######## zipdma_chsched ########
**zipdma_chsched: signal wires on met4**

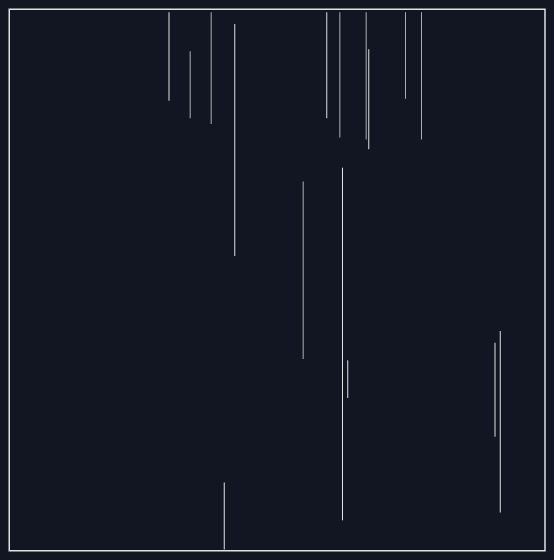

<file path="config.mk">
export PLATFORM = sky130hd
export DESIGN_NAME = zipdma_chsched
export DESIGN_NICKNAME = d
export VERILOG_FILES = /design/src/rtl/zipdma_chsched.sv
export SDC_FILE = /design/constraint.sdc
export NUM_CORES = 1
export LEC_CHECK = 0
export CORE_AREA = 5 5 182 184
export DETAILED_ROUTE_END_ITERATION = 12
export DIE_AREA = 0 0 187 189
export GPL_TIMING_DRIVEN = 0
export PLACE_DENSITY = 0.65
export SLEW_MARGIN = 20
export SYNTH_ARGS = -nofsm -noshare
export SYNTH_HDL_FRONTEND = slang
export SYNTH_SLANG_ARGS = --single-unit
</file>
<file path="constraint.sdc">
create_clock -name i_clk -period 6.3 [get_ports i_clk]
set_input_delay 0.63 -clock i_clk [delete_from_list [all_inputs] [get_ports i_clk]]
set_output_delay 0.63 -clock i_clk [all_outputs]
set_load 0.01 [all_outputs]
</file>
<file path="src/rtl/zipdma_chsched.sv">
// zipdma_chsched: round-robin channel scheduler for a single DMA engine.
// Channels post one-cycle requests. The scheduler latches them as pending,
// grants one channel at a time, hands that channel's descriptor to the
// engine, and reports done or error back to the channel.
// Optional: define ZIPDMA_CHSCHED_WATCHDOG_EN to add a watchdog. When the
// watchdog expires, the active transfer is aborted.
module zipdma_chsched #(
  parameter int NCHAN         = 4,
  parameter int ADDRESS_WIDTH = 30,
  parameter int LGDMALENGTH   = 30,
  parameter int LGWATCHDOG    = 20
) (
  input  logic                           i_clk,
  input  logic                           i_reset,
  input  logic [NCHAN-1:0]               i_ch_request,
  input  logic [NCHAN-1:0]               i_ch_abort,
  input  logic [NCHAN*ADDRESS_WIDTH-1:0] i_ch_src,
  input  logic [NCHAN*ADDRESS_WIDTH-1:0] i_ch_dst,
  input  logic [NCHAN*LGDMALENGTH-1:0]   i_ch_len,
  output logic [NCHAN-1:0]               o_ch_grant,
  output logic [NCHAN-1:0]               o_ch_done,
  output logic [NCHAN-1:0]               o_ch_err,
  output logic [NCHAN-1:0]               o_ch_pending,
  output logic                           o_dma_request,
  output logic                           o_dma_abort,
  output logic [ADDRESS_WIDTH-1:0]       o_src_addr,
  output logic [ADDRESS_WIDTH-1:0]       o_dst_addr,
  output logic [LGDMALENGTH-1:0]         o_length,
  input  logic                           i_dma_busy,
  input  logic                           i_dma_err
);

  localparam int CW = (NCHAN > 1) ? $clog2(NCHAN) : 1;

  typedef enum logic [1:0] {S_IDLE, S_ISSUE, S_RUN, S_DRAIN} state_t;

  state_t                   state_q, state_d;
  logic [NCHAN-1:0]         pending_q, pending_d;
  logic [NCHAN-1:0]         grant_q, grant_d;
  logic [NCHAN-1:0]         done_q, done_d;
  logic [NCHAN-1:0]         err_q, err_d;
  logic [CW-1:0]            last_q, last_d;
  logic [CW-1:0]            active_q, active_d;
  logic                     dma_abort_q, dma_abort_d;
  logic [ADDRESS_WIDTH-1:0] src_q, src_d;
  logic [ADDRESS_WIDTH-1:0] dst_q, dst_d;
  logic [LGDMALENGTH-1:0]   len_q, len_d;

  logic [NCHAN-1:0]         active_mask;
  logic [NCHAN-1:0]         req_eff;
  logic [NCHAN-1:0]         eligible;
  logic                     found;
  logic [CW-1:0]            pick;
  logic                     abort_active;
  logic                     timeout;

  // One-hot mask of the channel that currently owns the engine.
  // The mask is empty while the scheduler is idle.
  always_comb begin
    active_mask = '0;
    if (state_q != S_IDLE) active_mask[active_q] = 1'b1;
  end

  // Requests from the active channel are ignored.
  // A request beats an abort on the same channel in the same cycle.
  // A request arriving in IDLE can be granted at once, without first
  // becoming visible as pending.
  assign req_eff  = i_ch_request & ~active_mask;
  assign eligible = (pending_q & ~(i_ch_abort & ~active_mask)) | req_eff;

  // Round-robin search upward from the channel after the last grant.
  always_comb begin
    logic [CW-1:0] cand;
    found = 1'b0;
    pick  = last_q;
    cand  = last_q;
    for (int unsigned i = 1; i <= NCHAN; i++) begin
      cand = CW'((32'(last_q) + i) % NCHAN);
      if (!found && eligible[cand]) begin
        found = 1'b1;
        pick  = cand;
      end
    end
  end

`ifdef ZIPDMA_CHSCHED_WATCHDOG_EN
  logic [LGWATCHDOG-1:0] wd_q, wd_d;
  // The count reaches all-ones on the edge where it leaves this value.
  // The abort pulse is registered on that same edge.
  localparam logic [LGWATCHDOG-1:0] WD_LAST = {{(LGWATCHDOG-1){1'b1}}, 1'b0};

  // Watchdog count: held at zero while idle, so it is zero on ISSUE entry.
  // It counts in ISSUE and RUN, and holds in DRAIN.
  always_comb begin
    wd_d = wd_q;
    if (state_q == S_IDLE) wd_d = '0;
    else if (state_q == S_ISSUE || state_q == S_RUN) wd_d = wd_q + 1'b1;
  end

  // Watchdog counter register.
  always_ff @(posedge i_clk or posedge i_reset) begin
    if (i_reset) wd_q <= '0;
    else         wd_q <= wd_d;
  end

  assign timeout = (state_q == S_ISSUE || state_q == S_RUN) && (wd_q == WD_LAST);
`else
  logic cfg_unused;
  assign cfg_unused = (LGWATCHDOG > 0);
  assign timeout    = 1'b0;
`endif

  assign abort_active = timeout ||
                        ((|(i_ch_abort & active_mask)) &&
                         (state_q == S_ISSUE || state_q == S_RUN));

  // Next-state logic, status pulses, and descriptor capture.
  always_comb begin
    state_d     = state_q;
    pending_d   = eligible;
    grant_d     = '0;
    done_d      = '0;
    err_d       = '0;
    dma_abort_d = 1'b0;
    last_d      = last_q;
    active_d    = active_q;
    src_d       = src_q;
    dst_d       = dst_q;
    len_d       = len_q;
    case (state_q)
      S_IDLE: begin
        if (found && !i_dma_busy) begin
          grant_d[pick]   = 1'b1;
          pending_d[pick] = 1'b0;
          last_d          = pick;
          active_d        = pick;
          src_d           = i_ch_src[int'(pick)*ADDRESS_WIDTH +: ADDRESS_WIDTH];
          dst_d           = i_ch_dst[int'(pick)*ADDRESS_WIDTH +: ADDRESS_WIDTH];
          len_d           = i_ch_len[int'(pick)*LGDMALENGTH +: LGDMALENGTH];
          state_d         = S_ISSUE;
        end
      end
      S_ISSUE: begin
        if (abort_active) begin
          dma_abort_d = 1'b1;
          state_d     = S_DRAIN;
        end else if (i_dma_busy) begin
          state_d = S_RUN;
        end
      end
      S_RUN: begin
        if (abort_active) begin
          dma_abort_d = 1'b1;
          state_d     = S_DRAIN;
        end else if (!i_dma_busy) begin
          if (i_dma_err) err_d[active_q]  = 1'b1;
          else           done_d[active_q] = 1'b1;
          state_d = S_IDLE;
        end
      end
      S_DRAIN: begin
        if (!i_dma_busy) begin
          err_d[active_q] = 1'b1;
          state_d         = S_IDLE;
        end
      end
      default: state_d = S_IDLE;
    endcase
  end

  // State and output registers. Reset clears everything asynchronously.
  always_ff @(posedge i_clk or posedge i_reset) begin
    if (i_reset) begin
      state_q     <= S_IDLE;
      pending_q   <= '0;
      grant_q     <= '0;
      done_q      <= '0;
      err_q       <= '0;
      last_q      <= CW'(NCHAN - 1);
      active_q    <= '0;
      dma_abort_q <= 1'b0;
      src_q       <= '0;
      dst_q       <= '0;
      len_q       <= '0;
    end else begin
      state_q     <= state_d;
      pending_q   <= pending_d;
      grant_q     <= grant_d;
      done_q      <= done_d;
      err_q       <= err_d;
      last_q      <= last_d;
      active_q    <= active_d;
      dma_abort_q <= dma_abort_d;
      src_q       <= src_d;
      dst_q       <= dst_d;
      len_q       <= len_d;
    end
  end

  assign o_ch_grant    = grant_q;
  assign o_ch_done     = done_q;
  assign o_ch_err      = err_q;
  assign o_ch_pending  = pending_q;
  assign o_dma_request = (state_q == S_ISSUE);
  assign o_dma_abort   = dma_abort_q;
  assign o_src_addr    = src_q;
  assign o_dst_addr    = dst_q;
  assign o_length      = len_q;

endmodule

</file>
######## mem_access_unit ########
**src/rtl/mem_access_unit.sv**
```systemverilog
// Load/store initiator between the MEM stage and a multi-cycle data memory:
// one req/ack transaction per access, lane steering, load extension, alignment and ack timeout.
module mem_access_unit #(
  parameter int ADDR_W  = 32,
  parameter int TIMEOUT = 255
) (
  input  logic              clk,
  input  logic              rst,
  input  logic              cpu_read,
  input  logic              cpu_write,
  input  logic [1:0]        cpu_size,
  input  logic              cpu_unsigned,
  input  logic [ADDR_W-1:0] cpu_addr,
  input  logic [31:0]       cpu_wdata,
  output logic [31:0]       cpu_rdata,
  output logic              stall,
  output logic              addr_err,
  output logic              bus_err,
  output logic              mem_req,
  output logic              mem_we,
  output logic [ADDR_W-1:0] mem_addr,
  output logic [3:0]        mem_be,
  output logic [31:0]       mem_wdata,
  input  logic              mem_ack,
  input  logic [31:0]       mem_rdata
);

  typedef enum logic [1:0] {IDLE, REQ, DONE} state_t;

  localparam logic [7:0] CNT_LAST = 8'(TIMEOUT - 1);

  state_t     state, state_nxt;
  logic [7:0] cnt;
  logic [1:0] lane_p1;
  logic [1:0] size_p1;
  logic       uns_p1;

  logic access, illegal;
  logic latch, ack_done, timeout;

  function automatic logic [3:0] lane_be(input logic [1:0] size, input logic [1:0] lane);
    case (size)
      2'b00:   return 4'b0001 << lane;
      2'b01:   return 4'b0011 << lane;
      default: return 4'b1111;
    endcase
  endfunction

  function automatic logic [31:0] lane_wdata(input logic [1:0] size, input logic [31:0] wdata);
    case (size)
      2'b00:   return {4{wdata[7:0]}};
      2'b01:   return {2{wdata[15:0]}};
      default: return wdata;
    endcase
  endfunction

  // Pick the addressed byte/half from the full word and sign- or zero-extend it.
  function automatic logic [31:0] fmt_load(input logic [31:0] rdata, input logic [1:0] size,
                                           input logic [1:0] lane, input logic uns);
    logic [7:0]  b;
    logic [15:0] h;
    b = rdata[{lane, 3'b000} +: 8];
    h = rdata[{lane[1], 4'b0000} +: 16];
    case (size)
      2'b00:   return uns ? {24'd0, b} : {{24{b[7]}}, b};
      2'b01:   return uns ? {16'd0, h} : {{16{h[15]}}, h};
      default: return rdata;
    endcase
  endfunction

  assign access  = cpu_read | cpu_write;
  assign illegal = (cpu_read & cpu_write)
                 | ((cpu_size == 2'b01) & cpu_addr[0])
                 | (cpu_size[1] & (cpu_addr[1:0] != 2'b00));
  assign mem_req = (state == REQ);

  always_comb begin
    state_nxt = state;
    stall     = 1'b0;
    addr_err  = 1'b0;
    latch     = 1'b0;
    ack_done  = 1'b0;
    timeout   = 1'b0;
    case (state)
      IDLE: begin
        if (access) begin
          if (illegal) begin
            addr_err = 1'b1;
          end else begin
            stall     = 1'b1;
            latch     = 1'b1;
            state_nxt = REQ;
          end
        end
      end
      REQ: begin
        stall = 1'b1;
        // An ack in the final allowed cycle takes priority over the timeout.
        if (mem_ack) begin
          ack_done  = 1'b1;
          state_nxt = DONE;
        end else if (cnt == CNT_LAST) begin
          timeout   = 1'b1;
          state_nxt = DONE;
        end
      end
      DONE:    state_nxt = IDLE;
      default: state_nxt = IDLE;
    endcase
  end

  // Stage p1: latched request fields, response capture and timeout counter.
  always_ff @(posedge clk) begin
    if (rst) begin
      state     <= IDLE;
      cnt       <= 8'd0;
      bus_err   <= 1'b0;
      mem_we    <= 1'b0;
      mem_addr  <= '0;
      mem_be    <= 4'd0;
      mem_wdata <= 32'd0;
      cpu_rdata <= 32'd0;
      lane_p1   <= 2'd0;
      size_p1   <= 2'd0;
      uns_p1    <= 1'b0;
    end else begin
      state   <= state_nxt;
      bus_err <= timeout;
      if (latch) begin
        cnt       <= 8'd0;
        mem_we    <= cpu_write;
        mem_addr  <= {cpu_addr[ADDR_W-1:2], 2'b00};
        mem_be    <= lane_be(cpu_size, cpu_addr[1:0]);
        mem_wdata <= lane_wdata(cpu_size, cpu_wdata);
        lane_p1   <= cpu_addr[1:0];
        size_p1   <= cpu_size;
        uns_p1    <= cpu_unsigned;
      end else if (state == REQ) begin
        cnt <= cnt + 8'd1;
      end
      if (ack_done) begin
        cpu_rdata <= mem_we ? 32'd0 : fmt_load(mem_rdata, size_p1, lane_p1, uns_p1);
      end else if (timeout) begin
        cpu_rdata <= 32'd0;
      end
    end
  end

endmodule
```
**config.mk**
```make
export PLATFORM = sky130hd
export DESIGN_NAME = mem_access_unit
export DESIGN_NICKNAME = d
export VERILOG_FILES = /design/src/rtl/mem_access_unit.sv
export SDC_FILE = /design/constraint.sdc
export NUM_CORES = 1
export LEC_CHECK = 0
export CAP_MARGIN = 25
export CORE_AREA = 5 5 110 112
export CTS_CLUSTER_DIAMETER = 80
export DETAILED_ROUTE_END_ITERATION = 8
export DIE_AREA = 0 0 115 117
export PLACE_DENSITY = 0.85
export SLEW_MARGIN = 20
export SYNTH_ARGS = -nofsm -noshare
export SYNTH_HDL_FRONTEND = slang
export SYNTH_SLANG_ARGS = --single-unit
export TNS_END_PERCENT = 20
```
**constraint.sdc**
```tcl
create_clock -name clk -period 4.41 [get_ports clk]
set_clock_uncertainty 0.2 [all_clocks]
set_input_delay 0.6615 -clock clk [delete_from_list [all_inputs] [get_ports clk]]
set_output_delay 0.6615 -clock clk [all_outputs]
set_load 0.01 [all_outputs]
```
######## uart_avalon_rx ########
===== src/rtl/uart_avalon_pkg.sv =====
// Shared definitions for the Avalon-MM UART receiver: register offsets,
// register bit positions and the receive state machine encoding.
package uart_avalon_pkg;

  localparam logic ADDR_DATA = 1'b0;
  localparam logic ADDR_CTRL = 1'b1;

  localparam int RVALID_BIT = 15;
  localparam int RE_BIT     = 0;
  localparam int RI_BIT     = 8;
  localparam int FE_BIT     = 9;
  localparam int OE_BIT     = 10;
  localparam int AVAIL_LSB  = 16;

  typedef enum logic [1:0] {
    RX_IDLE  = 2'd0,
    RX_START = 2'd1,
    RX_DATA  = 2'd2,
    RX_STOP  = 2'd3
  } rx_state_t;

endpackage


===== src/rtl/uart_rx_core.sv =====
// 8N1 serial receiver: input synchronizer, start/data/stop FSM and shift
// register. Emits one-cycle pulses for a good byte or a framing error.
module uart_rx_core
  import uart_avalon_pkg::*;
#(
  parameter int CLKS_PER_BIT = 434
) (
  input  logic      clk,
  input  logic      rst_n,
  input  logic      rxd,
  output logic [7:0] rx_byte,
  output logic      rx_valid,
  output logic      rx_ferr,
  output logic      rx_active,
  output rx_state_t rx_state
);

  localparam int CW = $clog2(CLKS_PER_BIT);
  localparam logic [CW-1:0] CNT_LAST = CW'(CLKS_PER_BIT - 1);
  localparam logic [CW-1:0] CNT_HALF = CW'(CLKS_PER_BIT / 2);

  logic          rxd_meta;
  logic          rxd_sync;
  logic          rxd_prev;
  logic [CW-1:0] clk_cnt;
  logic [2:0]    bit_idx;
  logic [7:0]    shift_reg;
  rx_state_t     state;

  always_ff @(posedge clk or negedge rst_n) begin
    if (!rst_n) begin
      rxd_meta  <= 1'b1;
      rxd_sync  <= 1'b1;
      rxd_prev  <= 1'b1;
      clk_cnt   <= '0;
      bit_idx   <= '0;
      shift_reg <= '0;
      rx_valid  <= 1'b0;
      rx_ferr   <= 1'b0;
      state     <= RX_IDLE;
    end else begin
      rxd_meta <= rxd;
      rxd_sync <= rxd_meta;
      rxd_prev <= rxd_sync;
      rx_valid <= 1'b0;
      rx_ferr  <= 1'b0;
      unique case (state)
        RX_IDLE: begin
          clk_cnt <= '0;
          bit_idx <= '0;
          if (rxd_prev && !rxd_sync) state <= RX_START;
        end
        RX_START: begin
          // Mid start bit: a high line here was only a glitch.
          if (clk_cnt == CNT_HALF) begin
            clk_cnt <= '0;
            state   <= rxd_sync ? RX_IDLE : RX_DATA;
          end else begin
            clk_cnt <= clk_cnt + 1'b1;
          end
        end
        RX_DATA: begin
          if (clk_cnt == CNT_LAST) begin
            clk_cnt   <= '0;
            shift_reg <= {rxd_sync, shift_reg[7:1]};
            bit_idx   <= bit_idx + 1'b1;
            if (bit_idx == 3'd7) state <= RX_STOP;
          end else begin
            clk_cnt <= clk_cnt + 1'b1;
          end
        end
        RX_STOP: begin
          if (clk_cnt == CNT_LAST) begin
            clk_cnt  <= '0;
            rx_valid <= rxd_sync;
            rx_ferr  <= !rxd_sync;
            state    <= RX_IDLE;
          end else begin
            clk_cnt <= clk_cnt + 1'b1;
          end
        end
        default: state <= RX_IDLE;
      endcase
    end
  end

  assign rx_byte   = shift_reg;
  assign rx_active = (state != RX_IDLE);
  assign rx_state  = state;

endmodule


===== src/rtl/uart_avalon_rx.sv =====
// Avalon-MM receive-only UART: serial bytes land in a small FIFO which the
// host drains through a DATA register; CONTROL holds enable and error flags.
module uart_avalon_rx
  import uart_avalon_pkg::*;
#(
  parameter int CLKS_PER_BIT = 434,
  parameter int FIFO_AW      = 4
) (
  input  logic        clk_50M,
  input  logic        reset,
  input  logic        uart_rxd,
  input  logic        avs_address,
  input  logic        avs_chipselect,
  input  logic [3:0]  avs_byteenable,
  input  logic        avs_read,
  input  logic        avs_write,
  input  logic [31:0] avs_writedata,
  output logic [31:0] avs_readdata,
  output logic        irq,
  output logic        rx_active
);

  localparam int DEPTH = 2 ** FIFO_AW;

  logic [7:0]         rx_byte;
  logic               rx_valid;
  logic               rx_ferr;
  rx_state_t          rx_state;

  logic [7:0]         mem [DEPTH];
  logic [FIFO_AW-1:0] wr_ptr;
  logic [FIFO_AW-1:0] rd_ptr;
  logic [FIFO_AW:0]   count;
  logic               re;
  logic               fe;
  logic               oe;

  logic               rd_req;
  logic               ctrl_wr;
  logic               empty;
  logic               full;
  logic               pop;
  logic               push;
  logic               push_drop;
  logic               fe_clr;
  logic               oe_clr;
  logic [31:0]        rd_word;
  logic               unused_ok;

  uart_rx_core #(
    .CLKS_PER_BIT(CLKS_PER_BIT)
  ) u_core (
    .clk      (clk_50M),
    .rst_n    (reset),
    .rxd      (uart_rxd),
    .rx_byte  (rx_byte),
    .rx_valid (rx_valid),
    .rx_ferr  (rx_ferr),
    .rx_active(rx_active),
    .rx_state (rx_state)
  );

  assign rd_req    = avs_chipselect && avs_read;
  assign ctrl_wr   = avs_chipselect && avs_write && (avs_address == ADDR_CTRL);
  assign empty     = (count == '0);
  assign full      = (count == (FIFO_AW+1)'(DEPTH));
  assign pop       = rd_req && (avs_address == ADDR_DATA) && !empty;
  // A pop in the same cycle frees a slot, so a full FIFO still accepts the byte.
  assign push      = rx_valid && (!full || pop);
  assign push_drop = rx_valid && full && !pop;
  assign fe_clr    = ctrl_wr && avs_byteenable[1] && avs_writedata[FE_BIT];
  assign oe_clr    = ctrl_wr && avs_byteenable[1] && avs_writedata[OE_BIT];

  always_ff @(posedge clk_50M) begin
    if (push) mem[wr_ptr] <= rx_byte;
  end

  always_ff @(posedge clk_50M or negedge reset) begin
    if (!reset) begin
      wr_ptr <= '0;
      rd_ptr <= '0;
      count  <= '0;
    end else begin
      if (push) wr_ptr <= wr_ptr + 1'b1;
      if (pop)  rd_ptr <= rd_ptr + 1'b1;
      unique case ({push, pop})
        2'b10:   count <= count + 1'b1;
        2'b01:   count <= count - 1'b1;
        default: count <= count;
      endcase
    end
  end

  always_ff @(posedge clk_50M or negedge reset) begin
    if (!reset) begin
      re <= 1'b0;
      fe <= 1'b0;
      oe <= 1'b0;
    end else begin
      if (ctrl_wr && avs_byteenable[0]) re <= avs_writedata[RE_BIT];
      if (rx_ferr)     fe <= 1'b1;
      else if (fe_clr) fe <= 1'b0;
      if (push_drop)   oe <= 1'b1;
      else if (oe_clr) oe <= 1'b0;
    end
  end

  always_comb begin
    rd_word = '0;
    if (avs_address == ADDR_DATA) begin
      if (!empty) begin
        rd_word[7:0]             = mem[rd_ptr];
        rd_word[RVALID_BIT]      = 1'b1;
        rd_word[31:AVAIL_LSB]    = 16'(count) - 16'd1;
      end
    end else begin
      rd_word[RE_BIT]          = re;
      rd_word[RI_BIT]          = re && !empty;
      rd_word[FE_BIT]          = fe;
      rd_word[OE_BIT]          = oe;
      rd_word[31:AVAIL_LSB]    = 16'(DEPTH) - 16'(count);
    end
  end

  always_ff @(posedge clk_50M or negedge reset) begin
    if (!reset) avs_readdata <= '0;
    else if (rd_req) avs_readdata <= rd_word;
  end

  assign irq = re && !empty;

  assign unused_ok = &{1'b0, rx_state, avs_writedata[31:11], avs_writedata[8:1],
                       avs_byteenable[3:2]};

endmodule


===== config.mk =====
export PLATFORM = sky130hd
export DESIGN_NAME = uart_avalon_rx
export DESIGN_NICKNAME = d
export VERILOG_FILES = /design/src/rtl/uart_avalon_pkg.sv /design/src/rtl/uart_rx_core.sv /design/src/rtl/uart_avalon_rx.sv
export SDC_FILE = /design/constraint.sdc
export NUM_CORES = 1
export LEC_CHECK = 0
export ABC_AREA = 1
export CORE_MARGIN = 4
export CORE_UTILIZATION = 40
export DETAILED_ROUTE_END_ITERATION = 8
export REMOVE_ABC_BUFFERS = 1
export SYNTH_ARGS = -nofsm -noshare
export SYNTH_HDL_FRONTEND = slang
export SYNTH_SLANG_ARGS = --single-unit
export TNS_END_PERCENT = 5

===== constraint.sdc =====
create_clock -name clk_50M -period 2.6 [get_ports clk_50M]
set_input_delay 0.52 -clock clk_50M [delete_from_list [all_inputs] [get_ports clk_50M]]
set_output_delay 0.52 -clock clk_50M [all_outputs]
set_load 0.02 [all_outputs]

######## sym_tuple_decoder_pipe ########
File: src/rtl/sym_tuple_decoder_pipe.sv
// ---------------------------------------------------------------------------
// sym_tuple_decoder_pipe
//
// Purpose
//   Two-stage pipelined tuple decoder. Each input beat carries N_SYM symbols
//   of SYM_W bits, with symbol 0 in the most-significant slice. Every symbol
//   is looked up in a small programmable dictionary of N_CODES entries. The
//   per-symbol codes are then packed into a 1-based tuple index, which is 0
//   when any symbol misses. Output transfers are counted into saturating hit
//   and miss counters.
//
// Ports
//   clk, rst_n           clock, asynchronous active-low reset
//   in_valid/in_ready    input stream handshake
//   in_data              N_SYM symbols, symbol 0 in the MS slice
//   out_valid/out_ready  output stream handshake
//   out_index            1 + packed codes, or 0 on a miss
//   out_hit              all symbols matched
//   tbl_we/addr/data/inv dictionary write or invalidate
//   cnt_clr              synchronous clear of both counters
//   hit_cnt/miss_cnt     saturating transfer counters
//
// Handshake: a beat moves when valid && ready are both high at a rising
// edge. in_ready is combinational from pipeline occupancy and out_ready.
// It never depends on in_valid. While out_valid && !out_ready, out_index
// and out_hit hold their values.
// ---------------------------------------------------------------------------
module sym_tuple_decoder_pipe #(
  parameter int SYM_W   = 32,
  parameter int N_SYM   = 4,
  parameter int N_CODES = 4,
  parameter int CNT_W   = 16,
  localparam int CODE_W = $clog2(N_CODES),
  localparam int OUT_W  = N_SYM * CODE_W + 1
) (
  input  logic                     clk,
  input  logic                     rst_n,
  input  logic                     in_valid,
  output logic                     in_ready,
  input  logic [N_SYM*SYM_W-1:0]   in_data,
  output logic                     out_valid,
  input  logic                     out_ready,
  output logic [OUT_W-1:0]         out_index,
  output logic                     out_hit,
  input  logic                     tbl_we,
  input  logic [CODE_W-1:0]        tbl_addr,
  input  logic [SYM_W-1:0]         tbl_data,
  input  logic                     tbl_inv,
  input  logic                     cnt_clr,
  output logic [CNT_W-1:0]         hit_cnt,
  output logic [CNT_W-1:0]         miss_cnt
);

  // Power-on dictionary contents. Entries beyond the fourth have no default
  // value and start out invalid.
  function automatic logic [SYM_W-1:0] dflt_entry(input int j);
    logic [31:0] v;
    case (j)
      0:       v = 32'hDEADBEEF;
      1:       v = 32'h0BAD0B01;
      2:       v = 32'hC001D00D;
      3:       v = 32'h12345678;
      default: v = 32'h0;
    endcase
    return SYM_W'(v);
  endfunction

  // ------------------------------------------------------------------------
  // Dictionary
  // ------------------------------------------------------------------------
  logic [SYM_W-1:0]   tbl_val [N_CODES];
  logic [N_CODES-1:0] tbl_vld;

  always_ff @(posedge clk or negedge rst_n) begin
    if (!rst_n) begin
      for (int j = 0; j < N_CODES; j++) begin
        tbl_val[j] <= dflt_entry(j);
        tbl_vld[j] <= (j < 4);
      end
    end else if (tbl_we) begin
      if (tbl_inv) begin
        tbl_vld[tbl_addr] <= 1'b0;
      end else begin
        tbl_val[tbl_addr] <= tbl_data;
        tbl_vld[tbl_addr] <= 1'b1;
      end
    end
  end

  // ------------------------------------------------------------------------
  // Handshake
  // ------------------------------------------------------------------------
  logic s1_valid;
  logic s2_adv;
  logic s1_adv;

  assign s2_adv   = !out_valid || out_ready;
  assign s1_adv   = !s1_valid || s2_adv;
  assign in_ready = s1_adv;

  // ------------------------------------------------------------------------
  // Stage 1: per-symbol lookup against the registered dictionary.
  // A table write in the accepting cycle therefore does not affect the
  // beat being accepted.
  // ------------------------------------------------------------------------
  logic [CODE_W-1:0] lk_code [N_SYM];
  logic [N_SYM-1:0]  lk_hit;

  // The loop scans from the top entry down, so the last match assigned is
  // the lowest-numbered one. That makes duplicate values resolve to the
  // lowest index.
  always_comb begin
    for (int i = 0; i < N_SYM; i++) begin
      lk_code[i] = '0;
      lk_hit[i]  = 1'b0;
      for (int j = N_CODES - 1; j >= 0; j--) begin
        if (tbl_vld[j] && (tbl_val[j] == in_data[(N_SYM-1-i)*SYM_W +: SYM_W])) begin
          lk_code[i] = CODE_W'(j);
          lk_hit[i]  = 1'b1;
        end
      end
    end
  end

  logic [CODE_W-1:0] s1_code [N_SYM];
  logic [N_SYM-1:0]  s1_hit;

  always_ff @(posedge clk or negedge rst_n) begin
    if (!rst_n) begin
      s1_valid <= 1'b0;
      s1_hit   <= '0;
      for (int i = 0; i < N_SYM; i++) s1_code[i] <= '0;
    end else if (s1_adv) begin
      s1_valid <= in_valid;
      if (in_valid) begin
        s1_code <= lk_code;
        s1_hit  <= lk_hit;
      end
    end
  end

  // ------------------------------------------------------------------------
  // Stage 2: pack the codes into the tuple index.
  // The sum of code_i * N_CODES^(N_SYM-1-i) equals the codes concatenated
  // with symbol 0 in the MS position, because N_CODES is a power of two.
  // Its maximum is N_CODES^N_SYM - 1, so adding 1 fits in OUT_W bits.
  // ------------------------------------------------------------------------
  logic [N_SYM*CODE_W-1:0] s1_packed;
  logic                    s2_hit;
  logic [OUT_W-1:0]        s2_index;

  always_comb begin
    s1_packed = '0;
    for (int i = 0; i < N_SYM; i++) begin
      s1_packed[(N_SYM-1-i)*CODE_W +: CODE_W] = s1_code[i];
    end
    s2_hit   = &s1_hit;
    s2_index = s2_hit ? ({1'b0, s1_packed} + OUT_W'(1)) : '0;
  end

  always_ff @(posedge clk or negedge rst_n) begin
    if (!rst_n) begin
      out_valid <= 1'b0;
      out_index <= '0;
      out_hit   <= 1'b0;
    end else if (s2_adv) begin
      out_valid <= s1_valid;
      if (s1_valid) begin
        out_index <= s2_index;
        out_hit   <= s2_hit;
      end
    end
  end

  // ------------------------------------------------------------------------
  // Statistics. A clear takes priority over an increment in the same cycle.
  // ------------------------------------------------------------------------
  always_ff @(posedge clk or negedge rst_n) begin
    if (!rst_n) begin
      hit_cnt  <= '0;
      miss_cnt <= '0;
    end else if (cnt_clr) begin
      hit_cnt  <= '0;
      miss_cnt <= '0;
    end else if (out_valid && out_ready) begin
      if (out_hit) begin
        if (hit_cnt != '1) hit_cnt <= hit_cnt + CNT_W'(1);
      end else begin
        if (miss_cnt != '1) miss_cnt <= miss_cnt + CNT_W'(1);
      end
    end
  end

endmodule

File: config.mk
export PLATFORM = sky130hd
export DESIGN_NAME = sym_tuple_decoder_pipe
export DESIGN_NICKNAME = d
export VERILOG_FILES = /design/src/rtl/sym_tuple_decoder_pipe.sv
export SDC_FILE = /design/constraint.sdc
export NUM_CORES = 1
export LEC_CHECK = 0
export CAP_MARGIN = 10
export CORE_ASPECT_RATIO = 0.75
export CORE_MARGIN = 5
export CORE_UTILIZATION = 30
export CTS_CLUSTER_SIZE = 14
export DETAILED_ROUTE_END_ITERATION = 7
export REMOVE_ABC_BUFFERS = 1
export SYNTH_ARGS = -nofsm -noshare
export SYNTH_HDL_FRONTEND = slang
export SYNTH_SLANG_ARGS = --single-unit
File: constraint.sdc
create_clock -name clk -period 2.7 [get_ports clk]
set_input_delay 0.54 -clock clk [delete_from_list [all_inputs] [get_ports clk]]
set_output_delay 0.54 -clock clk [all_outputs]
set_load 0.05 [all_outputs]
**uart_avalon_rx: routing congestion map**

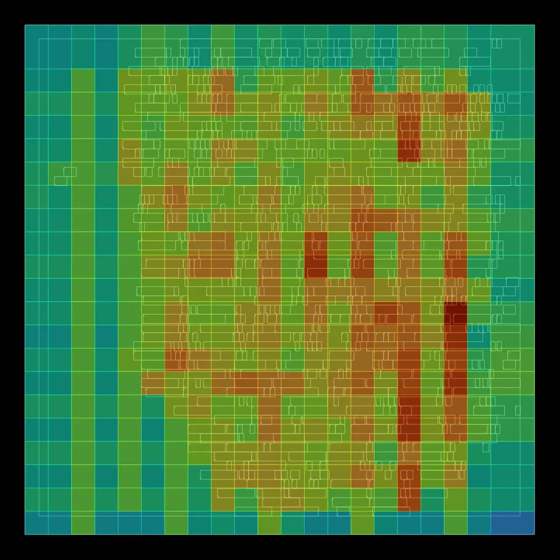
met1 track demand over resource in global routing: 23.3%
Finished Core Util: 47.3%
combined global-route utilization of all metal layers: 16.2%
met2 usage in global routing: 25.2%
most crowded layer after global routing: met2

**uart_avalon_rx: the metal 3 layer**

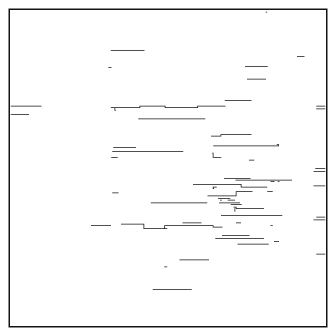
nets with wire on the layer: 41
wire length on this layer: 673 um

==> Slide: Implementation Results, uart_avalon_rx <==
Implementation Results

Outcome
  • Run status: finished, final reports clean

Die
  • Width of the die: between 150 and 200 um
  • Top-level I/O count: 77
  • Area of the die: about 0.023 sq mm

Synth
  • Post-Synth XOR/XNOR Area: about 1.4%
  • Synth Area in Compound Gates: a little under a tenth
  • Share of the synthesized area in the top cell type: between 40% and 50%

Power
  • Share of total power in sequential cells: about two fifths
  • Sw frac: a little over a third

Drt
  • Total Wirelength: about 18,000 um
  • DRC: 0

Clock network
  • Post-CTS sizing: 1
  • Clock slew at reported path FFs: 0.07 ns

Placed design
  • Final GP Congestion: roughly 0.86

Min path
  • Worst min-delay path class: input port to async pin

Timing
  • Actual transition at the worst max-transition pin: 0.762 ns

Final layout
  • Number of flip-flops under the largest register name: between 100 and 150
## uart_avalon_rx: final cells by class
cell class / count / area (sq um)
Timing Repair Buffer: 75 / 698
Clock buffer: 17 / 425
Clock inverter: 15 / 151
Sequential cell: 189 / 5380
Multi-Input combinational cell: 474 / 2390
Inverter: 42 / 165
Fill cell: 1827 / 10600
Tap cell: 270 / 338
## uart_avalon_rx: routing by layer
metal  vias to the layer above  GRT usage, %  wire [um]
met3                        17          2.87        672
met2                        98          25.2       8400
li1                       2651             -          -
met1                      2600          23.3       8350
met4                         0          4.94        240
met5                         -             0          0
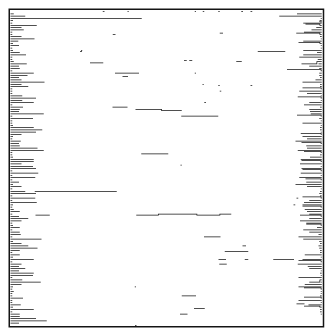
**Above:** zipdma_chsched (the metal 3 layer).
main direction: horizontal
nets with wire on the layer: 297
longest straight run: 78.2 um
share of all routed wire: 6.6%

Notes on 'signal wires on met4' of zipdma_chsched above:
nets with wire on the layer: 15
main direction: vertical

==> Slide: Implementation Results, zipdma_chsched <==
Implementation Results

Power
  • Power attributed to the clock group: just under 1 mW
  • Sw frac: 41.8%
  • Share of total power in sequential cells: 19.8%
  • Worst vdd rail ir drop: slightly below 200 uV

Worst setup path
  • Most frequent cell on the critical path: sky130_fd_sc_hd__buf_4
  • Cell chain of the critical path: inv_1 > ha_1 > buf_2 > and4b_1 > a211oi_2 > o21ai_0 > o22ai_1 > buf_4 > buf_4 > buf_4 > mux2i_1 > o221ai_2
  • Required @ worst endpoint: approximately 6.6 ns
  • Worst Path Class, Setup: flip-flop to flip-flop
  • Highest cell delay on the worst timing path: roughly 0.42 ns

Placed design
  • Number of instances in the placed design: between 1,000 and 1,500
  • Post-DP HPWL: 27,000 um

Final layout
  • Data-path buffer share of cell area in the final layout: between 30% and 40%
  • Clock buffers: 20
  • Number of logic gates: roughly 440
  • Layout net count: approximately 1,500
  • Footprint of the flip-flops and latches: ~0.0028 sq mm

Synth
  • Synth Area in Compound Gates: roughly a fifth
  • Main kind of combinational logic by area: multiplexers
  • Primary FF master, synth: sky130_fd_sc_hd__dfrtp_1
  • Unique masters post-synth: approximately 47

Timing
  • Final setup TNS: 0 ns
  • Clock tree skew after final layout: a little under 0.009 ns
  • Final count of pins violating max slew: 0

Clock network
  • CTS buffer count: 17
  • Clock latency reported for the late side of the worst-skew pair: roughly 0.41 ns
  • Post-CTS sizing: 0
  • Hold bufs inserted after CTS: 0
  • Clock slew at reported path FFs: approximately 0.060 ns

Outcome
  • Run status: finished, final reports clean

Global route
  • Combined global-route utilization of all metal layers: between 15 and 20%
## zipdma_chsched: path summary, 6_finish.rpt
kind / from / end / cells past startpoint
worst max-delay path: state_q[0] / o_src_addr[22] / 12
worst min register to register: o_length[14] / o_length[14] / 2
min in group asynchronous: i_reset / o_dst_addr[28] / 2
worst max register to register: state_q[0] / o_src_addr[22] / 12
max in group asynchronous: i_reset / o_ch_done[1] / 3
worst min-delay path: o_length[14] / o_length[14] / 2
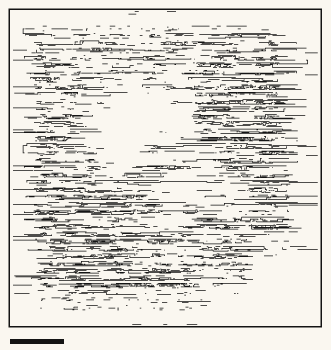
**Above:** mem_access_unit (signal wires on met1).
Scale bar: 20 um.
main direction: horizontal
share of all routed wire: 40%
wire length on this layer: 6,300 um
nets with wire on the layer: 745

**mem_access_unit: the metal 3 layer**

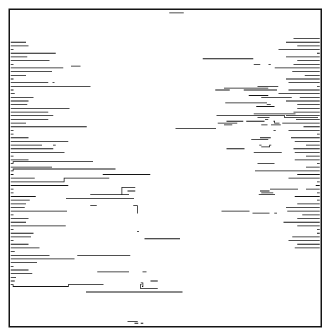
wire length on this layer: 1,640 um
longest straight run: 37.7 um
share of all routed wire: 10%
nets with wire on the layer: 162

==> Slide: Implementation Results, mem_access_unit <==
Implementation Results

Power
  • Leak pwr: approximately 2.8 nW
  • Combinational Power Share: 17.9%
  • Sw frac: around 25%
  • Power attributed to the clock group: around 1.3 mW

Global route
  • Maximum number of pins on one net before global-route repair: between 70 and 80
  • Most crowded layer after global routing: met2

Timing
  • Part of the cycle the worst path needs: approximately 79%
  • Final worst slack: 0.930 ns
  • Actual transition at the worst max-transition pin: between 0.8 and 0.9 ns

Flow run
  • Count of warning messages emitted by the tools: 27

Outcome
  • Run status: finished, final reports clean

Drt
  • Post-DRT Antenna Nets: 0
  • DRC: 0
  • Pre-antenna DRT Iters: 7
  • Highest metal layer used by the detailed router: met4

Final layout
  • Area added between synthesis and finish: 52.7%
  • Number of logic gates: about 400

Worst setup path
  • Arrival time of the worst setup path: roughly 2.6 ns

Synth
  • Seq share, synth: between 40 and 50%
  • Yosys Warn Count: 0
  • Cell types with the highest counts after synthesis: 134 x sky130_fd_sc_hd__nand2_1, 115 x sky130_fd_sc_hd__dfxtp_1, 55 x sky130_fd_sc_hd__a21oi_1

Clock network
  • CTS buffer count: 17
  • Maximum level of the CTS H-tree: 4
[mem_access_unit: cell families (layout without fill, tap and decap cells)]
family                     count (synthesis)  count (layout)  share of synthesized area, %
muxes                                     32              32                          6.91
other                                      1               2                        0.0755
and+or+nand+nor                          206             206                          17.7
adders and majority gates                  2               2                         0.504
xor gates and xnor gates                   6               6                          1.06
AOI/OAI and AO/OA                        153             153                          21.9
buffers and inverters                     54             247                          5.47
DFF                                      115             115                          46.4
**sym_tuple_decoder_pipe: the metal 3 layer**

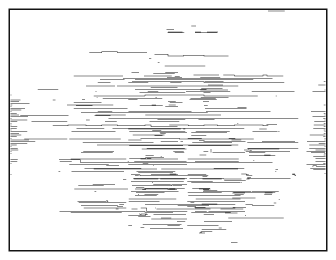
nets with wire on the layer: 300
longest straight run: 157 um
wire length on this layer: 7,280 um
share of all routed wire: 9.5%

**sym_tuple_decoder_pipe: routing congestion map**

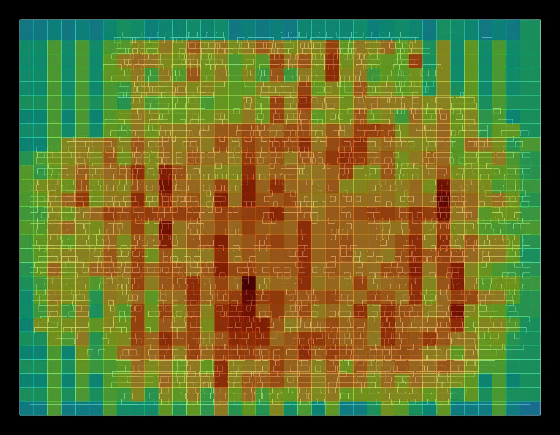
met3 layer usage reported by global route: 7.01%
Finished Core Util: 41.4%
most crowded layer after global routing: met1
met1 track demand over resource in global routing: 46.8%

==> Slide: Implementation Results, sym_tuple_decoder_pipe <==
Implementation Results

Outcome
  • Run status: finished with violations
  • Failing checks: setup timing

Timing
  • Final setup violation count: 1
  • Final worst slack: -0.0461 ns
  • Final setup TNS: -0.0461 ns
  • Relative slew slack: between 30% and 40%

Clock network
  • Hold bufs inserted after CTS: 0
  • Clock sinks: around 190
  • Maximum level of the CTS H-tree: 4
  • Max Root-Sink Buffers: 2

Synth
  • Post-synth EDFFs: 0
  • Top cells by area in the synthesized netlist: sky130_fd_sc_hd__dfrtp_1 23%, sky130_fd_sc_hd__xor2_1 21%, sky130_fd_sc_hd__xnor2_1 13%, sky130_fd_sc_hd__dfstp_2 12%, sky130_fd_sc_hd__mux2_2 10%

Die
  • Core Density at Floorplan: 30.3%

Final layout
  • Number of signal-net buffers in the layout: approximately 500
  • Number of logic gates: around 1,100
  • Clock buffers: 19
  • Cell area after layout: 0.0190 sq mm

Flow run
  • Number of violations of the max-capacitance limit: 0

Drt
  • DRC marker count from the first detailed-route iteration: 1,447
  • Post-DRT Antenna Nets: 0
  • Total Wirelength: roughly 77,000 um

Placed design
  • Post-DP HPWL: approximately 65,000 um
  • Final GP Congestion: around 1.1

Global route
  • Antenna violations before repair: 4

Worst setup path
  • R2R setup slack: roughly 0.13 ns
  • Arrival time of the worst setup path: between 3 and 4 ns
-- sym_tuple_decoder_pipe: power groups by stage --
stage               registers [mW]  logic (mW)  clock network (mW)
finish                        4.65        5.22                2.77
detailed placement            4.63        5.02                   0
CTS                           4.59        5.06                2.84
floorplan                     4.19        2.08                   0
global route                  4.66        5.33                2.92
global placement              4.64        5.08                   0
-- sym_tuple_decoder_pipe: sequential cells by signal, summed over array words and instances, names as in the netlist, named ones only --
signal,flops
s1_valid,1
hit_cnt,16
out_hit,1
s1_code,8
out_index,9
s1_hit,4
miss_cnt,16
out_valid,1
tbl_val,128

==> screenshots <==
The metal 2 layer.
(a)
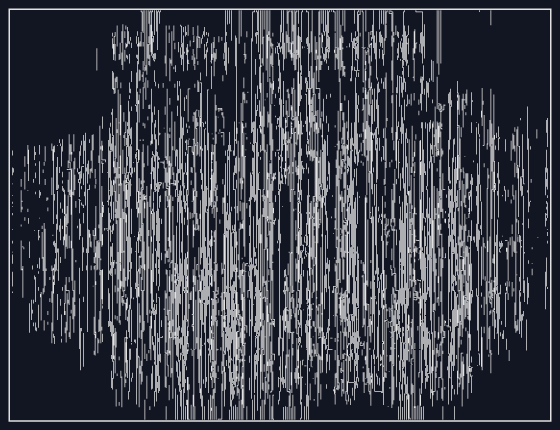
(b)
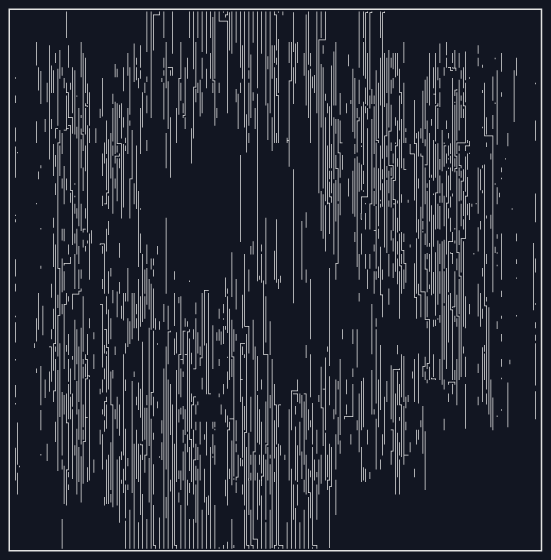
(c)
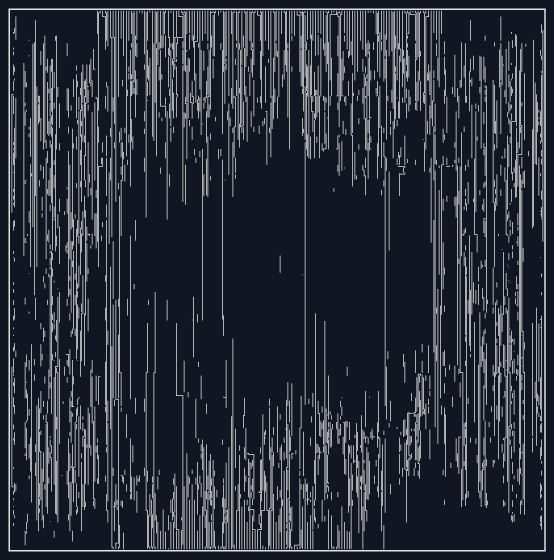
(d)
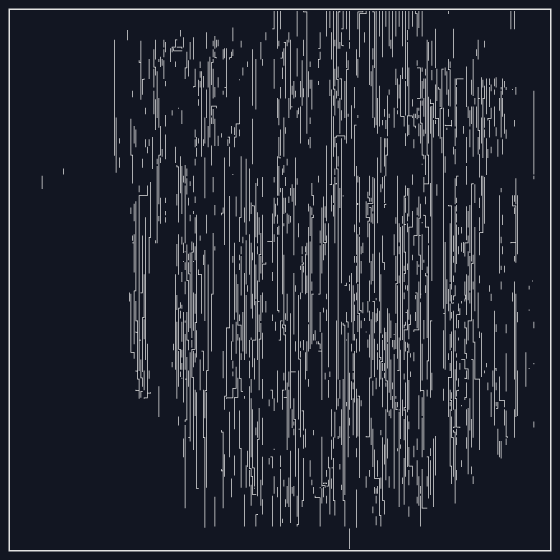
For uart_avalon_rx, see (d).
For mem_access_unit, see (b).
For zipdma_chsched, see (c).
For sym_tuple_decoder_pipe, see (a).

Key to (c):
main direction: vertical
nets with wire on the layer: 1,297
share of all routed wire: 52%


######## timer_setting_ctrl ########
**timer_setting_ctrl: the metal 2 layer**

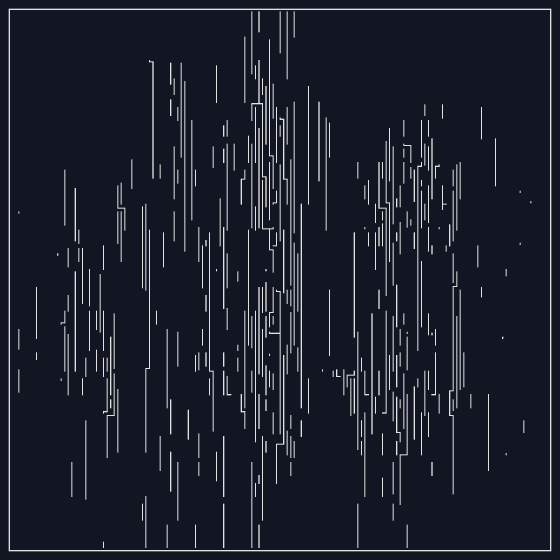

## src/rtl/timer_setting_ctrl_pkg.sv

```systemverilog
// timer_setting_ctrl_pkg: shared BCD constants, state codes and en_start encodings
package timer_setting_ctrl_pkg;
  localparam int BCD_BIT_WIDTH = 4;
  localparam logic [BCD_BIT_WIDTH-1:0] BCD_ZERO = 4'd0;
  localparam logic [BCD_BIT_WIDTH-1:0] BCD_FIVE = 4'd5;
  localparam logic [BCD_BIT_WIDTH-1:0] BCD_NINE = 4'd9;
  typedef enum logic [1:0] {
    STATE_SET   = 2'd0,
    STATE_RUN   = 2'd1,
    STATE_PAUSE = 2'd2,
    STATE_DONE  = 2'd3
  } state_e;
  localparam logic [1:0] EN_START_SET  = 2'b10;
  localparam logic [1:0] EN_START_RUN  = 2'b01;
  localparam logic [1:0] EN_START_IDLE = 2'b00;
  function automatic logic [1:0] en_start_of(input state_e s);
    return s == STATE_SET ? EN_START_SET : s == STATE_RUN ? EN_START_RUN : EN_START_IDLE;
  endfunction
endpackage

```

## src/rtl/timer_setting_ctrl_bcd_digit_editor.sv

```systemverilog
// bcd_digit_editor: one BCD digit register with wrap-around inc/dec up to LIMIT
module bcd_digit_editor
  import timer_setting_ctrl_pkg::*;
#(
  parameter logic [BCD_BIT_WIDTH-1:0] LIMIT = BCD_NINE
) (
  input  logic                     clk,
  input  logic                     rst_n,
  input  logic                     en,
  input  logic                     inc,
  input  logic                     dec,
  output logic [BCD_BIT_WIDTH-1:0] value_o
);
  logic [BCD_BIT_WIDTH-1:0] value_q, value_d;
  // inc wins over dec when both arrive together
  always_comb
    value_d = !en ? value_q
            : inc ? (value_q == LIMIT ? BCD_ZERO : value_q + 4'd1)
            : dec ? (value_q == BCD_ZERO ? LIMIT : value_q - 4'd1)
            : value_q;
  always_ff @(posedge clk or negedge rst_n)
    if (!rst_n) value_q <= BCD_ZERO;
    else value_q <= value_d;
  assign value_o = value_q;
endmodule

```

## src/rtl/timer_setting_ctrl.sv

```systemverilog
// timer_setting_ctrl: HH:MM start-value editor and SET/RUN/PAUSE/DONE sequencer for the BCD down counter
module timer_setting_ctrl
  import timer_setting_ctrl_pkg::*;
#(
  parameter logic [BCD_BIT_WIDTH-1:0] H1_LIMIT = BCD_FIVE,
  parameter logic [BCD_BIT_WIDTH-1:0] H0_LIMIT = BCD_NINE,
  parameter logic [BCD_BIT_WIDTH-1:0] M1_LIMIT = BCD_FIVE,
  parameter logic [BCD_BIT_WIDTH-1:0] M0_LIMIT = BCD_NINE
) (
  input  logic                     clk,
  input  logic                     rst_n,
  input  logic                     btn_mode,
  input  logic                     btn_inc,
  input  logic                     btn_dec,
  input  logic                     btn_start,
  input  logic                     cnt_zero,
  output logic [BCD_BIT_WIDTH-1:0] init_value_h1,
  output logic [BCD_BIT_WIDTH-1:0] init_value_h0,
  output logic [BCD_BIT_WIDTH-1:0] init_value_m1,
  output logic [BCD_BIT_WIDTH-1:0] init_value_m0,
  output logic [1:0]               en_start,
  output logic [1:0]               sel_digit,
  output logic [1:0]               state_o
);
  state_e     state_q, state_d;
  logic [1:0] sel_q, sel_d, en_start_q, en_start_d;
  logic [3:0] dig_en;
  logic       edit, all_zero;
  // digits are edited only when neither start nor mode claims the cycle
  assign edit     = state_q == STATE_SET && !btn_start && !btn_mode;
  assign dig_en   = edit ? 4'b0001 << sel_q : 4'b0000;
  assign all_zero = ~|{init_value_h1, init_value_h0, init_value_m1, init_value_m0};
  bcd_digit_editor #(.LIMIT(M0_LIMIT)) u_m0 (.clk, .rst_n, .en(dig_en[0]), .inc(btn_inc), .dec(btn_dec), .value_o(init_value_m0));
  bcd_digit_editor #(.LIMIT(M1_LIMIT)) u_m1 (.clk, .rst_n, .en(dig_en[1]), .inc(btn_inc), .dec(btn_dec), .value_o(init_value_m1));
  bcd_digit_editor #(.LIMIT(H0_LIMIT)) u_h0 (.clk, .rst_n, .en(dig_en[2]), .inc(btn_inc), .dec(btn_dec), .value_o(init_value_h0));
  bcd_digit_editor #(.LIMIT(H1_LIMIT)) u_h1 (.clk, .rst_n, .en(dig_en[3]), .inc(btn_inc), .dec(btn_dec), .value_o(init_value_h1));
  always_ff @(posedge clk or negedge rst_n)
    if (!rst_n) begin
      state_q    <= STATE_SET;
      sel_q      <= 2'd0;
      en_start_q <= EN_START_SET;
    end else begin
      state_q    <= state_d;
      sel_q      <= sel_d;
      en_start_q <= en_start_d;
    end
  always_comb begin
    state_d = state_q;
    sel_d   = sel_q;
    case (state_q)
      STATE_SET:
        if (btn_start) state_d = all_zero ? STATE_SET : STATE_RUN;
        else if (btn_mode) sel_d = sel_q + 2'd1;
      STATE_RUN:
        state_d = cnt_zero ? STATE_DONE : btn_start ? STATE_PAUSE : STATE_RUN;
      STATE_PAUSE:
        if (btn_start) state_d = STATE_RUN;
        else if (btn_mode) begin
          state_d = STATE_SET;
          sel_d   = 2'd0;
        end
      STATE_DONE:
        if (btn_start || btn_mode) begin
          state_d = STATE_SET;
          sel_d   = 2'd0;
        end
      default: state_d = STATE_SET;
    endcase
  end
  // registering the next-state decode keeps en_start aligned with state_o
  always_comb en_start_d = en_start_of(state_d);
  assign en_start  = en_start_q;
  assign sel_digit = sel_q;
  assign state_o   = state_q;
endmodule

```

## config.mk

```make
export PLATFORM = sky130hd
export DESIGN_NAME = timer_setting_ctrl
export DESIGN_NICKNAME = d
export VERILOG_FILES = /design/src/rtl/timer_setting_ctrl_pkg.sv /design/src/rtl/timer_setting_ctrl_bcd_digit_editor.sv /design/src/rtl/timer_setting_ctrl.sv
export SDC_FILE = /design/constraint.sdc
export NUM_CORES = 1
export LEC_CHECK = 0
export ABC_AREA = 1
export CORE_MARGIN = 2
export CORE_UTILIZATION = 34
export DETAILED_ROUTE_END_ITERATION = 10
export GPL_TIMING_DRIVEN = 0
export HOLD_SLACK_MARGIN = 0.1
export SYNTH_ARGS = -nofsm -noshare
export SYNTH_HDL_FRONTEND = slang
export SYNTH_SLANG_ARGS = --single-unit
```

## constraint.sdc

```tcl
create_clock -name clk -period 2.08 [get_ports clk]
set_clock_uncertainty 0.15 [all_clocks]
set_input_delay 0.312 -clock clk [delete_from_list [all_inputs] [get_ports clk]]
set_output_delay 0.312 -clock clk [all_outputs]
set_load 0.05 [all_outputs]
```

######## datapath_sequencer ########
**config.mk**
```make
export PLATFORM = sky130hd
export DESIGN_NAME = datapath_sequencer
export DESIGN_NICKNAME = d
export VERILOG_FILES = /design/src/rtl/datapath_sequencer.sv
export SDC_FILE = /design/constraint.sdc
export NUM_CORES = 1
export LEC_CHECK = 0
export CAP_MARGIN = 40
export CORE_UTILIZATION = 49
export CTS_CLUSTER_SIZE = 30
export DETAILED_ROUTE_END_ITERATION = 6
export GPL_TIMING_DRIVEN = 0
export PLACE_DENSITY = 0.79
export SYNTH_ARGS = -nofsm -noshare
export SYNTH_HDL_FRONTEND = slang
export SYNTH_SLANG_ARGS = --single-unit
export TNS_END_PERCENT = 20
```
**constraint.sdc**
```tcl
create_clock -name clk -period 2.21 [get_ports clk]
set_input_delay 0.221 -clock clk [delete_from_list [all_inputs] [get_ports clk]]
set_output_delay 0.221 -clock clk [all_outputs]
set_load 0.02 [all_outputs]
```
**src/rtl/datapath_sequencer.sv**
```systemverilog
// Fetch/decode/execute controller: pulls 16-bit instructions over req/ack and
// drives the register-file/ALU datapath control bus with registered outputs.
module datapath_sequencer #(
    parameter int                ADDR_W     = 8,
    parameter logic [ADDR_W-1:0] START_ADDR = '0
) (
    input  logic              clk,
    input  logic              reset,
    input  logic              start,
    output logic              instr_req,
    output logic [ADDR_W-1:0] instr_addr,
    input  logic              instr_ack,
    input  logic [15:0]       instr_data,
    output logic [15:0]       RegEnable,
    output logic [3:0]        MuxControlA,
    output logic [3:0]        MuxControlB,
    output logic              MuxControlC,
    output logic [15:0]       AluControl,
    output logic              busy,
    output logic              halted,
    output logic [2:0]        state_dbg
);

    localparam logic [2:0] S_IDLE   = 3'd0;
    localparam logic [2:0] S_FETCH  = 3'd1;
    localparam logic [2:0] S_DECODE = 3'd2;
    localparam logic [2:0] S_EXEC   = 3'd3;
    localparam logic [2:0] S_HALT   = 3'd4;

    logic [2:0]        state, state_nxt;
    logic [ADDR_W-1:0] pc, pc_nxt;
    logic [15:0]       ir, ir_nxt;

    logic              req_nxt, busy_nxt, halted_nxt, muxc_nxt;
    logic [ADDR_W-1:0] addr_nxt;
    logic [15:0]       regen_nxt, alu_nxt;
    logic [3:0]        muxa_nxt, muxb_nxt;

    logic [3:0] opcode_nxt;
    logic       is_ctrl_nxt, is_imm_nxt, writes_nxt, cur_is_halt;

    assign opcode_nxt  = ir_nxt[15:12];
    assign is_ctrl_nxt = (opcode_nxt == 4'hF);
    assign is_imm_nxt  = (opcode_nxt != 4'h0) && !is_ctrl_nxt;
    // r0 is the constant-zero source, so a write targeting it is dropped.
    assign writes_nxt  = !is_ctrl_nxt && (ir_nxt[11:8] != 4'h0);
    assign cur_is_halt = (ir[15:12] == 4'hF) && (ir[7:4] == 4'h1);

    always_comb begin
        state_nxt = state;
        pc_nxt    = pc;
        ir_nxt    = ir;
        case (state)
            S_IDLE: begin
                if (start) begin
                    state_nxt = S_FETCH;
                    pc_nxt    = START_ADDR;
                end
            end
            // Handshake: instr_req/instr_addr stay stable until a cycle with
            // instr_ack=1; that cycle's instr_data is the word, no timeout.
            S_FETCH: begin
                if (instr_ack) begin
                    ir_nxt    = instr_data;
                    state_nxt = S_DECODE;
                end
            end
            S_DECODE: state_nxt = S_EXEC;
            S_EXEC: begin
                pc_nxt    = pc + ADDR_W'(1);
                state_nxt = cur_is_halt ? S_HALT : S_FETCH;
            end
            S_HALT: begin
                if (start) state_nxt = S_FETCH;
            end
            default: state_nxt = S_IDLE;
        endcase
    end

    // Outputs are decoded from the upcoming state and registered alongside it.
    always_comb begin
        req_nxt    = 1'b0;
        addr_nxt   = '0;
        busy_nxt   = 1'b0;
        halted_nxt = 1'b0;
        regen_nxt  = '0;
        muxa_nxt   = '0;
        muxb_nxt   = '0;
        muxc_nxt   = 1'b0;
        alu_nxt    = '0;
        case (state_nxt)
            S_FETCH: begin
                req_nxt  = 1'b1;
                addr_nxt = pc_nxt;
                busy_nxt = 1'b1;
            end
            S_DECODE, S_EXEC: begin
                busy_nxt = 1'b1;
                muxa_nxt = ir_nxt[11:8];
                muxb_nxt = ir_nxt[3:0];
                muxc_nxt = is_imm_nxt;
                alu_nxt  = ir_nxt;
                if (state_nxt == S_EXEC && writes_nxt)
                    regen_nxt = 16'h0001 << ir_nxt[11:8];
            end
            S_HALT: halted_nxt = 1'b1;
            default: ;
        endcase
    end

    always_ff @(posedge clk or negedge reset) begin
        if (!reset) begin
            state       <= S_IDLE;
            pc          <= START_ADDR;
            ir          <= '0;
            instr_req   <= 1'b0;
            instr_addr  <= '0;
            busy        <= 1'b0;
            halted      <= 1'b0;
            RegEnable   <= '0;
            MuxControlA <= '0;
            MuxControlB <= '0;
            MuxControlC <= 1'b0;
            AluControl  <= '0;
        end else begin
            state       <= state_nxt;
            pc          <= pc_nxt;
            ir          <= ir_nxt;
            instr_req   <= req_nxt;
            instr_addr  <= addr_nxt;
            busy        <= busy_nxt;
            halted      <= halted_nxt;
            RegEnable   <= regen_nxt;
            MuxControlA <= muxa_nxt;
            MuxControlB <= muxb_nxt;
            MuxControlC <= muxc_nxt;
            AluControl  <= alu_nxt;
        end
    end

    assign state_dbg = state;

endmodule

```
######## regfile_sb ########
$ cat src/rtl/regfile_pkg.sv
// Shared register-file definitions: default geometry, reset-value encoding, address width helper.
// Latency: n/a (package only).
// Backpressure: n/a (package only).
package regfile_pkg;

  localparam int XLEN_DEF = 32;
  localparam int NREG_DEF = 32;

  // INIT_INDEX encodings: all-zero reset, or register i resets to value i.
  localparam int INIT_ZERO = 0;
  localparam int INIT_IDX  = 1;

  // Address width for a register count (ceil(log2(n))).
  function automatic int aw_of(input int n);
    int w;
    w = 0;
    for (int i = 0; i < 31; i++) begin
      if ((1 << i) < n) w = i + 1;
    end
    return w;
  endfunction

endpackage

$ cat src/rtl/regfile_sb_board.sv
// Scoreboard for the register file: pending bit per register, registered pending count, stray-writeback flag.
// Latency: pending/pend_cnt/wb_err update one edge after set/clear requests.
// Backpressure: none here; the parent gates set_en with its issue-ready decision.
// Ports: clk, reset (async active-low); set_en/set_idx reserve a register; clr_en/clr_idx release one;
//        pending is the live bit vector, pend_cnt its population count, wb_err a one-cycle pulse.
module regfile_sb_board
  import regfile_pkg::*;
#(
  parameter int NREG = NREG_DEF,
  localparam int AW  = aw_of(NREG)
) (
  input  logic            clk,
  input  logic            reset,
  input  logic            set_en,
  input  logic [AW-1:0]   set_idx,
  input  logic            clr_en,
  input  logic [AW-1:0]   clr_idx,
  output logic [NREG-1:0] pending,
  output logic [AW:0]     pend_cnt,
  output logic            wb_err
);

  logic [NREG-1:0] pend_d;
  logic [AW:0]     cnt_d;

  // Clear is applied before set so a writeback and a new reservation of the
  // same register in one cycle leave that register pending.
  always_comb begin
    pend_d = pending;
    if (clr_en) pend_d[clr_idx] = 1'b0;
    if (set_en) pend_d[set_idx] = 1'b1;
    pend_d[0] = 1'b0;
    // Count is derived from the next bit vector, so it can never drift or wrap.
    cnt_d = '0;
    for (int i = 1; i < NREG; i++) begin
      cnt_d = cnt_d + {{AW{1'b0}}, pend_d[i]};
    end
  end

  always_ff @(posedge clk or negedge reset) begin
    if (!reset) begin
      pending  <= '0;
      pend_cnt <= '0;
      wb_err   <= 1'b0;
    end else begin
      pending  <= pend_d;
      pend_cnt <= cnt_d;
      wb_err   <= clr_en && !pending[clr_idx];
    end
  end

endmodule

$ cat src/rtl/regfile_sb.sv
// Multi-port register file with write-through bypass and per-register pending scoreboard.
// Latency: reads combinational (same-cycle bypass of writeback); writes and reservations land at the next edge.
// Backpressure: iss_ready drops while the destination has a write outstanding, unless it is released this cycle.
// Ports: ra/rd/rd_busy are NRD packed read lanes; iss_valid/iss_rd/iss_ready reserve a destination;
//        we/wa/wd write back and release; wb_err flags a writeback to a non-pending register; pend_cnt counts pending.
module regfile_sb
  import regfile_pkg::*;
#(
  parameter int XLEN       = XLEN_DEF,
  parameter int NREG       = NREG_DEF,
  parameter int NRD        = 2,
  parameter int INIT_INDEX = INIT_ZERO,
  localparam int AW        = aw_of(NREG)
) (
  input  logic              clk,
  input  logic              reset,
  input  logic [NRD*AW-1:0] ra,
  output logic [NRD*XLEN-1:0] rd,
  output logic [NRD-1:0]    rd_busy,
  input  logic              iss_valid,
  input  logic [AW-1:0]     iss_rd,
  output logic              iss_ready,
  input  logic              we,
  input  logic [AW-1:0]     wa,
  input  logic [XLEN-1:0]   wd,
  output logic              wb_err,
  output logic [AW:0]       pend_cnt
);

  logic [XLEN-1:0] regs [NREG];
  logic [NREG-1:0] pending;
  logic            wr_en;
  logic            set_en;
  logic [AW-1:0]   ra_p;
  logic            hit;

  // x0 is never written and never reserved.
  assign wr_en  = we && (wa != '0);
  assign set_en = iss_valid && iss_ready && (iss_rd != '0);

  // A writeback to the requested destination in the same cycle frees it.
  assign iss_ready = reset &&
                     ((iss_rd == '0) || !pending[iss_rd] || (we && (wa == iss_rd)));

  always_ff @(posedge clk or negedge reset) begin
    if (!reset) begin
      for (int i = 0; i < NREG; i++) begin
        regs[i] <= (INIT_INDEX == INIT_IDX) ? XLEN'(i) : '0;
      end
    end else if (wr_en) begin
      regs[wa] <= wd;
    end
  end

  // Read lanes: zero during reset and for x0, otherwise bypass a matching writeback.
  always_comb begin
    rd      = '0;
    rd_busy = '0;
    ra_p    = '0;
    hit     = 1'b0;
    for (int p = 0; p < NRD; p++) begin
      ra_p = ra[p*AW +: AW];
      hit  = we && (wa == ra_p);
      if (reset && (ra_p != '0)) begin
        rd[p*XLEN +: XLEN] = hit ? wd : regs[ra_p];
        rd_busy[p]         = pending[ra_p] && !hit;
      end
    end
  end

  regfile_sb_board #(
    .NREG (NREG)
  ) u_board (
    .clk      (clk),
    .reset    (reset),
    .set_en   (set_en),
    .set_idx  (iss_rd),
    .clr_en   (wr_en),
    .clr_idx  (wa),
    .pending  (pending),
    .pend_cnt (pend_cnt),
    .wb_err   (wb_err)
  );

endmodule

$ cat config.mk
export PLATFORM = sky130hd
export DESIGN_NAME = regfile_sb
export DESIGN_NICKNAME = d
export VERILOG_FILES = /design/src/rtl/regfile_pkg.sv /design/src/rtl/regfile_sb_board.sv /design/src/rtl/regfile_sb.sv
export SDC_FILE = /design/constraint.sdc
export NUM_CORES = 2
export LEC_CHECK = 0
export CORE_MARGIN = 2
export CORE_UTILIZATION = 63
export CTS_CLUSTER_DIAMETER = 40
export DETAILED_ROUTE_END_ITERATION = 8
export HOLD_SLACK_MARGIN = 0.15
export PLACE_DENSITY = 0.81
export SETUP_SLACK_MARGIN = 0.4
export SLEW_MARGIN = 5
export SYNTH_ARGS = -nofsm -noshare
export SYNTH_HDL_FRONTEND = slang
export SYNTH_SLANG_ARGS = --single-unit
$ cat constraint.sdc
create_clock -name clk -period 8.6 [get_ports clk]
set_input_delay 1.72 -clock clk [delete_from_list [all_inputs] [get_ports clk]]
set_output_delay 1.72 -clock clk [all_outputs]
set_load 0.05 [all_outputs]
**timer_setting_ctrl: routing congestion map**

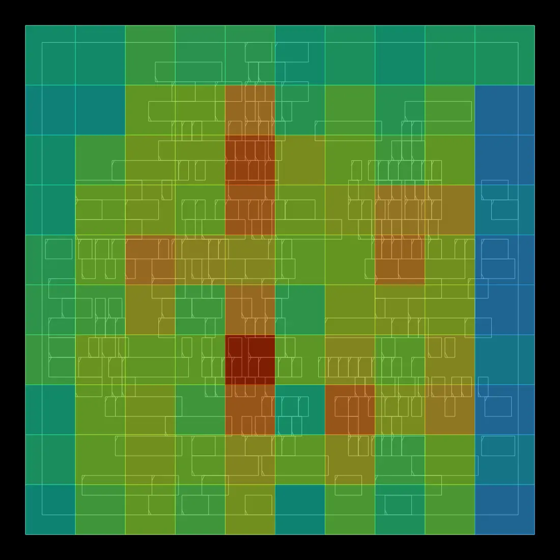
Finished Core Util: 44.1%
combined global-route utilization of all metal layers: 14.5%
met2 usage in global routing: 25.1%
Routed WL per cell: 11.0 um
met1 track demand over resource in global routing: 18.8%

**timer_setting_ctrl: wires at chosen ports, followed through buffers**

Scale bar: 20 um.
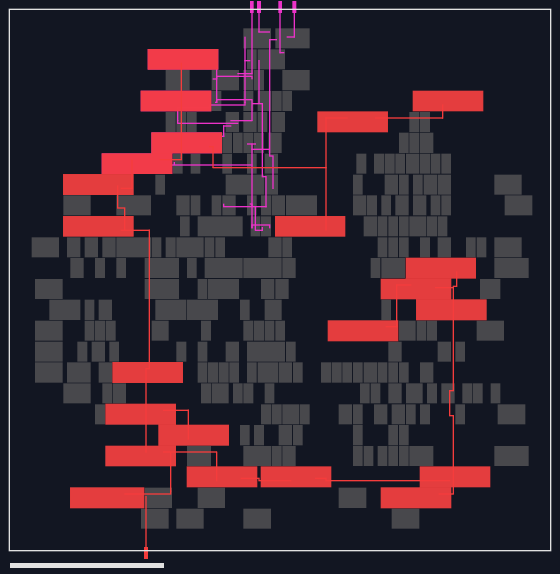
legend:
  `init_value_m1`:
    colour: magenta
    bits: 4
    direction: output
    edge: top
    end_cells: 4
    buffers: 4
    wire: 156 um
  `rst_n`:
    colour: red
    bits: 1
    direction: input
    edge: bottom
    end_cells: 22
    buffers: 1
    wire: 209 um

About 'the metal 2 layer' of timer_setting_ctrl:
nets with wire on the layer: 202
wire length on this layer: 1,600 um

==> Slide: Implementation Results, timer_setting_ctrl <==
Implementation Results

Placed design
  • Number of instances in the placed design: approximately 300

Clock network
  • CTS buffer count: 3
  • Clock sinks: 22

Synth
  • Number of nets in the synthesized netlist: between 200 and 250
  • FFs w/ async S/R, synth: 100%
  • Post-synth EDFFs: 0
  • Primary FF master, synth: sky130_fd_sc_hd__dfrtp_1
  • Yosys chip area: around 0.0015 sq mm
  • Share of the synthesized area in the top cell type: 35.1%

Worst setup path
  • Reg2Reg Launch Point: sel_digit[0]
  • Critical path capture point type: output port

Final layout
  • Fill count: 454
  • # diodes: 0
  • Most frequently placed logic cells in the final layout: 77 x sky130_fd_sc_hd__nand2_1, 31 x sky130_fd_sc_hd__inv_1, 24 x sky130_fd_sc_hd__clkdlybuf4s50_1

Power
  • Internal power: 1.44 mW
  • Worst vdd rail ir drop: between 700 and 800 uV

Drt
  • Pre-antenna DRT Iters: 4
  • DRC marker count from the first detailed-route iteration: about 57
  • Total length of routed met2 wires: around 1600 um

Die
  • Area of the die: just under 0.005 sq mm

Timing
  • Maximum frequency from static timing analysis: 492 MHz

Outcome
  • Run status: finished, final reports clean
-- timer_setting_ctrl: cell families (layout without fill, tap and decap cells) --
kind of cell | Yosys count | in the layout
buf+inv | 35 | 66
compound gates | 24 | 24
flops | 22 | 22
xor+xnor | 4 | 4
fa+ha+maj | 4 | 4
simple gates | 132 | 132
-- timer_setting_ctrl: per-layer routing --
layer  up-vias  GRT usage (%)
li1        753              -
met1       683           18.8
met2        37           25.1
met3         4           1.88
met4         0           4.49
met5         -              0
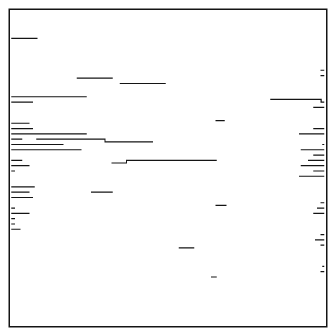
**Above:** datapath_sequencer (the metal 3 layer).
nets with wire on the layer: 44
main direction: horizontal

==> Slide: Implementation Results, datapath_sequencer <==
Implementation Results

Die
  • Width of the die: just over 80 um
  • Row Count: 28

Power
  • Clock group share of total power: 22.9%
  • Total power of the final layout: ~5.6 mW
  • Comb power: between 2 and 2.5 mW

Outcome
  • Failing checks: hold timing
  • Run status: finished with violations

Synth
  • Main kind of combinational logic by area: simple AND/OR/NAND/NOR gates
  • Cell types with the highest counts after synthesis: 71 x sky130_fd_sc_hd__dfrtp_1, 21 x sky130_fd_sc_hd__nand2_1, 20 x sky130_fd_sc_hd__nor2_1
  • FFs w/ async S/R, synth: 100%
  • Synth Area in Compound Gates: under 10%
  • Area fraction in and, or, nand and nor cells: 19.1%
  • Yosys chip area: 0.00306 sq mm
  • Unique masters post-synth: 51
  • Area leader, netlist: sky130_fd_sc_hd__dfrtp_1

Final layout
  • Clock buffers: 9
  • Number of sequential cells: roughly 71
  • Combined area of the multi-input logic cells: approximately 0.0011 sq mm
  • Logic share of the area: 26.4%
  • Clock-cell share of area: under 10%

Worst setup path
  • Arrival time of the worst setup path: between 2 and 2.5 ns
  • Worst path buffer plus inverter count: 0

Timing
  • Post-layout min period: between 1.5 and 2 ns
  • Actual transition at the worst max-transition pin: about 0.84 ns
  • Worst hold slack across all endpoints: -0.0325 ns
  • Final hold violations: 32

Placed design
  • Count of input and output buffers: about 74

Global route
  • Grt ovf: 0

Clock network
  • Clk Tree Root Cell: sky130_fd_sc_hd__clkbuf_8
-- datapath_sequencer: metal layers --
layer  track usage [%]  vias to the layer above  share of wire (%)  wire, um
li1                  -                      999                  -         -
met1              26.7                     1014                 46      2650
met2              31.3                       52                 48      2790
met3              4.72                        9                4.8       280
met4              10.0                        0                1.6        95
met5                 0                        -                  0         0
-- datapath_sequencer: sequential cells by signal, indices dropped and copies added (netlist names) --
signal,count
ir,16
instr_addr,8
RegEnable,16
MuxControlC,1
state_dbg,3
instr_req,1
pc,8
halted,1
AluControl,16
busy,1
**regfile_sb: the metal 3 layer**

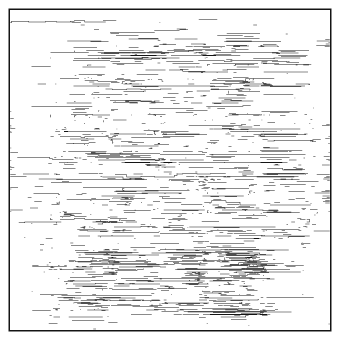
nets with wire on the layer: 472
main direction: horizontal
wire length on this layer: 15,800 um

==> Slide: Implementation Results, regfile_sb <==
Implementation Results

Timing
  • Relative slew slack: between 10% and 20%

Worst setup path
  • End of the worst register-to-register path: u_board.pend_cnt[4]
  • Critical Path Source Type: input port

Drt
  • Highest metal layer used by the detailed router: met5
  • DR vias: 39,800
  • Total Wirelength: 167,000 um

Clock network
  • Hold bufs inserted after CTS: 0
  • Clk Tree Root Cell: sky130_fd_sc_hd__clkbuf_16
  • Maximum level of the CTS H-tree: 4
  • CTS tree: done

Global route
  • Most crowded layer after global routing: met2

Outcome
  • Run status: finished, final reports clean

Power
  • Internal power: between 10 and 15 mW

Die
  • Top-level I/O count: between 100 and 150

Synth
  • Post-Syn Area per Cell: 13.9 sq um
  • Syn Std Cell Area: between 0.05 and 0.06 sq mm
  • Top cells by area in the synthesized netlist: sky130_fd_sc_hd__dfrtp_1 45%, sky130_fd_sc_hd__mux4_2 18%, sky130_fd_sc_hd__mux2_2 18%, sky130_fd_sc_hd__mux2i_1 4.5%, sky130_fd_sc_hd__nand2_1 2.3%

Flow run
  • Number of violations of the max-capacitance limit: 0

Final layout
  • Fill count: about 6,000
[regfile_sb: cell families after synthesis]
family / count (synthesis) / synth area share (%)
compound gates: 466 / 5.66
mux: 1673 / 40.6
buf+inv: 508 / 3.93
fa+ha+maj: 32 / 0.977
simple gates: 474 / 3.30
flops: 1062 / 45.3
xor+xnor: 17 / 0.254
[regfile_sb: final cells by class]
class	count	area, sq um	area share [%]
multi-input combinational	2662	30000	45.5
clock buffer	181	4040	6.13
antenna	1	2.50	0.00380
clock inverter	90	1150	1.75
timing repair buffer	255	2410	3.66
inverter	45	171	0.260
sequential	1062	26600	40.3
tap	1243	1560	2.36

######## ofm_write_ctrl ########
**ofm_write_ctrl: signal wires on met4**

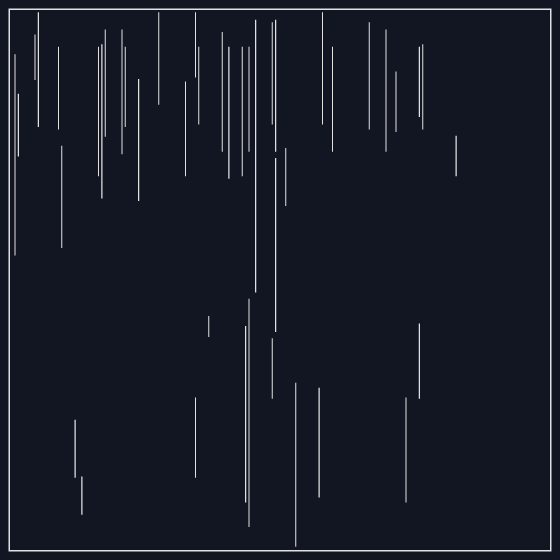

## config.mk

```make
export PLATFORM = sky130hd
export DESIGN_NAME = ofm_write_ctrl
export DESIGN_NICKNAME = d
export VERILOG_FILES = /design/src/rtl/ofm_write_ctrl.sv
export SDC_FILE = /design/constraint.sdc
export NUM_CORES = 1
export LEC_CHECK = 0
export CAP_MARGIN = 10
export CORE_MARGIN = 2
export CORE_UTILIZATION = 50
export DETAILED_ROUTE_END_ITERATION = 8
export HOLD_SLACK_MARGIN = 0.02
export PLACE_DENSITY = 0.89
export SYNTH_ARGS = -nofsm -noshare
export SYNTH_HDL_FRONTEND = slang
export SYNTH_SLANG_ARGS = --single-unit
```

## constraint.sdc

```tcl
create_clock -name clk -period 17.01 [get_ports clk]
set_input_delay 3.402 -clock clk [delete_from_list [all_inputs] [get_ports clk]]
set_output_delay 3.402 -clock clk [all_outputs]
set_load 0.02 [all_outputs]
```

## src/rtl/ofm_write_ctrl.sv

```systemverilog
// rtl/ofm_write_ctrl.sv - output feature-map writer: splits rows into 16-byte chunks and streams them to the buffer
module ofm_write_ctrl #(
    parameter int ADDR_WIDTH  = 19,
    parameter int INOUT_WIDTH = 128
) (
    input  logic                   clk,
    input  logic                   rst,
    input  logic                   start,
    input  logic [ADDR_WIDTH-1:0]  base_addr,
    input  logic [8:0]             ofm_width,
    input  logic [8:0]             ofm_height,
    input  logic [9:0]             num_ch,
    input  logic                   in_valid,
    input  logic [INOUT_WIDTH-1:0] in_data,
    output logic                   in_ready,
    output logic                   we_b,
    output logic [ADDR_WIDTH-1:0]  addr_b,
    output logic [INOUT_WIDTH-1:0] din_b,
    output logic [4:0]             size,
    output logic                   busy,
    output logic                   done
);

    typedef enum logic [1:0] {
        IDLE   = 2'd0,
        RUN    = 2'd1,
        FINISH = 2'd2
    } state_t;

    state_t                 state_q, state_d;
    logic [ADDR_WIDTH-1:0]  ptr_q, ptr_d;
    logic [8:0]             col_q, col_d;
    logic [8:0]             row_q, row_d;
    logic [9:0]             ch_q, ch_d;
    logic [8:0]             width_q, width_d;
    logic [8:0]             height_q, height_d;
    logic [9:0]             nch_q, nch_d;
    logic                   we_q, we_d;
    logic [ADDR_WIDTH-1:0]  addr_q, addr_d;
    logic [INOUT_WIDTH-1:0] din_q, din_d;
    logic [4:0]             size_q, size_d;

    logic       accept;
    logic [9:0] remain;
    logic       last_col;
    logic       last_row;
    logic       last_ch;
    logic       job_empty;
    logic [4:0] chunk_len;

    // Chunk bookkeeping: the last chunk of a row carries whatever pixels remain (1..16).
    always_comb begin
        accept    = (state_q == RUN) && in_valid;
        remain    = {1'b0, width_q} - {1'b0, col_q};
        last_col  = (remain <= 10'd16);
        chunk_len = last_col ? remain[4:0] : 5'd16;
        last_row  = (row_q == height_q - 9'd1);
        last_ch   = (ch_q == nch_q - 10'd1);
        job_empty = (ofm_width == 9'd0) || (ofm_height == 9'd0) || (num_ch == 10'd0);
    end

    // State and datapath registers; reset abandons any job in flight.
    always_ff @(posedge clk or posedge rst) begin
        if (rst) begin
            state_q  <= IDLE;
            ptr_q    <= '0;
            col_q    <= '0;
            row_q    <= '0;
            ch_q     <= '0;
            width_q  <= '0;
            height_q <= '0;
            nch_q    <= '0;
            we_q     <= 1'b0;
            addr_q   <= '0;
            din_q    <= '0;
            size_q   <= '0;
        end else begin
            state_q  <= state_d;
            ptr_q    <= ptr_d;
            col_q    <= col_d;
            row_q    <= row_d;
            ch_q     <= ch_d;
            width_q  <= width_d;
            height_q <= height_d;
            nch_q    <= nch_d;
            we_q     <= we_d;
            addr_q   <= addr_d;
            din_q    <= din_d;
            size_q   <= size_d;
        end
    end

    // Next-state: start only honoured in IDLE; FINISH lasts exactly one cycle.
    always_comb begin
        state_d = state_q;
        case (state_q)
            IDLE: begin
                if (start) begin
                    state_d = job_empty ? FINISH : RUN;
                end
            end
            RUN: begin
                if (accept && last_col && last_row && last_ch) begin
                    state_d = FINISH;
                end
            end
            FINISH:  state_d = IDLE;
            default: state_d = IDLE;
        endcase
    end

    // Counters, pointer and the registered write port; col innermost, then row, then channel.
    always_comb begin
        ptr_d    = ptr_q;
        col_d    = col_q;
        row_d    = row_q;
        ch_d     = ch_q;
        width_d  = width_q;
        height_d = height_q;
        nch_d    = nch_q;
        we_d     = accept;
        addr_d   = addr_q;
        din_d    = din_q;
        size_d   = size_q;
        if ((state_q == IDLE) && start) begin
            ptr_d    = base_addr;
            col_d    = '0;
            row_d    = '0;
            ch_d     = '0;
            width_d  = ofm_width;
            height_d = ofm_height;
            nch_d    = num_ch;
        end
        if (accept) begin
            addr_d = ptr_q;
            din_d  = in_data;
            size_d = chunk_len;
            // Rows and planes are packed back to back, so the pointer simply accumulates.
            ptr_d  = ptr_q + ADDR_WIDTH'(chunk_len);
            if (!last_col) begin
                col_d = col_q + 9'd16;
            end else begin
                col_d = '0;
                if (!last_row) begin
                    row_d = row_q + 9'd1;
                end else begin
                    row_d = '0;
                    ch_d  = ch_q + 10'd1;
                end
            end
        end
    end

    // Outputs: handshake and status decode from state only; write port straight from flops.
    always_comb begin
        in_ready = (state_q == RUN);
        busy     = (state_q != IDLE);
        done     = (state_q == FINISH);
        we_b     = we_q;
        addr_b   = addr_q;
        din_b    = din_q;
        size     = size_q;
    end

endmodule

```

######## store_monitor_flat ########
$ cat config.mk
export PLATFORM = sky130hd
export DESIGN_NAME = store_monitor_flat
export DESIGN_NICKNAME = d
export VERILOG_FILES = /design/src/rtl/store_monitor_pkg.sv /design/src/rtl/store_monitor_if.sv /design/src/rtl/store_monitor_sync_fifo.sv /design/src/rtl/store_monitor.sv /design/src/flat_wrapper.sv
export SDC_FILE = /design/constraint.sdc
export NUM_CORES = 1
export LEC_CHECK = 0
export CAP_MARGIN = 20
export CORE_MARGIN = 5
export CORE_UTILIZATION = 40
export CTS_CLUSTER_DIAMETER = 60
export CTS_CLUSTER_SIZE = 12
export DETAILED_ROUTE_END_ITERATION = 12
export SLEW_MARGIN = 20
export SYNTH_ARGS = -nofsm -noshare
export SYNTH_HDL_FRONTEND = slang
export SYNTH_HIERARCHICAL = 1
export SYNTH_SLANG_ARGS = --single-unit
$ cat constraint.sdc
create_clock -name clk -period 25.7 [get_ports clk]
set_clock_uncertainty 0.15 [all_clocks]
set_input_delay 3.855 -clock clk [delete_from_list [all_inputs] [get_ports clk]]
set_output_delay 3.855 -clock clk [all_outputs]
set_load 0.01 [all_outputs]
$ cat src/rtl/store_monitor_pkg.sv
// ----------------------------------------------------------------------------
// store_monitor_pkg
// Shared types and constants for the store monitor.
//   mon_state_t   : monitor FSM states (RUN, PASS, TIMEOUT)
//   store_entry_t : one buffered store {adr, data[, ts]}
//   CNT_W         : width of the cycle counter, store counter and timestamps
// Optional feature macro: STORE_MONITOR_TIMESTAMP_EN adds the ts field.
// ----------------------------------------------------------------------------
package store_monitor_pkg;

    localparam int CNT_W = 16;
    // Field width for addresses/data held in an entry; the monitor's N must
    // not exceed this.
    localparam int MON_W = 32;

    typedef enum logic [1:0] {
        RUN     = 2'd0,
        PASS    = 2'd1,
        TIMEOUT = 2'd2
    } mon_state_t;

    typedef struct packed {
        logic [MON_W-1:0] adr;
        logic [MON_W-1:0] data;
`ifdef STORE_MONITOR_TIMESTAMP_EN
        logic [CNT_W-1:0] ts;
`endif
    } store_entry_t;

endpackage

$ cat src/rtl/store_monitor_if.sv
// ----------------------------------------------------------------------------
// store_monitor_if
// Bundles the memory write-port snoop, the FIFO readout and the result flags.
//   master : computer/consumer side (drives memwrite, dataadr, writedata, pop)
//   slave  : monitor side (drives head_*, full, overflow, store_count, pass,
//            timeout and, with STORE_MONITOR_TIMESTAMP_EN, head_ts)
// ----------------------------------------------------------------------------
interface store_monitor_if #(
    parameter int N = 32
);
    logic         memwrite;
    logic [N-1:0] dataadr;
    logic [N-1:0] writedata;
    logic         pop;
    logic [N-1:0] head_adr;
    logic [N-1:0] head_data;
    logic         head_valid;
    logic         full;
    logic         overflow;
    logic [15:0]  store_count;
    logic         pass;
    logic         timeout;
`ifdef STORE_MONITOR_TIMESTAMP_EN
    logic [15:0]  head_ts;
`endif

    modport master (
        output memwrite, dataadr, writedata, pop,
        input  head_adr, head_data, head_valid, full, overflow,
               store_count, pass, timeout
`ifdef STORE_MONITOR_TIMESTAMP_EN
        , input head_ts
`endif
    );

    modport slave (
        input  memwrite, dataadr, writedata, pop,
        output head_adr, head_data, head_valid, full, overflow,
               store_count, pass, timeout
`ifdef STORE_MONITOR_TIMESTAMP_EN
        , output head_ts
`endif
    );
endinterface

$ cat src/rtl/store_monitor_sync_fifo.sv
// ----------------------------------------------------------------------------
// sync_fifo
// First-word-fall-through FIFO, one clock, synchronous active-high reset.
//   clk, srst : clock and reset
//   push/din  : write request and entry
//   pop       : read request (ignored while empty)
//   head      : entry at the read pointer (raw; caller gates with empty)
//   count     : occupancy 0..DEPTH
//   full/empty: occupancy flags
// A push while full is accepted only when a pop frees a slot that cycle.
// DEPTH must be a power of two so the pointers wrap naturally.
// ----------------------------------------------------------------------------
module sync_fifo #(
    parameter int W     = 8,
    parameter int DEPTH = 8
) (
    input  logic                         clk,
    input  logic                         srst,
    input  logic                         push,
    input  logic                         pop,
    input  logic [W-1:0]                 din,
    output logic [W-1:0]                 head,
    output logic [$clog2(DEPTH+1)-1:0]   count,
    output logic                         full,
    output logic                         empty
);
    localparam int AW = $clog2(DEPTH);
    localparam int CW = $clog2(DEPTH+1);

    logic [W-1:0]  r_mem [DEPTH];
    logic [AW-1:0] r_wr_ptr;
    logic [AW-1:0] r_rd_ptr;
    logic [CW-1:0] r_count;
    logic          w_push;
    logic          w_pop;

    assign empty  = (r_count == '0);
    assign full   = (r_count == CW'(DEPTH));
    assign count  = r_count;
    assign w_pop  = pop && !empty;
    assign w_push = push && (!full || w_pop);
    assign head   = r_mem[r_rd_ptr];

    always_ff @(posedge clk) begin
        if (w_push && !srst) begin
            r_mem[r_wr_ptr] <= din;
        end
    end

    always_ff @(posedge clk) begin
        if (srst) begin
            r_wr_ptr <= '0;
            r_rd_ptr <= '0;
            r_count  <= '0;
        end else begin
            if (w_push) r_wr_ptr <= r_wr_ptr + 1'b1;
            if (w_pop)  r_rd_ptr <= r_rd_ptr + 1'b1;
            case ({w_push, w_pop})
                2'b10:   r_count <= r_count + 1'b1;
                2'b01:   r_count <= r_count - 1'b1;
                default: r_count <= r_count;
            endcase
        end
    end
endmodule

$ cat src/rtl/store_monitor.sv
// ----------------------------------------------------------------------------
// store_monitor
// Observes the data-memory write port, buffers every store made while running
// and reports pass (signature store seen) or timeout (budget expired).
//   clk   : system clock, all logic on posedge
//   reset : synchronous, active-high; clears everything, same-cycle store lost
//   bus   : store_monitor_if.slave (snoop inputs, pop, FIFO head, flags)
// Optional feature macro: STORE_MONITOR_TIMESTAMP_EN records the cycle count
// with each entry and drives bus.head_ts.
// TIMEOUT must fit the 16-bit cycle counter.
// ----------------------------------------------------------------------------
module store_monitor
    import store_monitor_pkg::*;
#(
    parameter int           N         = 32,
    parameter int           DEPTH     = 8,
    parameter logic [N-1:0] PASS_ADDR = N'(84),
    parameter logic [N-1:0] PASS_DATA = N'(32'h00000096),
    parameter int           TIMEOUT   = 1000
) (
    input  logic           clk,
    input  logic           reset,
    store_monitor_if.slave bus
);
    localparam int                CW       = $clog2(DEPTH+1);
    localparam logic [CNT_W-1:0]  LAST_CYC = CNT_W'(TIMEOUT - 1);

    mon_state_t       r_state;
    logic [CNT_W-1:0] r_cyc;
    logic [CNT_W-1:0] r_store_count;
    logic             r_overflow;
    logic             r_pass;
    logic             r_timeout;

    logic             w_run;
    logic             w_store;
    logic             w_match;
    logic             w_expire;
    logic             w_full;
    logic             w_empty;
    logic [CW-1:0]    w_count;
    store_entry_t     w_entry;
    store_entry_t     w_head;

    assign w_run    = (r_state == RUN);
    assign w_store  = w_run && bus.memwrite;
    assign w_match  = w_store && (bus.dataadr == PASS_ADDR) && (bus.writedata == PASS_DATA);
    assign w_expire = (r_cyc == LAST_CYC);

    always_comb begin
        w_entry      = '0;
        w_entry.adr  = MON_W'(bus.dataadr);
        w_entry.data = MON_W'(bus.writedata);
`ifdef STORE_MONITOR_TIMESTAMP_EN
        w_entry.ts   = r_cyc;
`endif
    end

    sync_fifo #(
        .W     ($bits(store_entry_t)),
        .DEPTH (DEPTH)
    ) u_fifo (
        .clk   (clk),
        .srst  (reset),
        .push  (w_store),
        .pop   (bus.pop),
        .din   (w_entry),
        .head  (w_head),
        .count (w_count),
        .full  (w_full),
        .empty (w_empty)
    );

    // Head fields read as zero while empty so stale RAM never leaks out.
    assign bus.head_valid  = (w_count != '0);
    assign bus.head_adr    = w_empty ? '0 : N'(w_head.adr);
    assign bus.head_data   = w_empty ? '0 : N'(w_head.data);
`ifdef STORE_MONITOR_TIMESTAMP_EN
    assign bus.head_ts     = w_empty ? '0 : w_head.ts;
`endif
    assign bus.full        = w_full;
    assign bus.overflow    = r_overflow;
    assign bus.store_count = r_store_count;
    assign bus.pass        = r_pass;
    assign bus.timeout     = r_timeout;

    always_ff @(posedge clk) begin
        if (reset) begin
            r_state       <= RUN;
            r_cyc         <= '0;
            r_store_count <= '0;
            r_overflow    <= 1'b0;
            r_pass        <= 1'b0;
            r_timeout     <= 1'b0;
        end else begin
            if (w_store) begin
                if (r_store_count != '1) r_store_count <= r_store_count + 1'b1;
                // A pop in the same cycle frees the slot, so only a push
                // into a full FIFO without a pop loses data.
                if (w_full && !bus.pop) r_overflow <= 1'b1;
            end
            case (r_state)
                RUN: begin
                    r_cyc <= r_cyc + 1'b1;
                    // Match is checked first so it wins over expiry.
                    if (w_match) begin
                        r_state <= PASS;
                        r_pass  <= 1'b1;
                    end else if (w_expire) begin
                        r_state   <= store_monitor_pkg::TIMEOUT;
                        r_timeout <= 1'b1;
                    end
                end
                default: ;
            endcase
        end
    end
endmodule

$ cat src/flat_wrapper.sv
// flat-port wrapper written by rule: the top's interface ports become plain ports
module store_monitor_flat import store_monitor_pkg::*;
#(
    parameter int           N         = 32,
    parameter int           DEPTH     = 8,
    parameter logic [N-1:0] PASS_ADDR = N'(84),
    parameter logic [N-1:0] PASS_DATA = N'(32'h00000096),
    parameter int           TIMEOUT   = 1000
)
  (clk, reset, bus_memwrite, bus_dataadr, bus_writedata, bus_pop, bus_head_adr, bus_head_data, bus_head_valid, bus_full, bus_overflow, bus_store_count, bus_pass, bus_timeout);
  store_monitor_if #(.N(N)) bus_i ();
  input  logic clk;
  input  logic reset;
  input wire logic [$bits(bus_i.memwrite)-1:0] bus_memwrite;
  input wire logic [$bits(bus_i.dataadr)-1:0] bus_dataadr;
  input wire logic [$bits(bus_i.writedata)-1:0] bus_writedata;
  input wire logic [$bits(bus_i.pop)-1:0] bus_pop;
  output wire logic [$bits(bus_i.head_adr)-1:0] bus_head_adr;
  output wire logic [$bits(bus_i.head_data)-1:0] bus_head_data;
  output wire logic [$bits(bus_i.head_valid)-1:0] bus_head_valid;
  output wire logic [$bits(bus_i.full)-1:0] bus_full;
  output wire logic [$bits(bus_i.overflow)-1:0] bus_overflow;
  output wire logic [$bits(bus_i.store_count)-1:0] bus_store_count;
  output wire logic [$bits(bus_i.pass)-1:0] bus_pass;
  output wire logic [$bits(bus_i.timeout)-1:0] bus_timeout;
  assign bus_i.memwrite = bus_memwrite;
  assign bus_i.dataadr = bus_dataadr;
  assign bus_i.writedata = bus_writedata;
  assign bus_i.pop = bus_pop;
  assign bus_head_adr = bus_i.head_adr;
  assign bus_head_data = bus_i.head_data;
  assign bus_head_valid = bus_i.head_valid;
  assign bus_full = bus_i.full;
  assign bus_overflow = bus_i.overflow;
  assign bus_store_count = bus_i.store_count;
  assign bus_pass = bus_i.pass;
  assign bus_timeout = bus_i.timeout;
  store_monitor #(.N(N), .DEPTH(DEPTH), .PASS_ADDR(PASS_ADDR), .PASS_DATA(PASS_DATA), .TIMEOUT(TIMEOUT)) u_core (.clk(clk), .reset(reset), .bus(bus_i));
endmodule
**ofm_write_ctrl: routing congestion map**

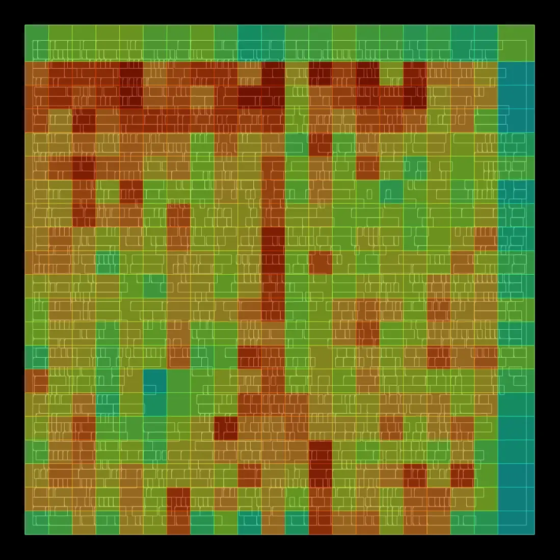
Routed WL per cell: 17.6 um
met2 usage in global routing: 47.7%
most crowded layer after global routing: met2
Finished Core Util: 72.6%

## Picture notes: 'signal wires on met4' of ofm_write_ctrl
nets with wire on the layer: 33
main direction: vertical
wire length on this layer: 1,280 um

==> Slide: Implementation Results, ofm_write_ctrl <==
Implementation Results

Die
  • Top-level I/O count: 335

Final layout
  • Layout net count: between 1,500 and 2,000
  • Cell area after layout: roughly 0.015 sq mm

Global route
  • Grt ovf: 0
  • Maximum number of pins on one net before global-route repair: 104

Synth
  • Adders+Majority by Area: between 2 and 2.5%
  • Top cells by area in the synthesized netlist: sky130_fd_sc_hd__dfrtp_1 54%, sky130_fd_sc_hd__nand2_1 19%, sky130_fd_sc_hd__xnor2_1 2.0%, sky130_fd_sc_hd__ha_1 1.9%, sky130_fd_sc_hd__clkbuf_1 1.7%
  • Yosys chip area: approximately 0.010 sq mm

Worst setup path
  • End of the worst register-to-register path: ptr_q[7]
  • Largest delay share family, worst path: buffers and inverters
  • Critical Path Source Type: input port

Power
  • Power attributed to the clock group: ~520 uW
  • Sw frac: between 30 and 40%

Outcome
  • Run status: finished, final reports clean

Clock network
  • Clock sinks: 226
  • Post-CTS sizing: 0

Drt
  • Met3 wire length: approximately 2500 um

Placed design
  • Total placed instance area: between 0.01 and 0.015 sq mm
[ofm_write_ctrl: area by class of cell]
| type | instances | area (sq um) | share of cell area [%] |
|---|---|---|---|
| antenna | 1 | 2.50 | 0.0169 |
| multi-input combinational | 881 | 4450 | 30.1 |
| timing repair buffer | 342 | 3400 | 23.0 |
| tap | 270 | 338 | 2.29 |
| clock inverter | 11 | 87.6 | 0.593 |
| inverter | 34 | 138 | 0.931 |
| sequential | 226 | 5660 | 38.3 |
| clock buffer | 35 | 703 | 4.76 |
**store_monitor_flat: signal wires on met4**

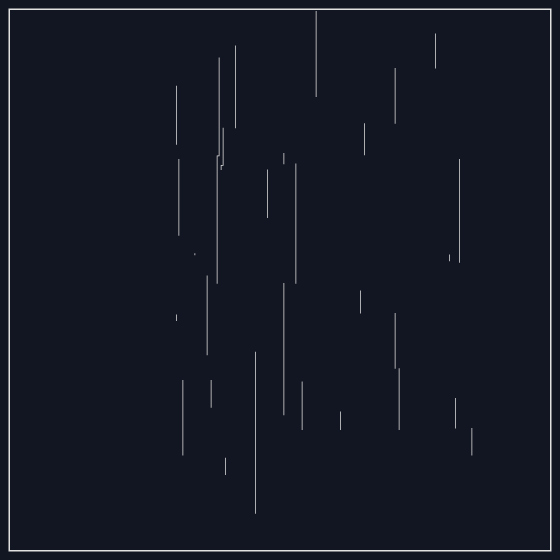
nets with wire on the layer: 11
main direction: vertical

==> Slide: Implementation Results, store_monitor_flat <==
Implementation Results

Final layout
  • Clock-cell share of area: 5.84%
  • Number of sequential cells: 562
  • Most frequently placed logic cells in the final layout: 512 x sky130_fd_sc_hd__edfxtp_1, 152 x sky130_fd_sc_hd__clkdlybuf4s50_1, 128 x sky130_fd_sc_hd__mux4_2
  • Sequential share of cell area: between 60 and 70%

Worst setup path
  • Cell chain of the critical path: buf_4 > mux4_2 > mux2_2 > nor2b_1 > clkdlybuf4s50_1
  • Levels on crit path: 5
  • Crit path to: bus_head_data[6]

Timing
  • Final worst slack: between 15 and 20 ns
  • Actual transition at the worst max-transition pin: around 1.1 ns

Global route
  • Combined global-route utilization of all metal layers: ~16%
  • Met2 usage in global routing: 25.6%

Die
  • Row Count: 86
  • Area of the die: 0.0604 sq mm

Synth
  • Top cells by area in the synthesized netlist: sky130_fd_sc_hd__edfxtp_1 69%, sky130_fd_sc_hd__mux4_2 13%, sky130_fd_sc_hd__dfxtp_1 4.5%, sky130_fd_sc_hd__mux2_2 3.2%, sky130_fd_sc_hd__nor2b_1 1.9%
  • Cell count listed in synth_stat.txt: approximately 1,100
  • Flop and latch count out of synthesis: around 560
  • Share of the synthesized area in the top cell type: 69.1%

Power
  • Leak pwr: about 8.0 nW
  • Comb power: between 600 and 700 uW
  • Net switching power: between 600 and 700 uW
  • Combinational Power Share: 26.3%

Clock network
  • Clock slew at reported path FFs: about 0.060 ns
  • Clock latency reported for the late side of the worst-skew pair: a little under 0.6 ns

Placed design
  • Final GP Congestion: 0.768

Drt
  • DRC marker count from the first detailed-route iteration: between 700 and 800

Outcome
  • Run status: finished, final reports clean

Flow run
  • Number of violations of the max-capacitance limit: 0
-- store_monitor_flat: state kept, by name, summed over array words and instances, names as in the netlist, 2 cells and up, named ones only --
register	flops
u_core/r_cyc	16
u_core/u_fifo/r_mem	512
u_core/u_fifo/r_wr_ptr	3
u_core/u_fifo/count	4
u_core/bus.store_count	16
u_core/u_fifo/r_rd_ptr	3
u_core/r_state	2

==> layout pictures side by side <==
The metal 2 layer.
picture 1
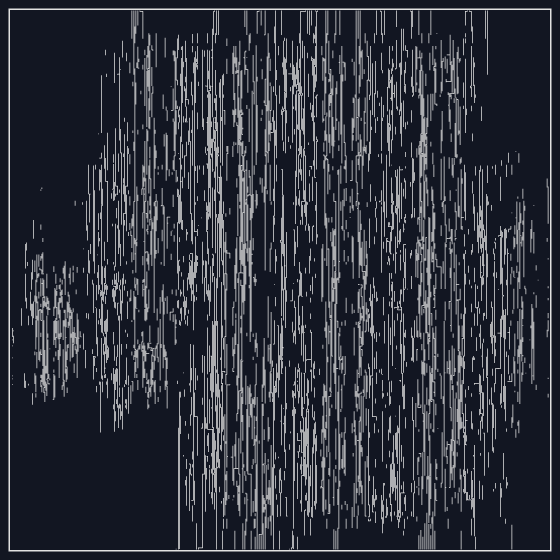
picture 2
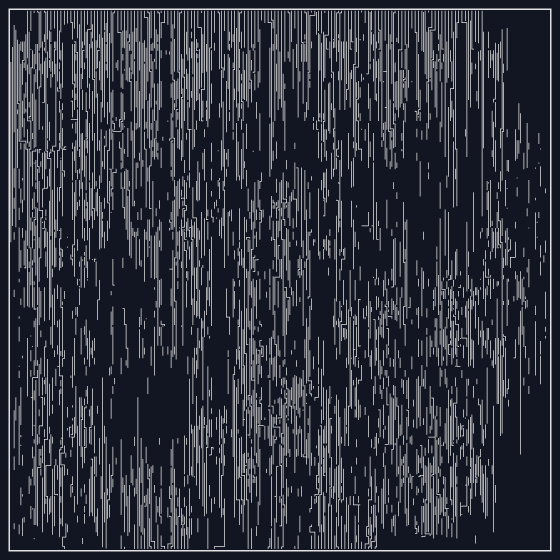
- picture 2 = ofm_write_ctrl
- picture 1 = store_monitor_flat


######## layer_inter_pingpong_ctrl ########
**layer_inter_pingpong_ctrl: routing congestion map**

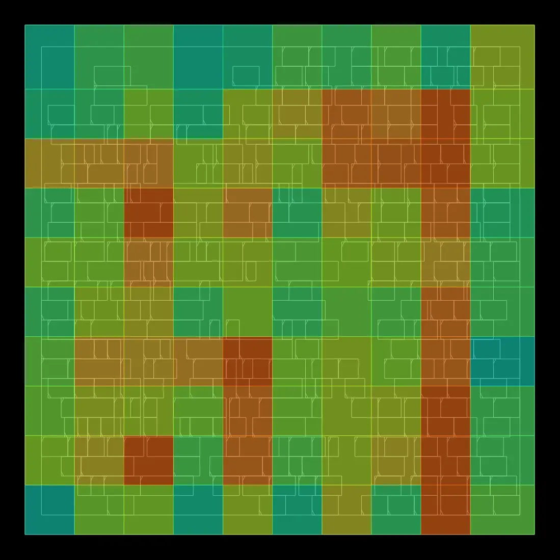

$ cat src/rtl/layer_inter_pingpong_ctrl.sv
// Multi-bank ping-pong sequencer that routes producer/consumer layer RAM ports onto their owned bank.
// Latency: run control and ownership are registered; bank routing is combinational from them.
// Backpressure: the producer waits while every bank is full and the consumer waits while none is.
module layer_inter_pingpong_ctrl #(
    parameter int ADDR_WIDTH = 9,
    parameter int NUM_BANKS  = 2,
    parameter int SEL_WIDTH  = 2,
    parameter int CNT_WIDTH  = 3
) (
    input  logic                            clock,
    input  logic                            reset,
    input  logic                            enable,
    input  logic                            former_done,
    input  logic                            next_done,
    output logic                            former_enable,
    output logic                            former_reset,
    output logic                            next_enable,
    output logic                            next_reset,
    input  logic [ADDR_WIDTH-1:0]           former_addr_a,
    input  logic [ADDR_WIDTH-1:0]           former_addr_b,
    input  logic [3:0]                      former_ctl,
    input  logic [ADDR_WIDTH-1:0]           next_addr_a,
    input  logic [ADDR_WIDTH-1:0]           next_addr_b,
    input  logic [3:0]                      next_ctl,
    output logic [NUM_BANKS*ADDR_WIDTH-1:0] bank_addr_a,
    output logic [NUM_BANKS*ADDR_WIDTH-1:0] bank_addr_b,
    output logic [NUM_BANKS*4-1:0]          bank_ctl,
    output logic [SEL_WIDTH-1:0]            rd_bank_sel,
    output logic [CNT_WIDTH-1:0]            full_cnt,
    output logic [15:0]                     frames_done
);

    typedef enum logic [1:0] {
        IDLE  = 2'd0,
        START = 2'd1,
        RUN   = 2'd2
    } run_state_t;

    localparam logic [CNT_WIDTH-1:0] ALL_FULL  = CNT_WIDTH'(NUM_BANKS);
    localparam logic [SEL_WIDTH-1:0] LAST_BANK = SEL_WIDTH'(NUM_BANKS - 1);

    run_state_t           prod_state;
    run_state_t           prod_next;
    run_state_t           cons_state;
    run_state_t           cons_next;
    logic [SEL_WIDTH-1:0] wr_bank;
    logic [SEL_WIDTH-1:0] rd_bank;
    logic                 prod_fin;
    logic                 cons_fin;
    logic                 cons_launch;

    // Done pulses only count while the matching layer is actually running.
    assign prod_fin    = (prod_state == RUN) && former_done;
    assign cons_fin    = (cons_state == RUN) && next_done;
    assign cons_launch = (cons_state == IDLE) && (full_cnt != '0);

    assign former_reset  = (prod_state == START);
    assign former_enable = (prod_state == RUN);
    assign next_reset    = (cons_state == START);
    assign next_enable   = (cons_state == RUN);

    // Producer next state: launch only while enabled and a bank is free.
    always_comb begin
        prod_next = prod_state;
        case (prod_state)
            IDLE:    if (enable && (full_cnt < ALL_FULL)) prod_next = START;
            START:   prod_next = RUN;
            RUN:     if (former_done) prod_next = IDLE;
            default: prod_next = IDLE;
        endcase
    end

    // Consumer next state: drains any filled bank regardless of enable.
    always_comb begin
        cons_next = cons_state;
        case (cons_state)
            IDLE:    if (full_cnt != '0) cons_next = START;
            START:   cons_next = RUN;
            RUN:     if (next_done) cons_next = IDLE;
            default: cons_next = IDLE;
        endcase
    end

    // State, bank pointers, occupancy and frame counter.
    always_ff @(posedge clock) begin
        if (reset) begin
            prod_state  <= IDLE;
            cons_state  <= IDLE;
            wr_bank     <= '0;
            rd_bank     <= '0;
            rd_bank_sel <= '0;
            full_cnt    <= '0;
            frames_done <= '0;
        end else begin
            prod_state <= prod_next;
            cons_state <= cons_next;
            if (prod_fin) begin
                wr_bank <= (wr_bank == LAST_BANK) ? '0 : wr_bank + SEL_WIDTH'(1);
            end
            if (cons_fin) begin
                rd_bank     <= (rd_bank == LAST_BANK) ? '0 : rd_bank + SEL_WIDTH'(1);
                frames_done <= frames_done + 16'd1;
            end
            // Read mux select is latched at consumer launch so it holds over the
            // cycle after next_done, when the last read data is still returning.
            if (cons_launch) begin
                rd_bank_sel <= rd_bank;
            end
            case ({prod_fin, cons_fin})
                2'b10:   full_cnt <= full_cnt + CNT_WIDTH'(1);
                2'b01:   full_cnt <= full_cnt - CNT_WIDTH'(1);
                default: full_cnt <= full_cnt;
            endcase
        end
    end

    // Route each layer's ports onto its owned bank; idle or unowned banks see zeros.
    always_comb begin
        bank_addr_a = '0;
        bank_addr_b = '0;
        bank_ctl    = '0;
        for (int i = 0; i < NUM_BANKS; i++) begin
            if ((prod_state == RUN) && (wr_bank == SEL_WIDTH'(i))) begin
                bank_addr_a[i*ADDR_WIDTH +: ADDR_WIDTH] = former_addr_a;
                bank_addr_b[i*ADDR_WIDTH +: ADDR_WIDTH] = former_addr_b;
                bank_ctl[i*4 +: 4]                      = former_ctl;
            end else if ((cons_state == RUN) && (rd_bank == SEL_WIDTH'(i))) begin
                bank_addr_a[i*ADDR_WIDTH +: ADDR_WIDTH] = next_addr_a;
                bank_addr_b[i*ADDR_WIDTH +: ADDR_WIDTH] = next_addr_b;
                bank_ctl[i*4 +: 4]                      = next_ctl;
            end
        end
    end

    // Occupancy rules must keep both layers off the same bank at once.
    always_ff @(posedge clock) begin
        if (!reset) begin
            assert (!((prod_state == RUN) && (cons_state == RUN) && (wr_bank == rd_bank)));
        end
    end

endmodule
$ cat config.mk
export PLATFORM = sky130hd
export DESIGN_NAME = layer_inter_pingpong_ctrl
export DESIGN_NICKNAME = d
export VERILOG_FILES = /design/src/rtl/layer_inter_pingpong_ctrl.sv
export SDC_FILE = /design/constraint.sdc
export NUM_CORES = 1
export LEC_CHECK = 0
export CORE_MARGIN = 2
export CORE_UTILIZATION = 39
export DETAILED_ROUTE_END_ITERATION = 10
export PLACE_DENSITY = 0.95
export SETUP_SLACK_MARGIN = 0.05
export SLEW_MARGIN = 20
export SYNTH_ARGS = -nofsm -noshare
export SYNTH_HDL_FRONTEND = slang
export SYNTH_SLANG_ARGS = --single-unit
$ cat constraint.sdc
create_clock -name clock -period 4.9 [get_ports clock]
set_input_delay 0.98 -clock clock [delete_from_list [all_inputs] [get_ports clock]]
set_output_delay 0.98 -clock clock [all_outputs]
set_load 0.02 [all_outputs]
######## ram_bit_serializer_ctrl_flat ########
## src/rtl/ram_bit_serializer_ctrl_pkg.sv

```systemverilog
// Shared types and width defaults for the RAM word bit serializer.
package ram_bit_serializer_ctrl_pkg;

  localparam int unsigned DEFAULT_INPUT_WIDTH = 16;
  localparam int unsigned DEFAULT_REG_WIDTH   = 4;

  typedef enum logic {
    IDLE = 1'b0,
    RUN  = 1'b1
  } state_t;

  typedef enum logic {
    ASC  = 1'b0,
    DESC = 1'b1
  } dir_t;

endpackage

```

## src/rtl/ram_bit_serializer_ctrl_if.sv

```systemverilog
// Word-in / bit-out handshake bundle for the serializer.
interface ram_bit_serializer_ctrl_if
  import ram_bit_serializer_ctrl_pkg::*;
#(
  parameter int unsigned INPUT_WIDTH = DEFAULT_INPUT_WIDTH,
  parameter int unsigned REG_WIDTH   = DEFAULT_REG_WIDTH
);
  logic                   in_valid;
  logic                   in_ready;
  logic [INPUT_WIDTH-1:0] in_data;
  logic [REG_WIDTH-1:0]   in_start_bit;
  logic [REG_WIDTH-1:0]   in_end_bit;
  logic                   out_valid;
  logic                   out_ready;
  logic                   out_bit;
  logic [REG_WIDTH-1:0]   out_idx;
  logic                   out_last;

  modport master (
    output in_valid, in_data, in_start_bit, in_end_bit, out_ready,
    input  in_ready, out_valid, out_bit, out_idx, out_last
  );

  modport slave (
    input  in_valid, in_data, in_start_bit, in_end_bit, out_ready,
    output in_ready, out_valid, out_bit, out_idx, out_last
  );
endinterface

```

## src/rtl/ram_bit_serializer_ctrl_bit_select_mux_16.sv

```systemverilog
// Purely combinational 16:1 bit selector.
module bit_select_mux_16 (
  input  logic [15:0] word,
  input  logic [3:0]  idx,
  output logic        bit_out
);
  always_comb begin
    bit_out = word[idx];
  end
endmodule

```

## src/rtl/ram_bit_serializer_ctrl.sv

```systemverilog
// Latches a word and emits a start..end bit range, one bit per transfer,
// in either direction; counts completed words.
module ram_bit_serializer_ctrl
  import ram_bit_serializer_ctrl_pkg::*;
#(
  parameter int unsigned INPUT_WIDTH = DEFAULT_INPUT_WIDTH,
  parameter int unsigned REG_WIDTH   = DEFAULT_REG_WIDTH
) (
  input  logic                     clk,
  input  logic                     rst,
  ram_bit_serializer_ctrl_if.slave bus,
  output logic [7:0]               words_done
);

  state_t                 state;
  state_t                 state_nxt;
  dir_t                   dir;
  logic [INPUT_WIDTH-1:0] word;
  logic [REG_WIDTH-1:0]   idx;
  logic [REG_WIDTH-1:0]   end_idx;
  logic                   sel_bit;
  logic                   accept;
  logic                   transfer;
  logic                   last;

  // Handshakes decode from registered state only, never from outputs.
  assign accept   = bus.in_valid && (state == IDLE);
  assign transfer = bus.out_ready && (state == RUN);
  assign last     = (idx == end_idx);

  bit_select_mux_16 u_mux (
    .word    (word),
    .idx     (idx),
    .bit_out (sel_bit)
  );

  always_ff @(posedge clk) begin
    if (rst) begin
      state <= IDLE;
    end else begin
      state <= state_nxt;
    end
  end

  always_comb begin
    state_nxt = state;
    case (state)
      IDLE:    if (accept) state_nxt = RUN;
      RUN:     if (transfer && last) state_nxt = IDLE;
      default: state_nxt = IDLE;
    endcase
  end

  always_comb begin
    bus.in_ready  = 1'b0;
    bus.out_valid = 1'b0;
    bus.out_bit   = 1'b0;
    bus.out_idx   = '0;
    bus.out_last  = 1'b0;
    case (state)
      IDLE: bus.in_ready = 1'b1;
      RUN: begin
        bus.out_valid = 1'b1;
        bus.out_bit   = sel_bit;
        bus.out_idx   = idx;
        bus.out_last  = last;
      end
      default: ;
    endcase
  end

  always_ff @(posedge clk) begin
    if (rst) begin
      word    <= '0;
      idx     <= '0;
      end_idx <= '0;
      dir     <= ASC;
    end else if (accept) begin
      word    <= bus.in_data;
      idx     <= bus.in_start_bit;
      end_idx <= bus.in_end_bit;
      dir     <= (bus.in_start_bit <= bus.in_end_bit) ? ASC : DESC;
    end else if (transfer && !last) begin
      idx <= (dir == ASC) ? idx + 1'b1 : idx - 1'b1;
    end
  end

  always_ff @(posedge clk) begin
    if (rst) begin
      words_done <= '0;
    end else if (transfer && last) begin
      words_done <= words_done + 8'd1;
    end
  end

endmodule

```

## src/flat_wrapper.sv

```systemverilog
// flat-port wrapper written by rule: the top's interface ports become plain ports
module ram_bit_serializer_ctrl_flat import ram_bit_serializer_ctrl_pkg::*;
#(
  parameter int unsigned INPUT_WIDTH = DEFAULT_INPUT_WIDTH,
  parameter int unsigned REG_WIDTH   = DEFAULT_REG_WIDTH
)
  (clk, rst, words_done, bus_in_valid, bus_in_data, bus_in_start_bit, bus_in_end_bit, bus_out_ready, bus_in_ready, bus_out_valid, bus_out_bit, bus_out_idx, bus_out_last);
  ram_bit_serializer_ctrl_if #(.INPUT_WIDTH(INPUT_WIDTH), .REG_WIDTH(REG_WIDTH)) bus_i ();
  input  logic clk;
  input  logic rst;
  output logic [7:0] words_done;
  input wire logic [$bits(bus_i.in_valid)-1:0] bus_in_valid;
  input wire logic [$bits(bus_i.in_data)-1:0] bus_in_data;
  input wire logic [$bits(bus_i.in_start_bit)-1:0] bus_in_start_bit;
  input wire logic [$bits(bus_i.in_end_bit)-1:0] bus_in_end_bit;
  input wire logic [$bits(bus_i.out_ready)-1:0] bus_out_ready;
  output wire logic [$bits(bus_i.in_ready)-1:0] bus_in_ready;
  output wire logic [$bits(bus_i.out_valid)-1:0] bus_out_valid;
  output wire logic [$bits(bus_i.out_bit)-1:0] bus_out_bit;
  output wire logic [$bits(bus_i.out_idx)-1:0] bus_out_idx;
  output wire logic [$bits(bus_i.out_last)-1:0] bus_out_last;
  assign bus_i.in_valid = bus_in_valid;
  assign bus_i.in_data = bus_in_data;
  assign bus_i.in_start_bit = bus_in_start_bit;
  assign bus_i.in_end_bit = bus_in_end_bit;
  assign bus_i.out_ready = bus_out_ready;
  assign bus_in_ready = bus_i.in_ready;
  assign bus_out_valid = bus_i.out_valid;
  assign bus_out_bit = bus_i.out_bit;
  assign bus_out_idx = bus_i.out_idx;
  assign bus_out_last = bus_i.out_last;
  ram_bit_serializer_ctrl #(.INPUT_WIDTH(INPUT_WIDTH), .REG_WIDTH(REG_WIDTH)) u_core (.clk(clk), .rst(rst), .bus(bus_i), .words_done(words_done));
endmodule
```

## config.mk

```make
export PLATFORM = sky130hd
export DESIGN_NAME = ram_bit_serializer_ctrl_flat
export DESIGN_NICKNAME = d
export VERILOG_FILES = /design/src/rtl/ram_bit_serializer_ctrl_pkg.sv /design/src/rtl/ram_bit_serializer_ctrl_if.sv /design/src/rtl/ram_bit_serializer_ctrl_bit_select_mux_16.sv /design/src/rtl/ram_bit_serializer_ctrl.sv /design/src/flat_wrapper.sv
export SDC_FILE = /design/constraint.sdc
export NUM_CORES = 1
export LEC_CHECK = 0
export CORE_UTILIZATION = 35
export CTS_CLUSTER_SIZE = 20
export DETAILED_ROUTE_END_ITERATION = 6
export MAX_ROUTING_LAYER = met4
export SLEW_MARGIN = 20
export SYNTH_ARGS = -nofsm -noshare
export SYNTH_HDL_FRONTEND = slang
export SYNTH_HIERARCHICAL = 1
export SYNTH_SLANG_ARGS = --single-unit
export TNS_END_PERCENT = 20
```

## constraint.sdc

```tcl
create_clock -name clk -period 2.5 [get_ports clk]
set_input_delay 0.5 -clock clk [delete_from_list [all_inputs] [get_ports clk]]
set_output_delay 0.5 -clock clk [all_outputs]
set_load 0.01 [all_outputs]
```

**layer_inter_pingpong_ctrl: the metal 2 layer**

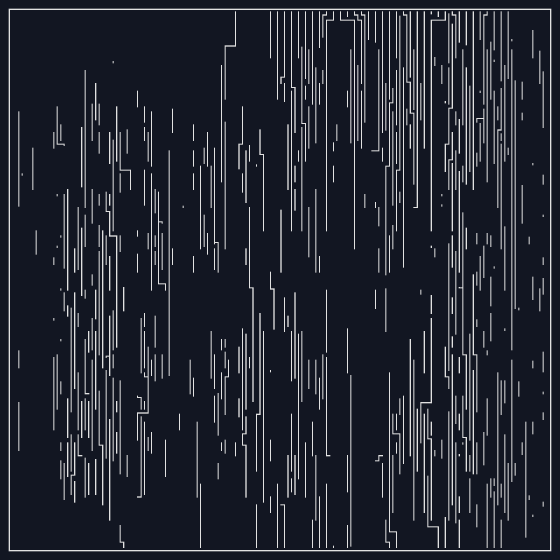
nets with wire on the layer: 323
share of all routed wire: 50%
wire length on this layer: 2,770 um

**layer_inter_pingpong_ctrl: wires at chosen ports, followed through buffers**

Scale bar: 20 um.
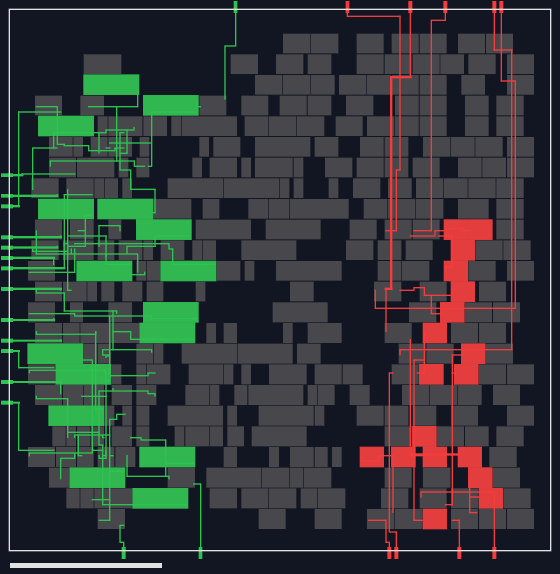
legend:
  `frames_done`:
    colour: green
    bits: 16
    direction: output
    edge: 13 left, 2 bottom, 1 top
    end_cells: 16
    buffers: 16
    wire: 618 um
  `next_addr_a`:
    colour: red
    bits: 9
    direction: input
    edge: 5 top, 4 bottom
    end_cells: 18
    buffers: 9
    wire: 418 um

About 'routing congestion map' of layer_inter_pingpong_ctrl:
met3 layer usage reported by global route: 4.99%
Finished Core Util: 69.9%
Routed WL per cell: 15.3 um

==> Slide: Implementation Results, layer_inter_pingpong_ctrl <==
Implementation Results

Worst setup path
  • Largest delay share family, worst path: simple AND/OR/NAND/NOR gates
  • Highest cell delay on the worst timing path: ~0.96 ns
  • Worst Path Class, Setup: flip-flop to output port

Final layout
  • Layout cells sized above 1: 6.15%
  • Cell type taking the most area: buffers

Clock network
  • Post CTS Setup Buffer Count: 0
  • Clk Tree Root Cell: sky130_fd_sc_hd__clkbuf_8

Placed design
  • Worst slack after detailed placement: between 1 and 1.5 ns
  • Final GP Congestion: ~0.87

Synth
  • Number of nets in the synthesized netlist: around 250
  • Cell types with the highest counts after synthesis: 44 x sky130_fd_sc_hd__a22o_1, 29 x sky130_fd_sc_hd__dfxtp_1, 21 x sky130_fd_sc_hd__nor2_1
  • Yosys Warn Count: 0

Power
  • Comb power: 110 uW
  • Share of total power in sequential cells: 44.2%

Global route
  • Combined global-route utilization of all metal layers: a little over a fifth

Die
  • Core Density at Floorplan: 40.3%

Timing
  • Post-layout min period: about 4 ns

Outcome
  • Run status: finished, final reports clean
-- layer_inter_pingpong_ctrl: metal layers --
layer | wire length (um) | GRT usage [%] | part of all wire [%] | up-vias
met5 | 0 | 0 | 0 | -
met4 | 80 | 6.71 | 1.4 | 0
met3 | 381 | 4.99 | 6.9 | 8
met2 | 2770 | 38.8 | 50 | 75
met1 | 2300 | 25.7 | 42 | 912
li1 | - | - | - | 961
**ram_bit_serializer_ctrl_flat: the metal 2 layer**

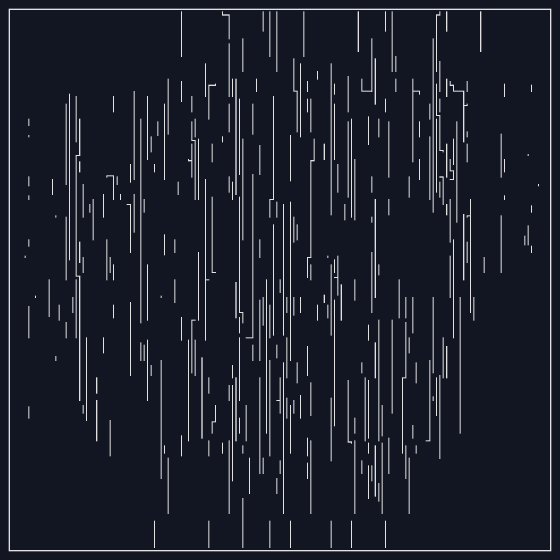
longest straight run: 27.5 um
wire length on this layer: 1,670 um
nets with wire on the layer: 222
share of all routed wire: 46%
main direction: vertical

**ram_bit_serializer_ctrl_flat: wires at chosen ports, followed through buffers**

Scale bar: 20 um.
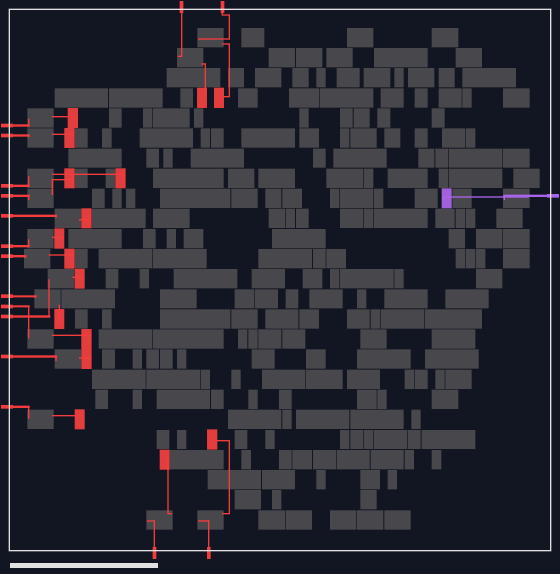
legend:
  `bus_out_ready`:
    colour: purple
    bits: 1
    direction: input
    edge: right
    end_cells: 1
    buffers: 1
    wire: 18.1 um
  `bus_in_data`:
    colour: red
    bits: 16
    direction: input
    edge: 12 left, 2 bottom, 2 top
    end_cells: 16
    buffers: 16
    wire: 154 um

==> Slide: Implementation Results, ram_bit_serializer_ctrl_flat <==
Implementation Results

Outcome
  • Run status: finished, final reports clean

Timing
  • Final setup TNS: 0 ns
  • Actual transition at the worst max-transition pin: 0.565 ns

Die
  • Area of the die: roughly 0.0053 sq mm
  • Vert. Die Dim: roughly 73 um

Final layout
  • Inverters excl. clock: 9
  • Area added between synthesis and finish: 35.9%
  • Register containing the most flip-flops in the final layout: u_core/word
  • Logic share of the area: 42.4%

Drt
  • Vias per std cell: between 4 and 5
  • Post-DRT Antenna Nets: 0
  • DRC marker count from the first detailed-route iteration: ~67

Synth
  • Main kind of combinational logic by area: simple AND/OR/NAND/NOR gates
  • Share of the synthesized area in the top cell type: around two fifths
  • Post-Syn Area per Cell: between 8 and 9 sq um
  • Yosys Warn Count: 6

Clock network
  • Post CTS Setup Buffer Count: 0
  • Clk Tree Root Cell: sky130_fd_sc_hd__clkbuf_8

Flow run
  • Count of warning messages emitted by the tools: 26

Power
  • Worst vdd rail ir drop: roughly 280 uV
  • Total power of the final layout: around 1.3 mW

Placed design
  • Count of input and output buffers: roughly 43
-- ram_bit_serializer_ctrl_flat: worst min path at each step --
stage                         start               to  slack, ns
global placement    u_core/word[10]  u_core/word[10]       0.44
CTS                 u_core/word[10]  u_core/word[10]       0.46
finish              u_core/word[10]  u_core/word[10]       0.45
floorplan           u_core/word[13]  u_core/word[13]       0.43
global route         u_core/word[8]   u_core/word[8]       0.47
detailed placement  u_core/word[10]  u_core/word[10]       0.45


## Gallery

The metal 3 layer.
shot_01.png
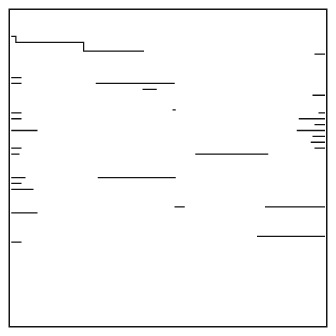
shot_02.png
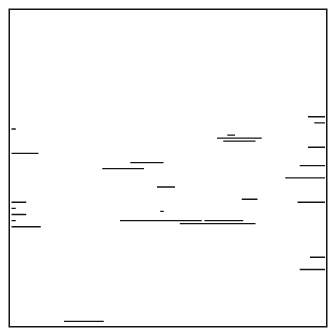
shot_03.png
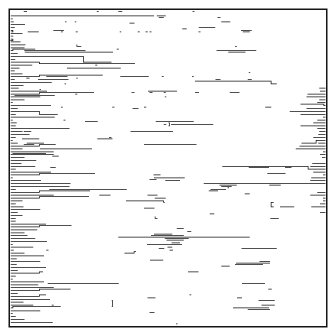
shot_04.png
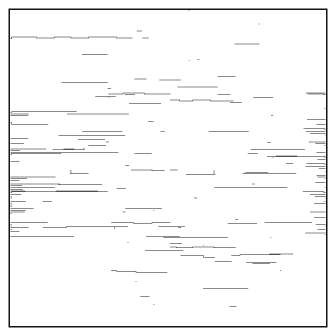
shot_05.png
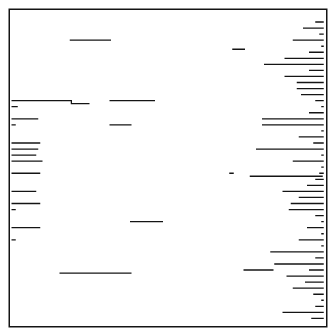
shot_03.png: ofm_write_ctrl
shot_04.png: store_monitor_flat
shot_02.png: timer_setting_ctrl
shot_01.png: ram_bit_serializer_ctrl_flat
shot_05.png: layer_inter_pingpong_ctrl


==> layout pictures side by side <==
Signal wires on met1.
panel A
Scale bar: 50 um.
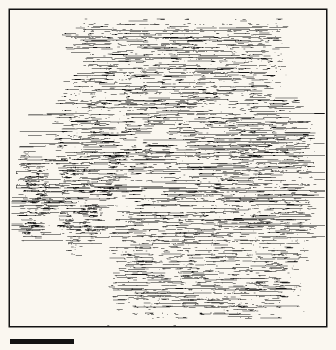
panel B
Scale bar: 50 um.
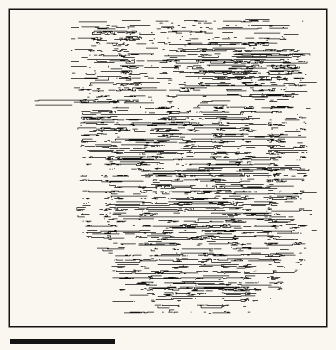
panel C
Scale bar: 50 um.
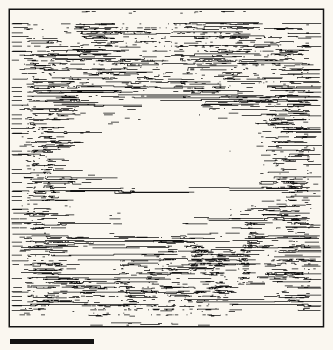
panel D
Scale bar: 100 um.
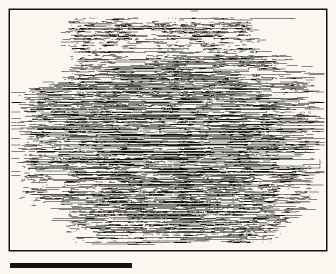
panel E
Scale bar: 20 um.
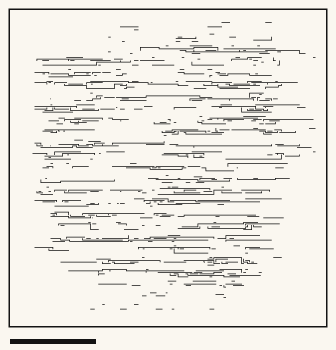
panel F
Scale bar: 20 um.
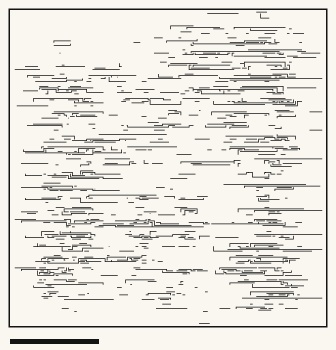
Of these, largest die: panel A
ram_bit_serializer_ctrl_flat -> panel E
layer_inter_pingpong_ctrl -> panel F
sym_tuple_decoder_pipe -> panel D
uart_avalon_rx -> panel B
store_monitor_flat -> panel A
zipdma_chsched -> panel C

Key to panel A:
main direction: horizontal
nets with wire on the layer: 1,277
wire length on this layer: 20.6 mm
longest straight run: 92.0 um
share of all routed wire: 44%

Power figures rest on the tool's default switching activity, not on a simulated workload.
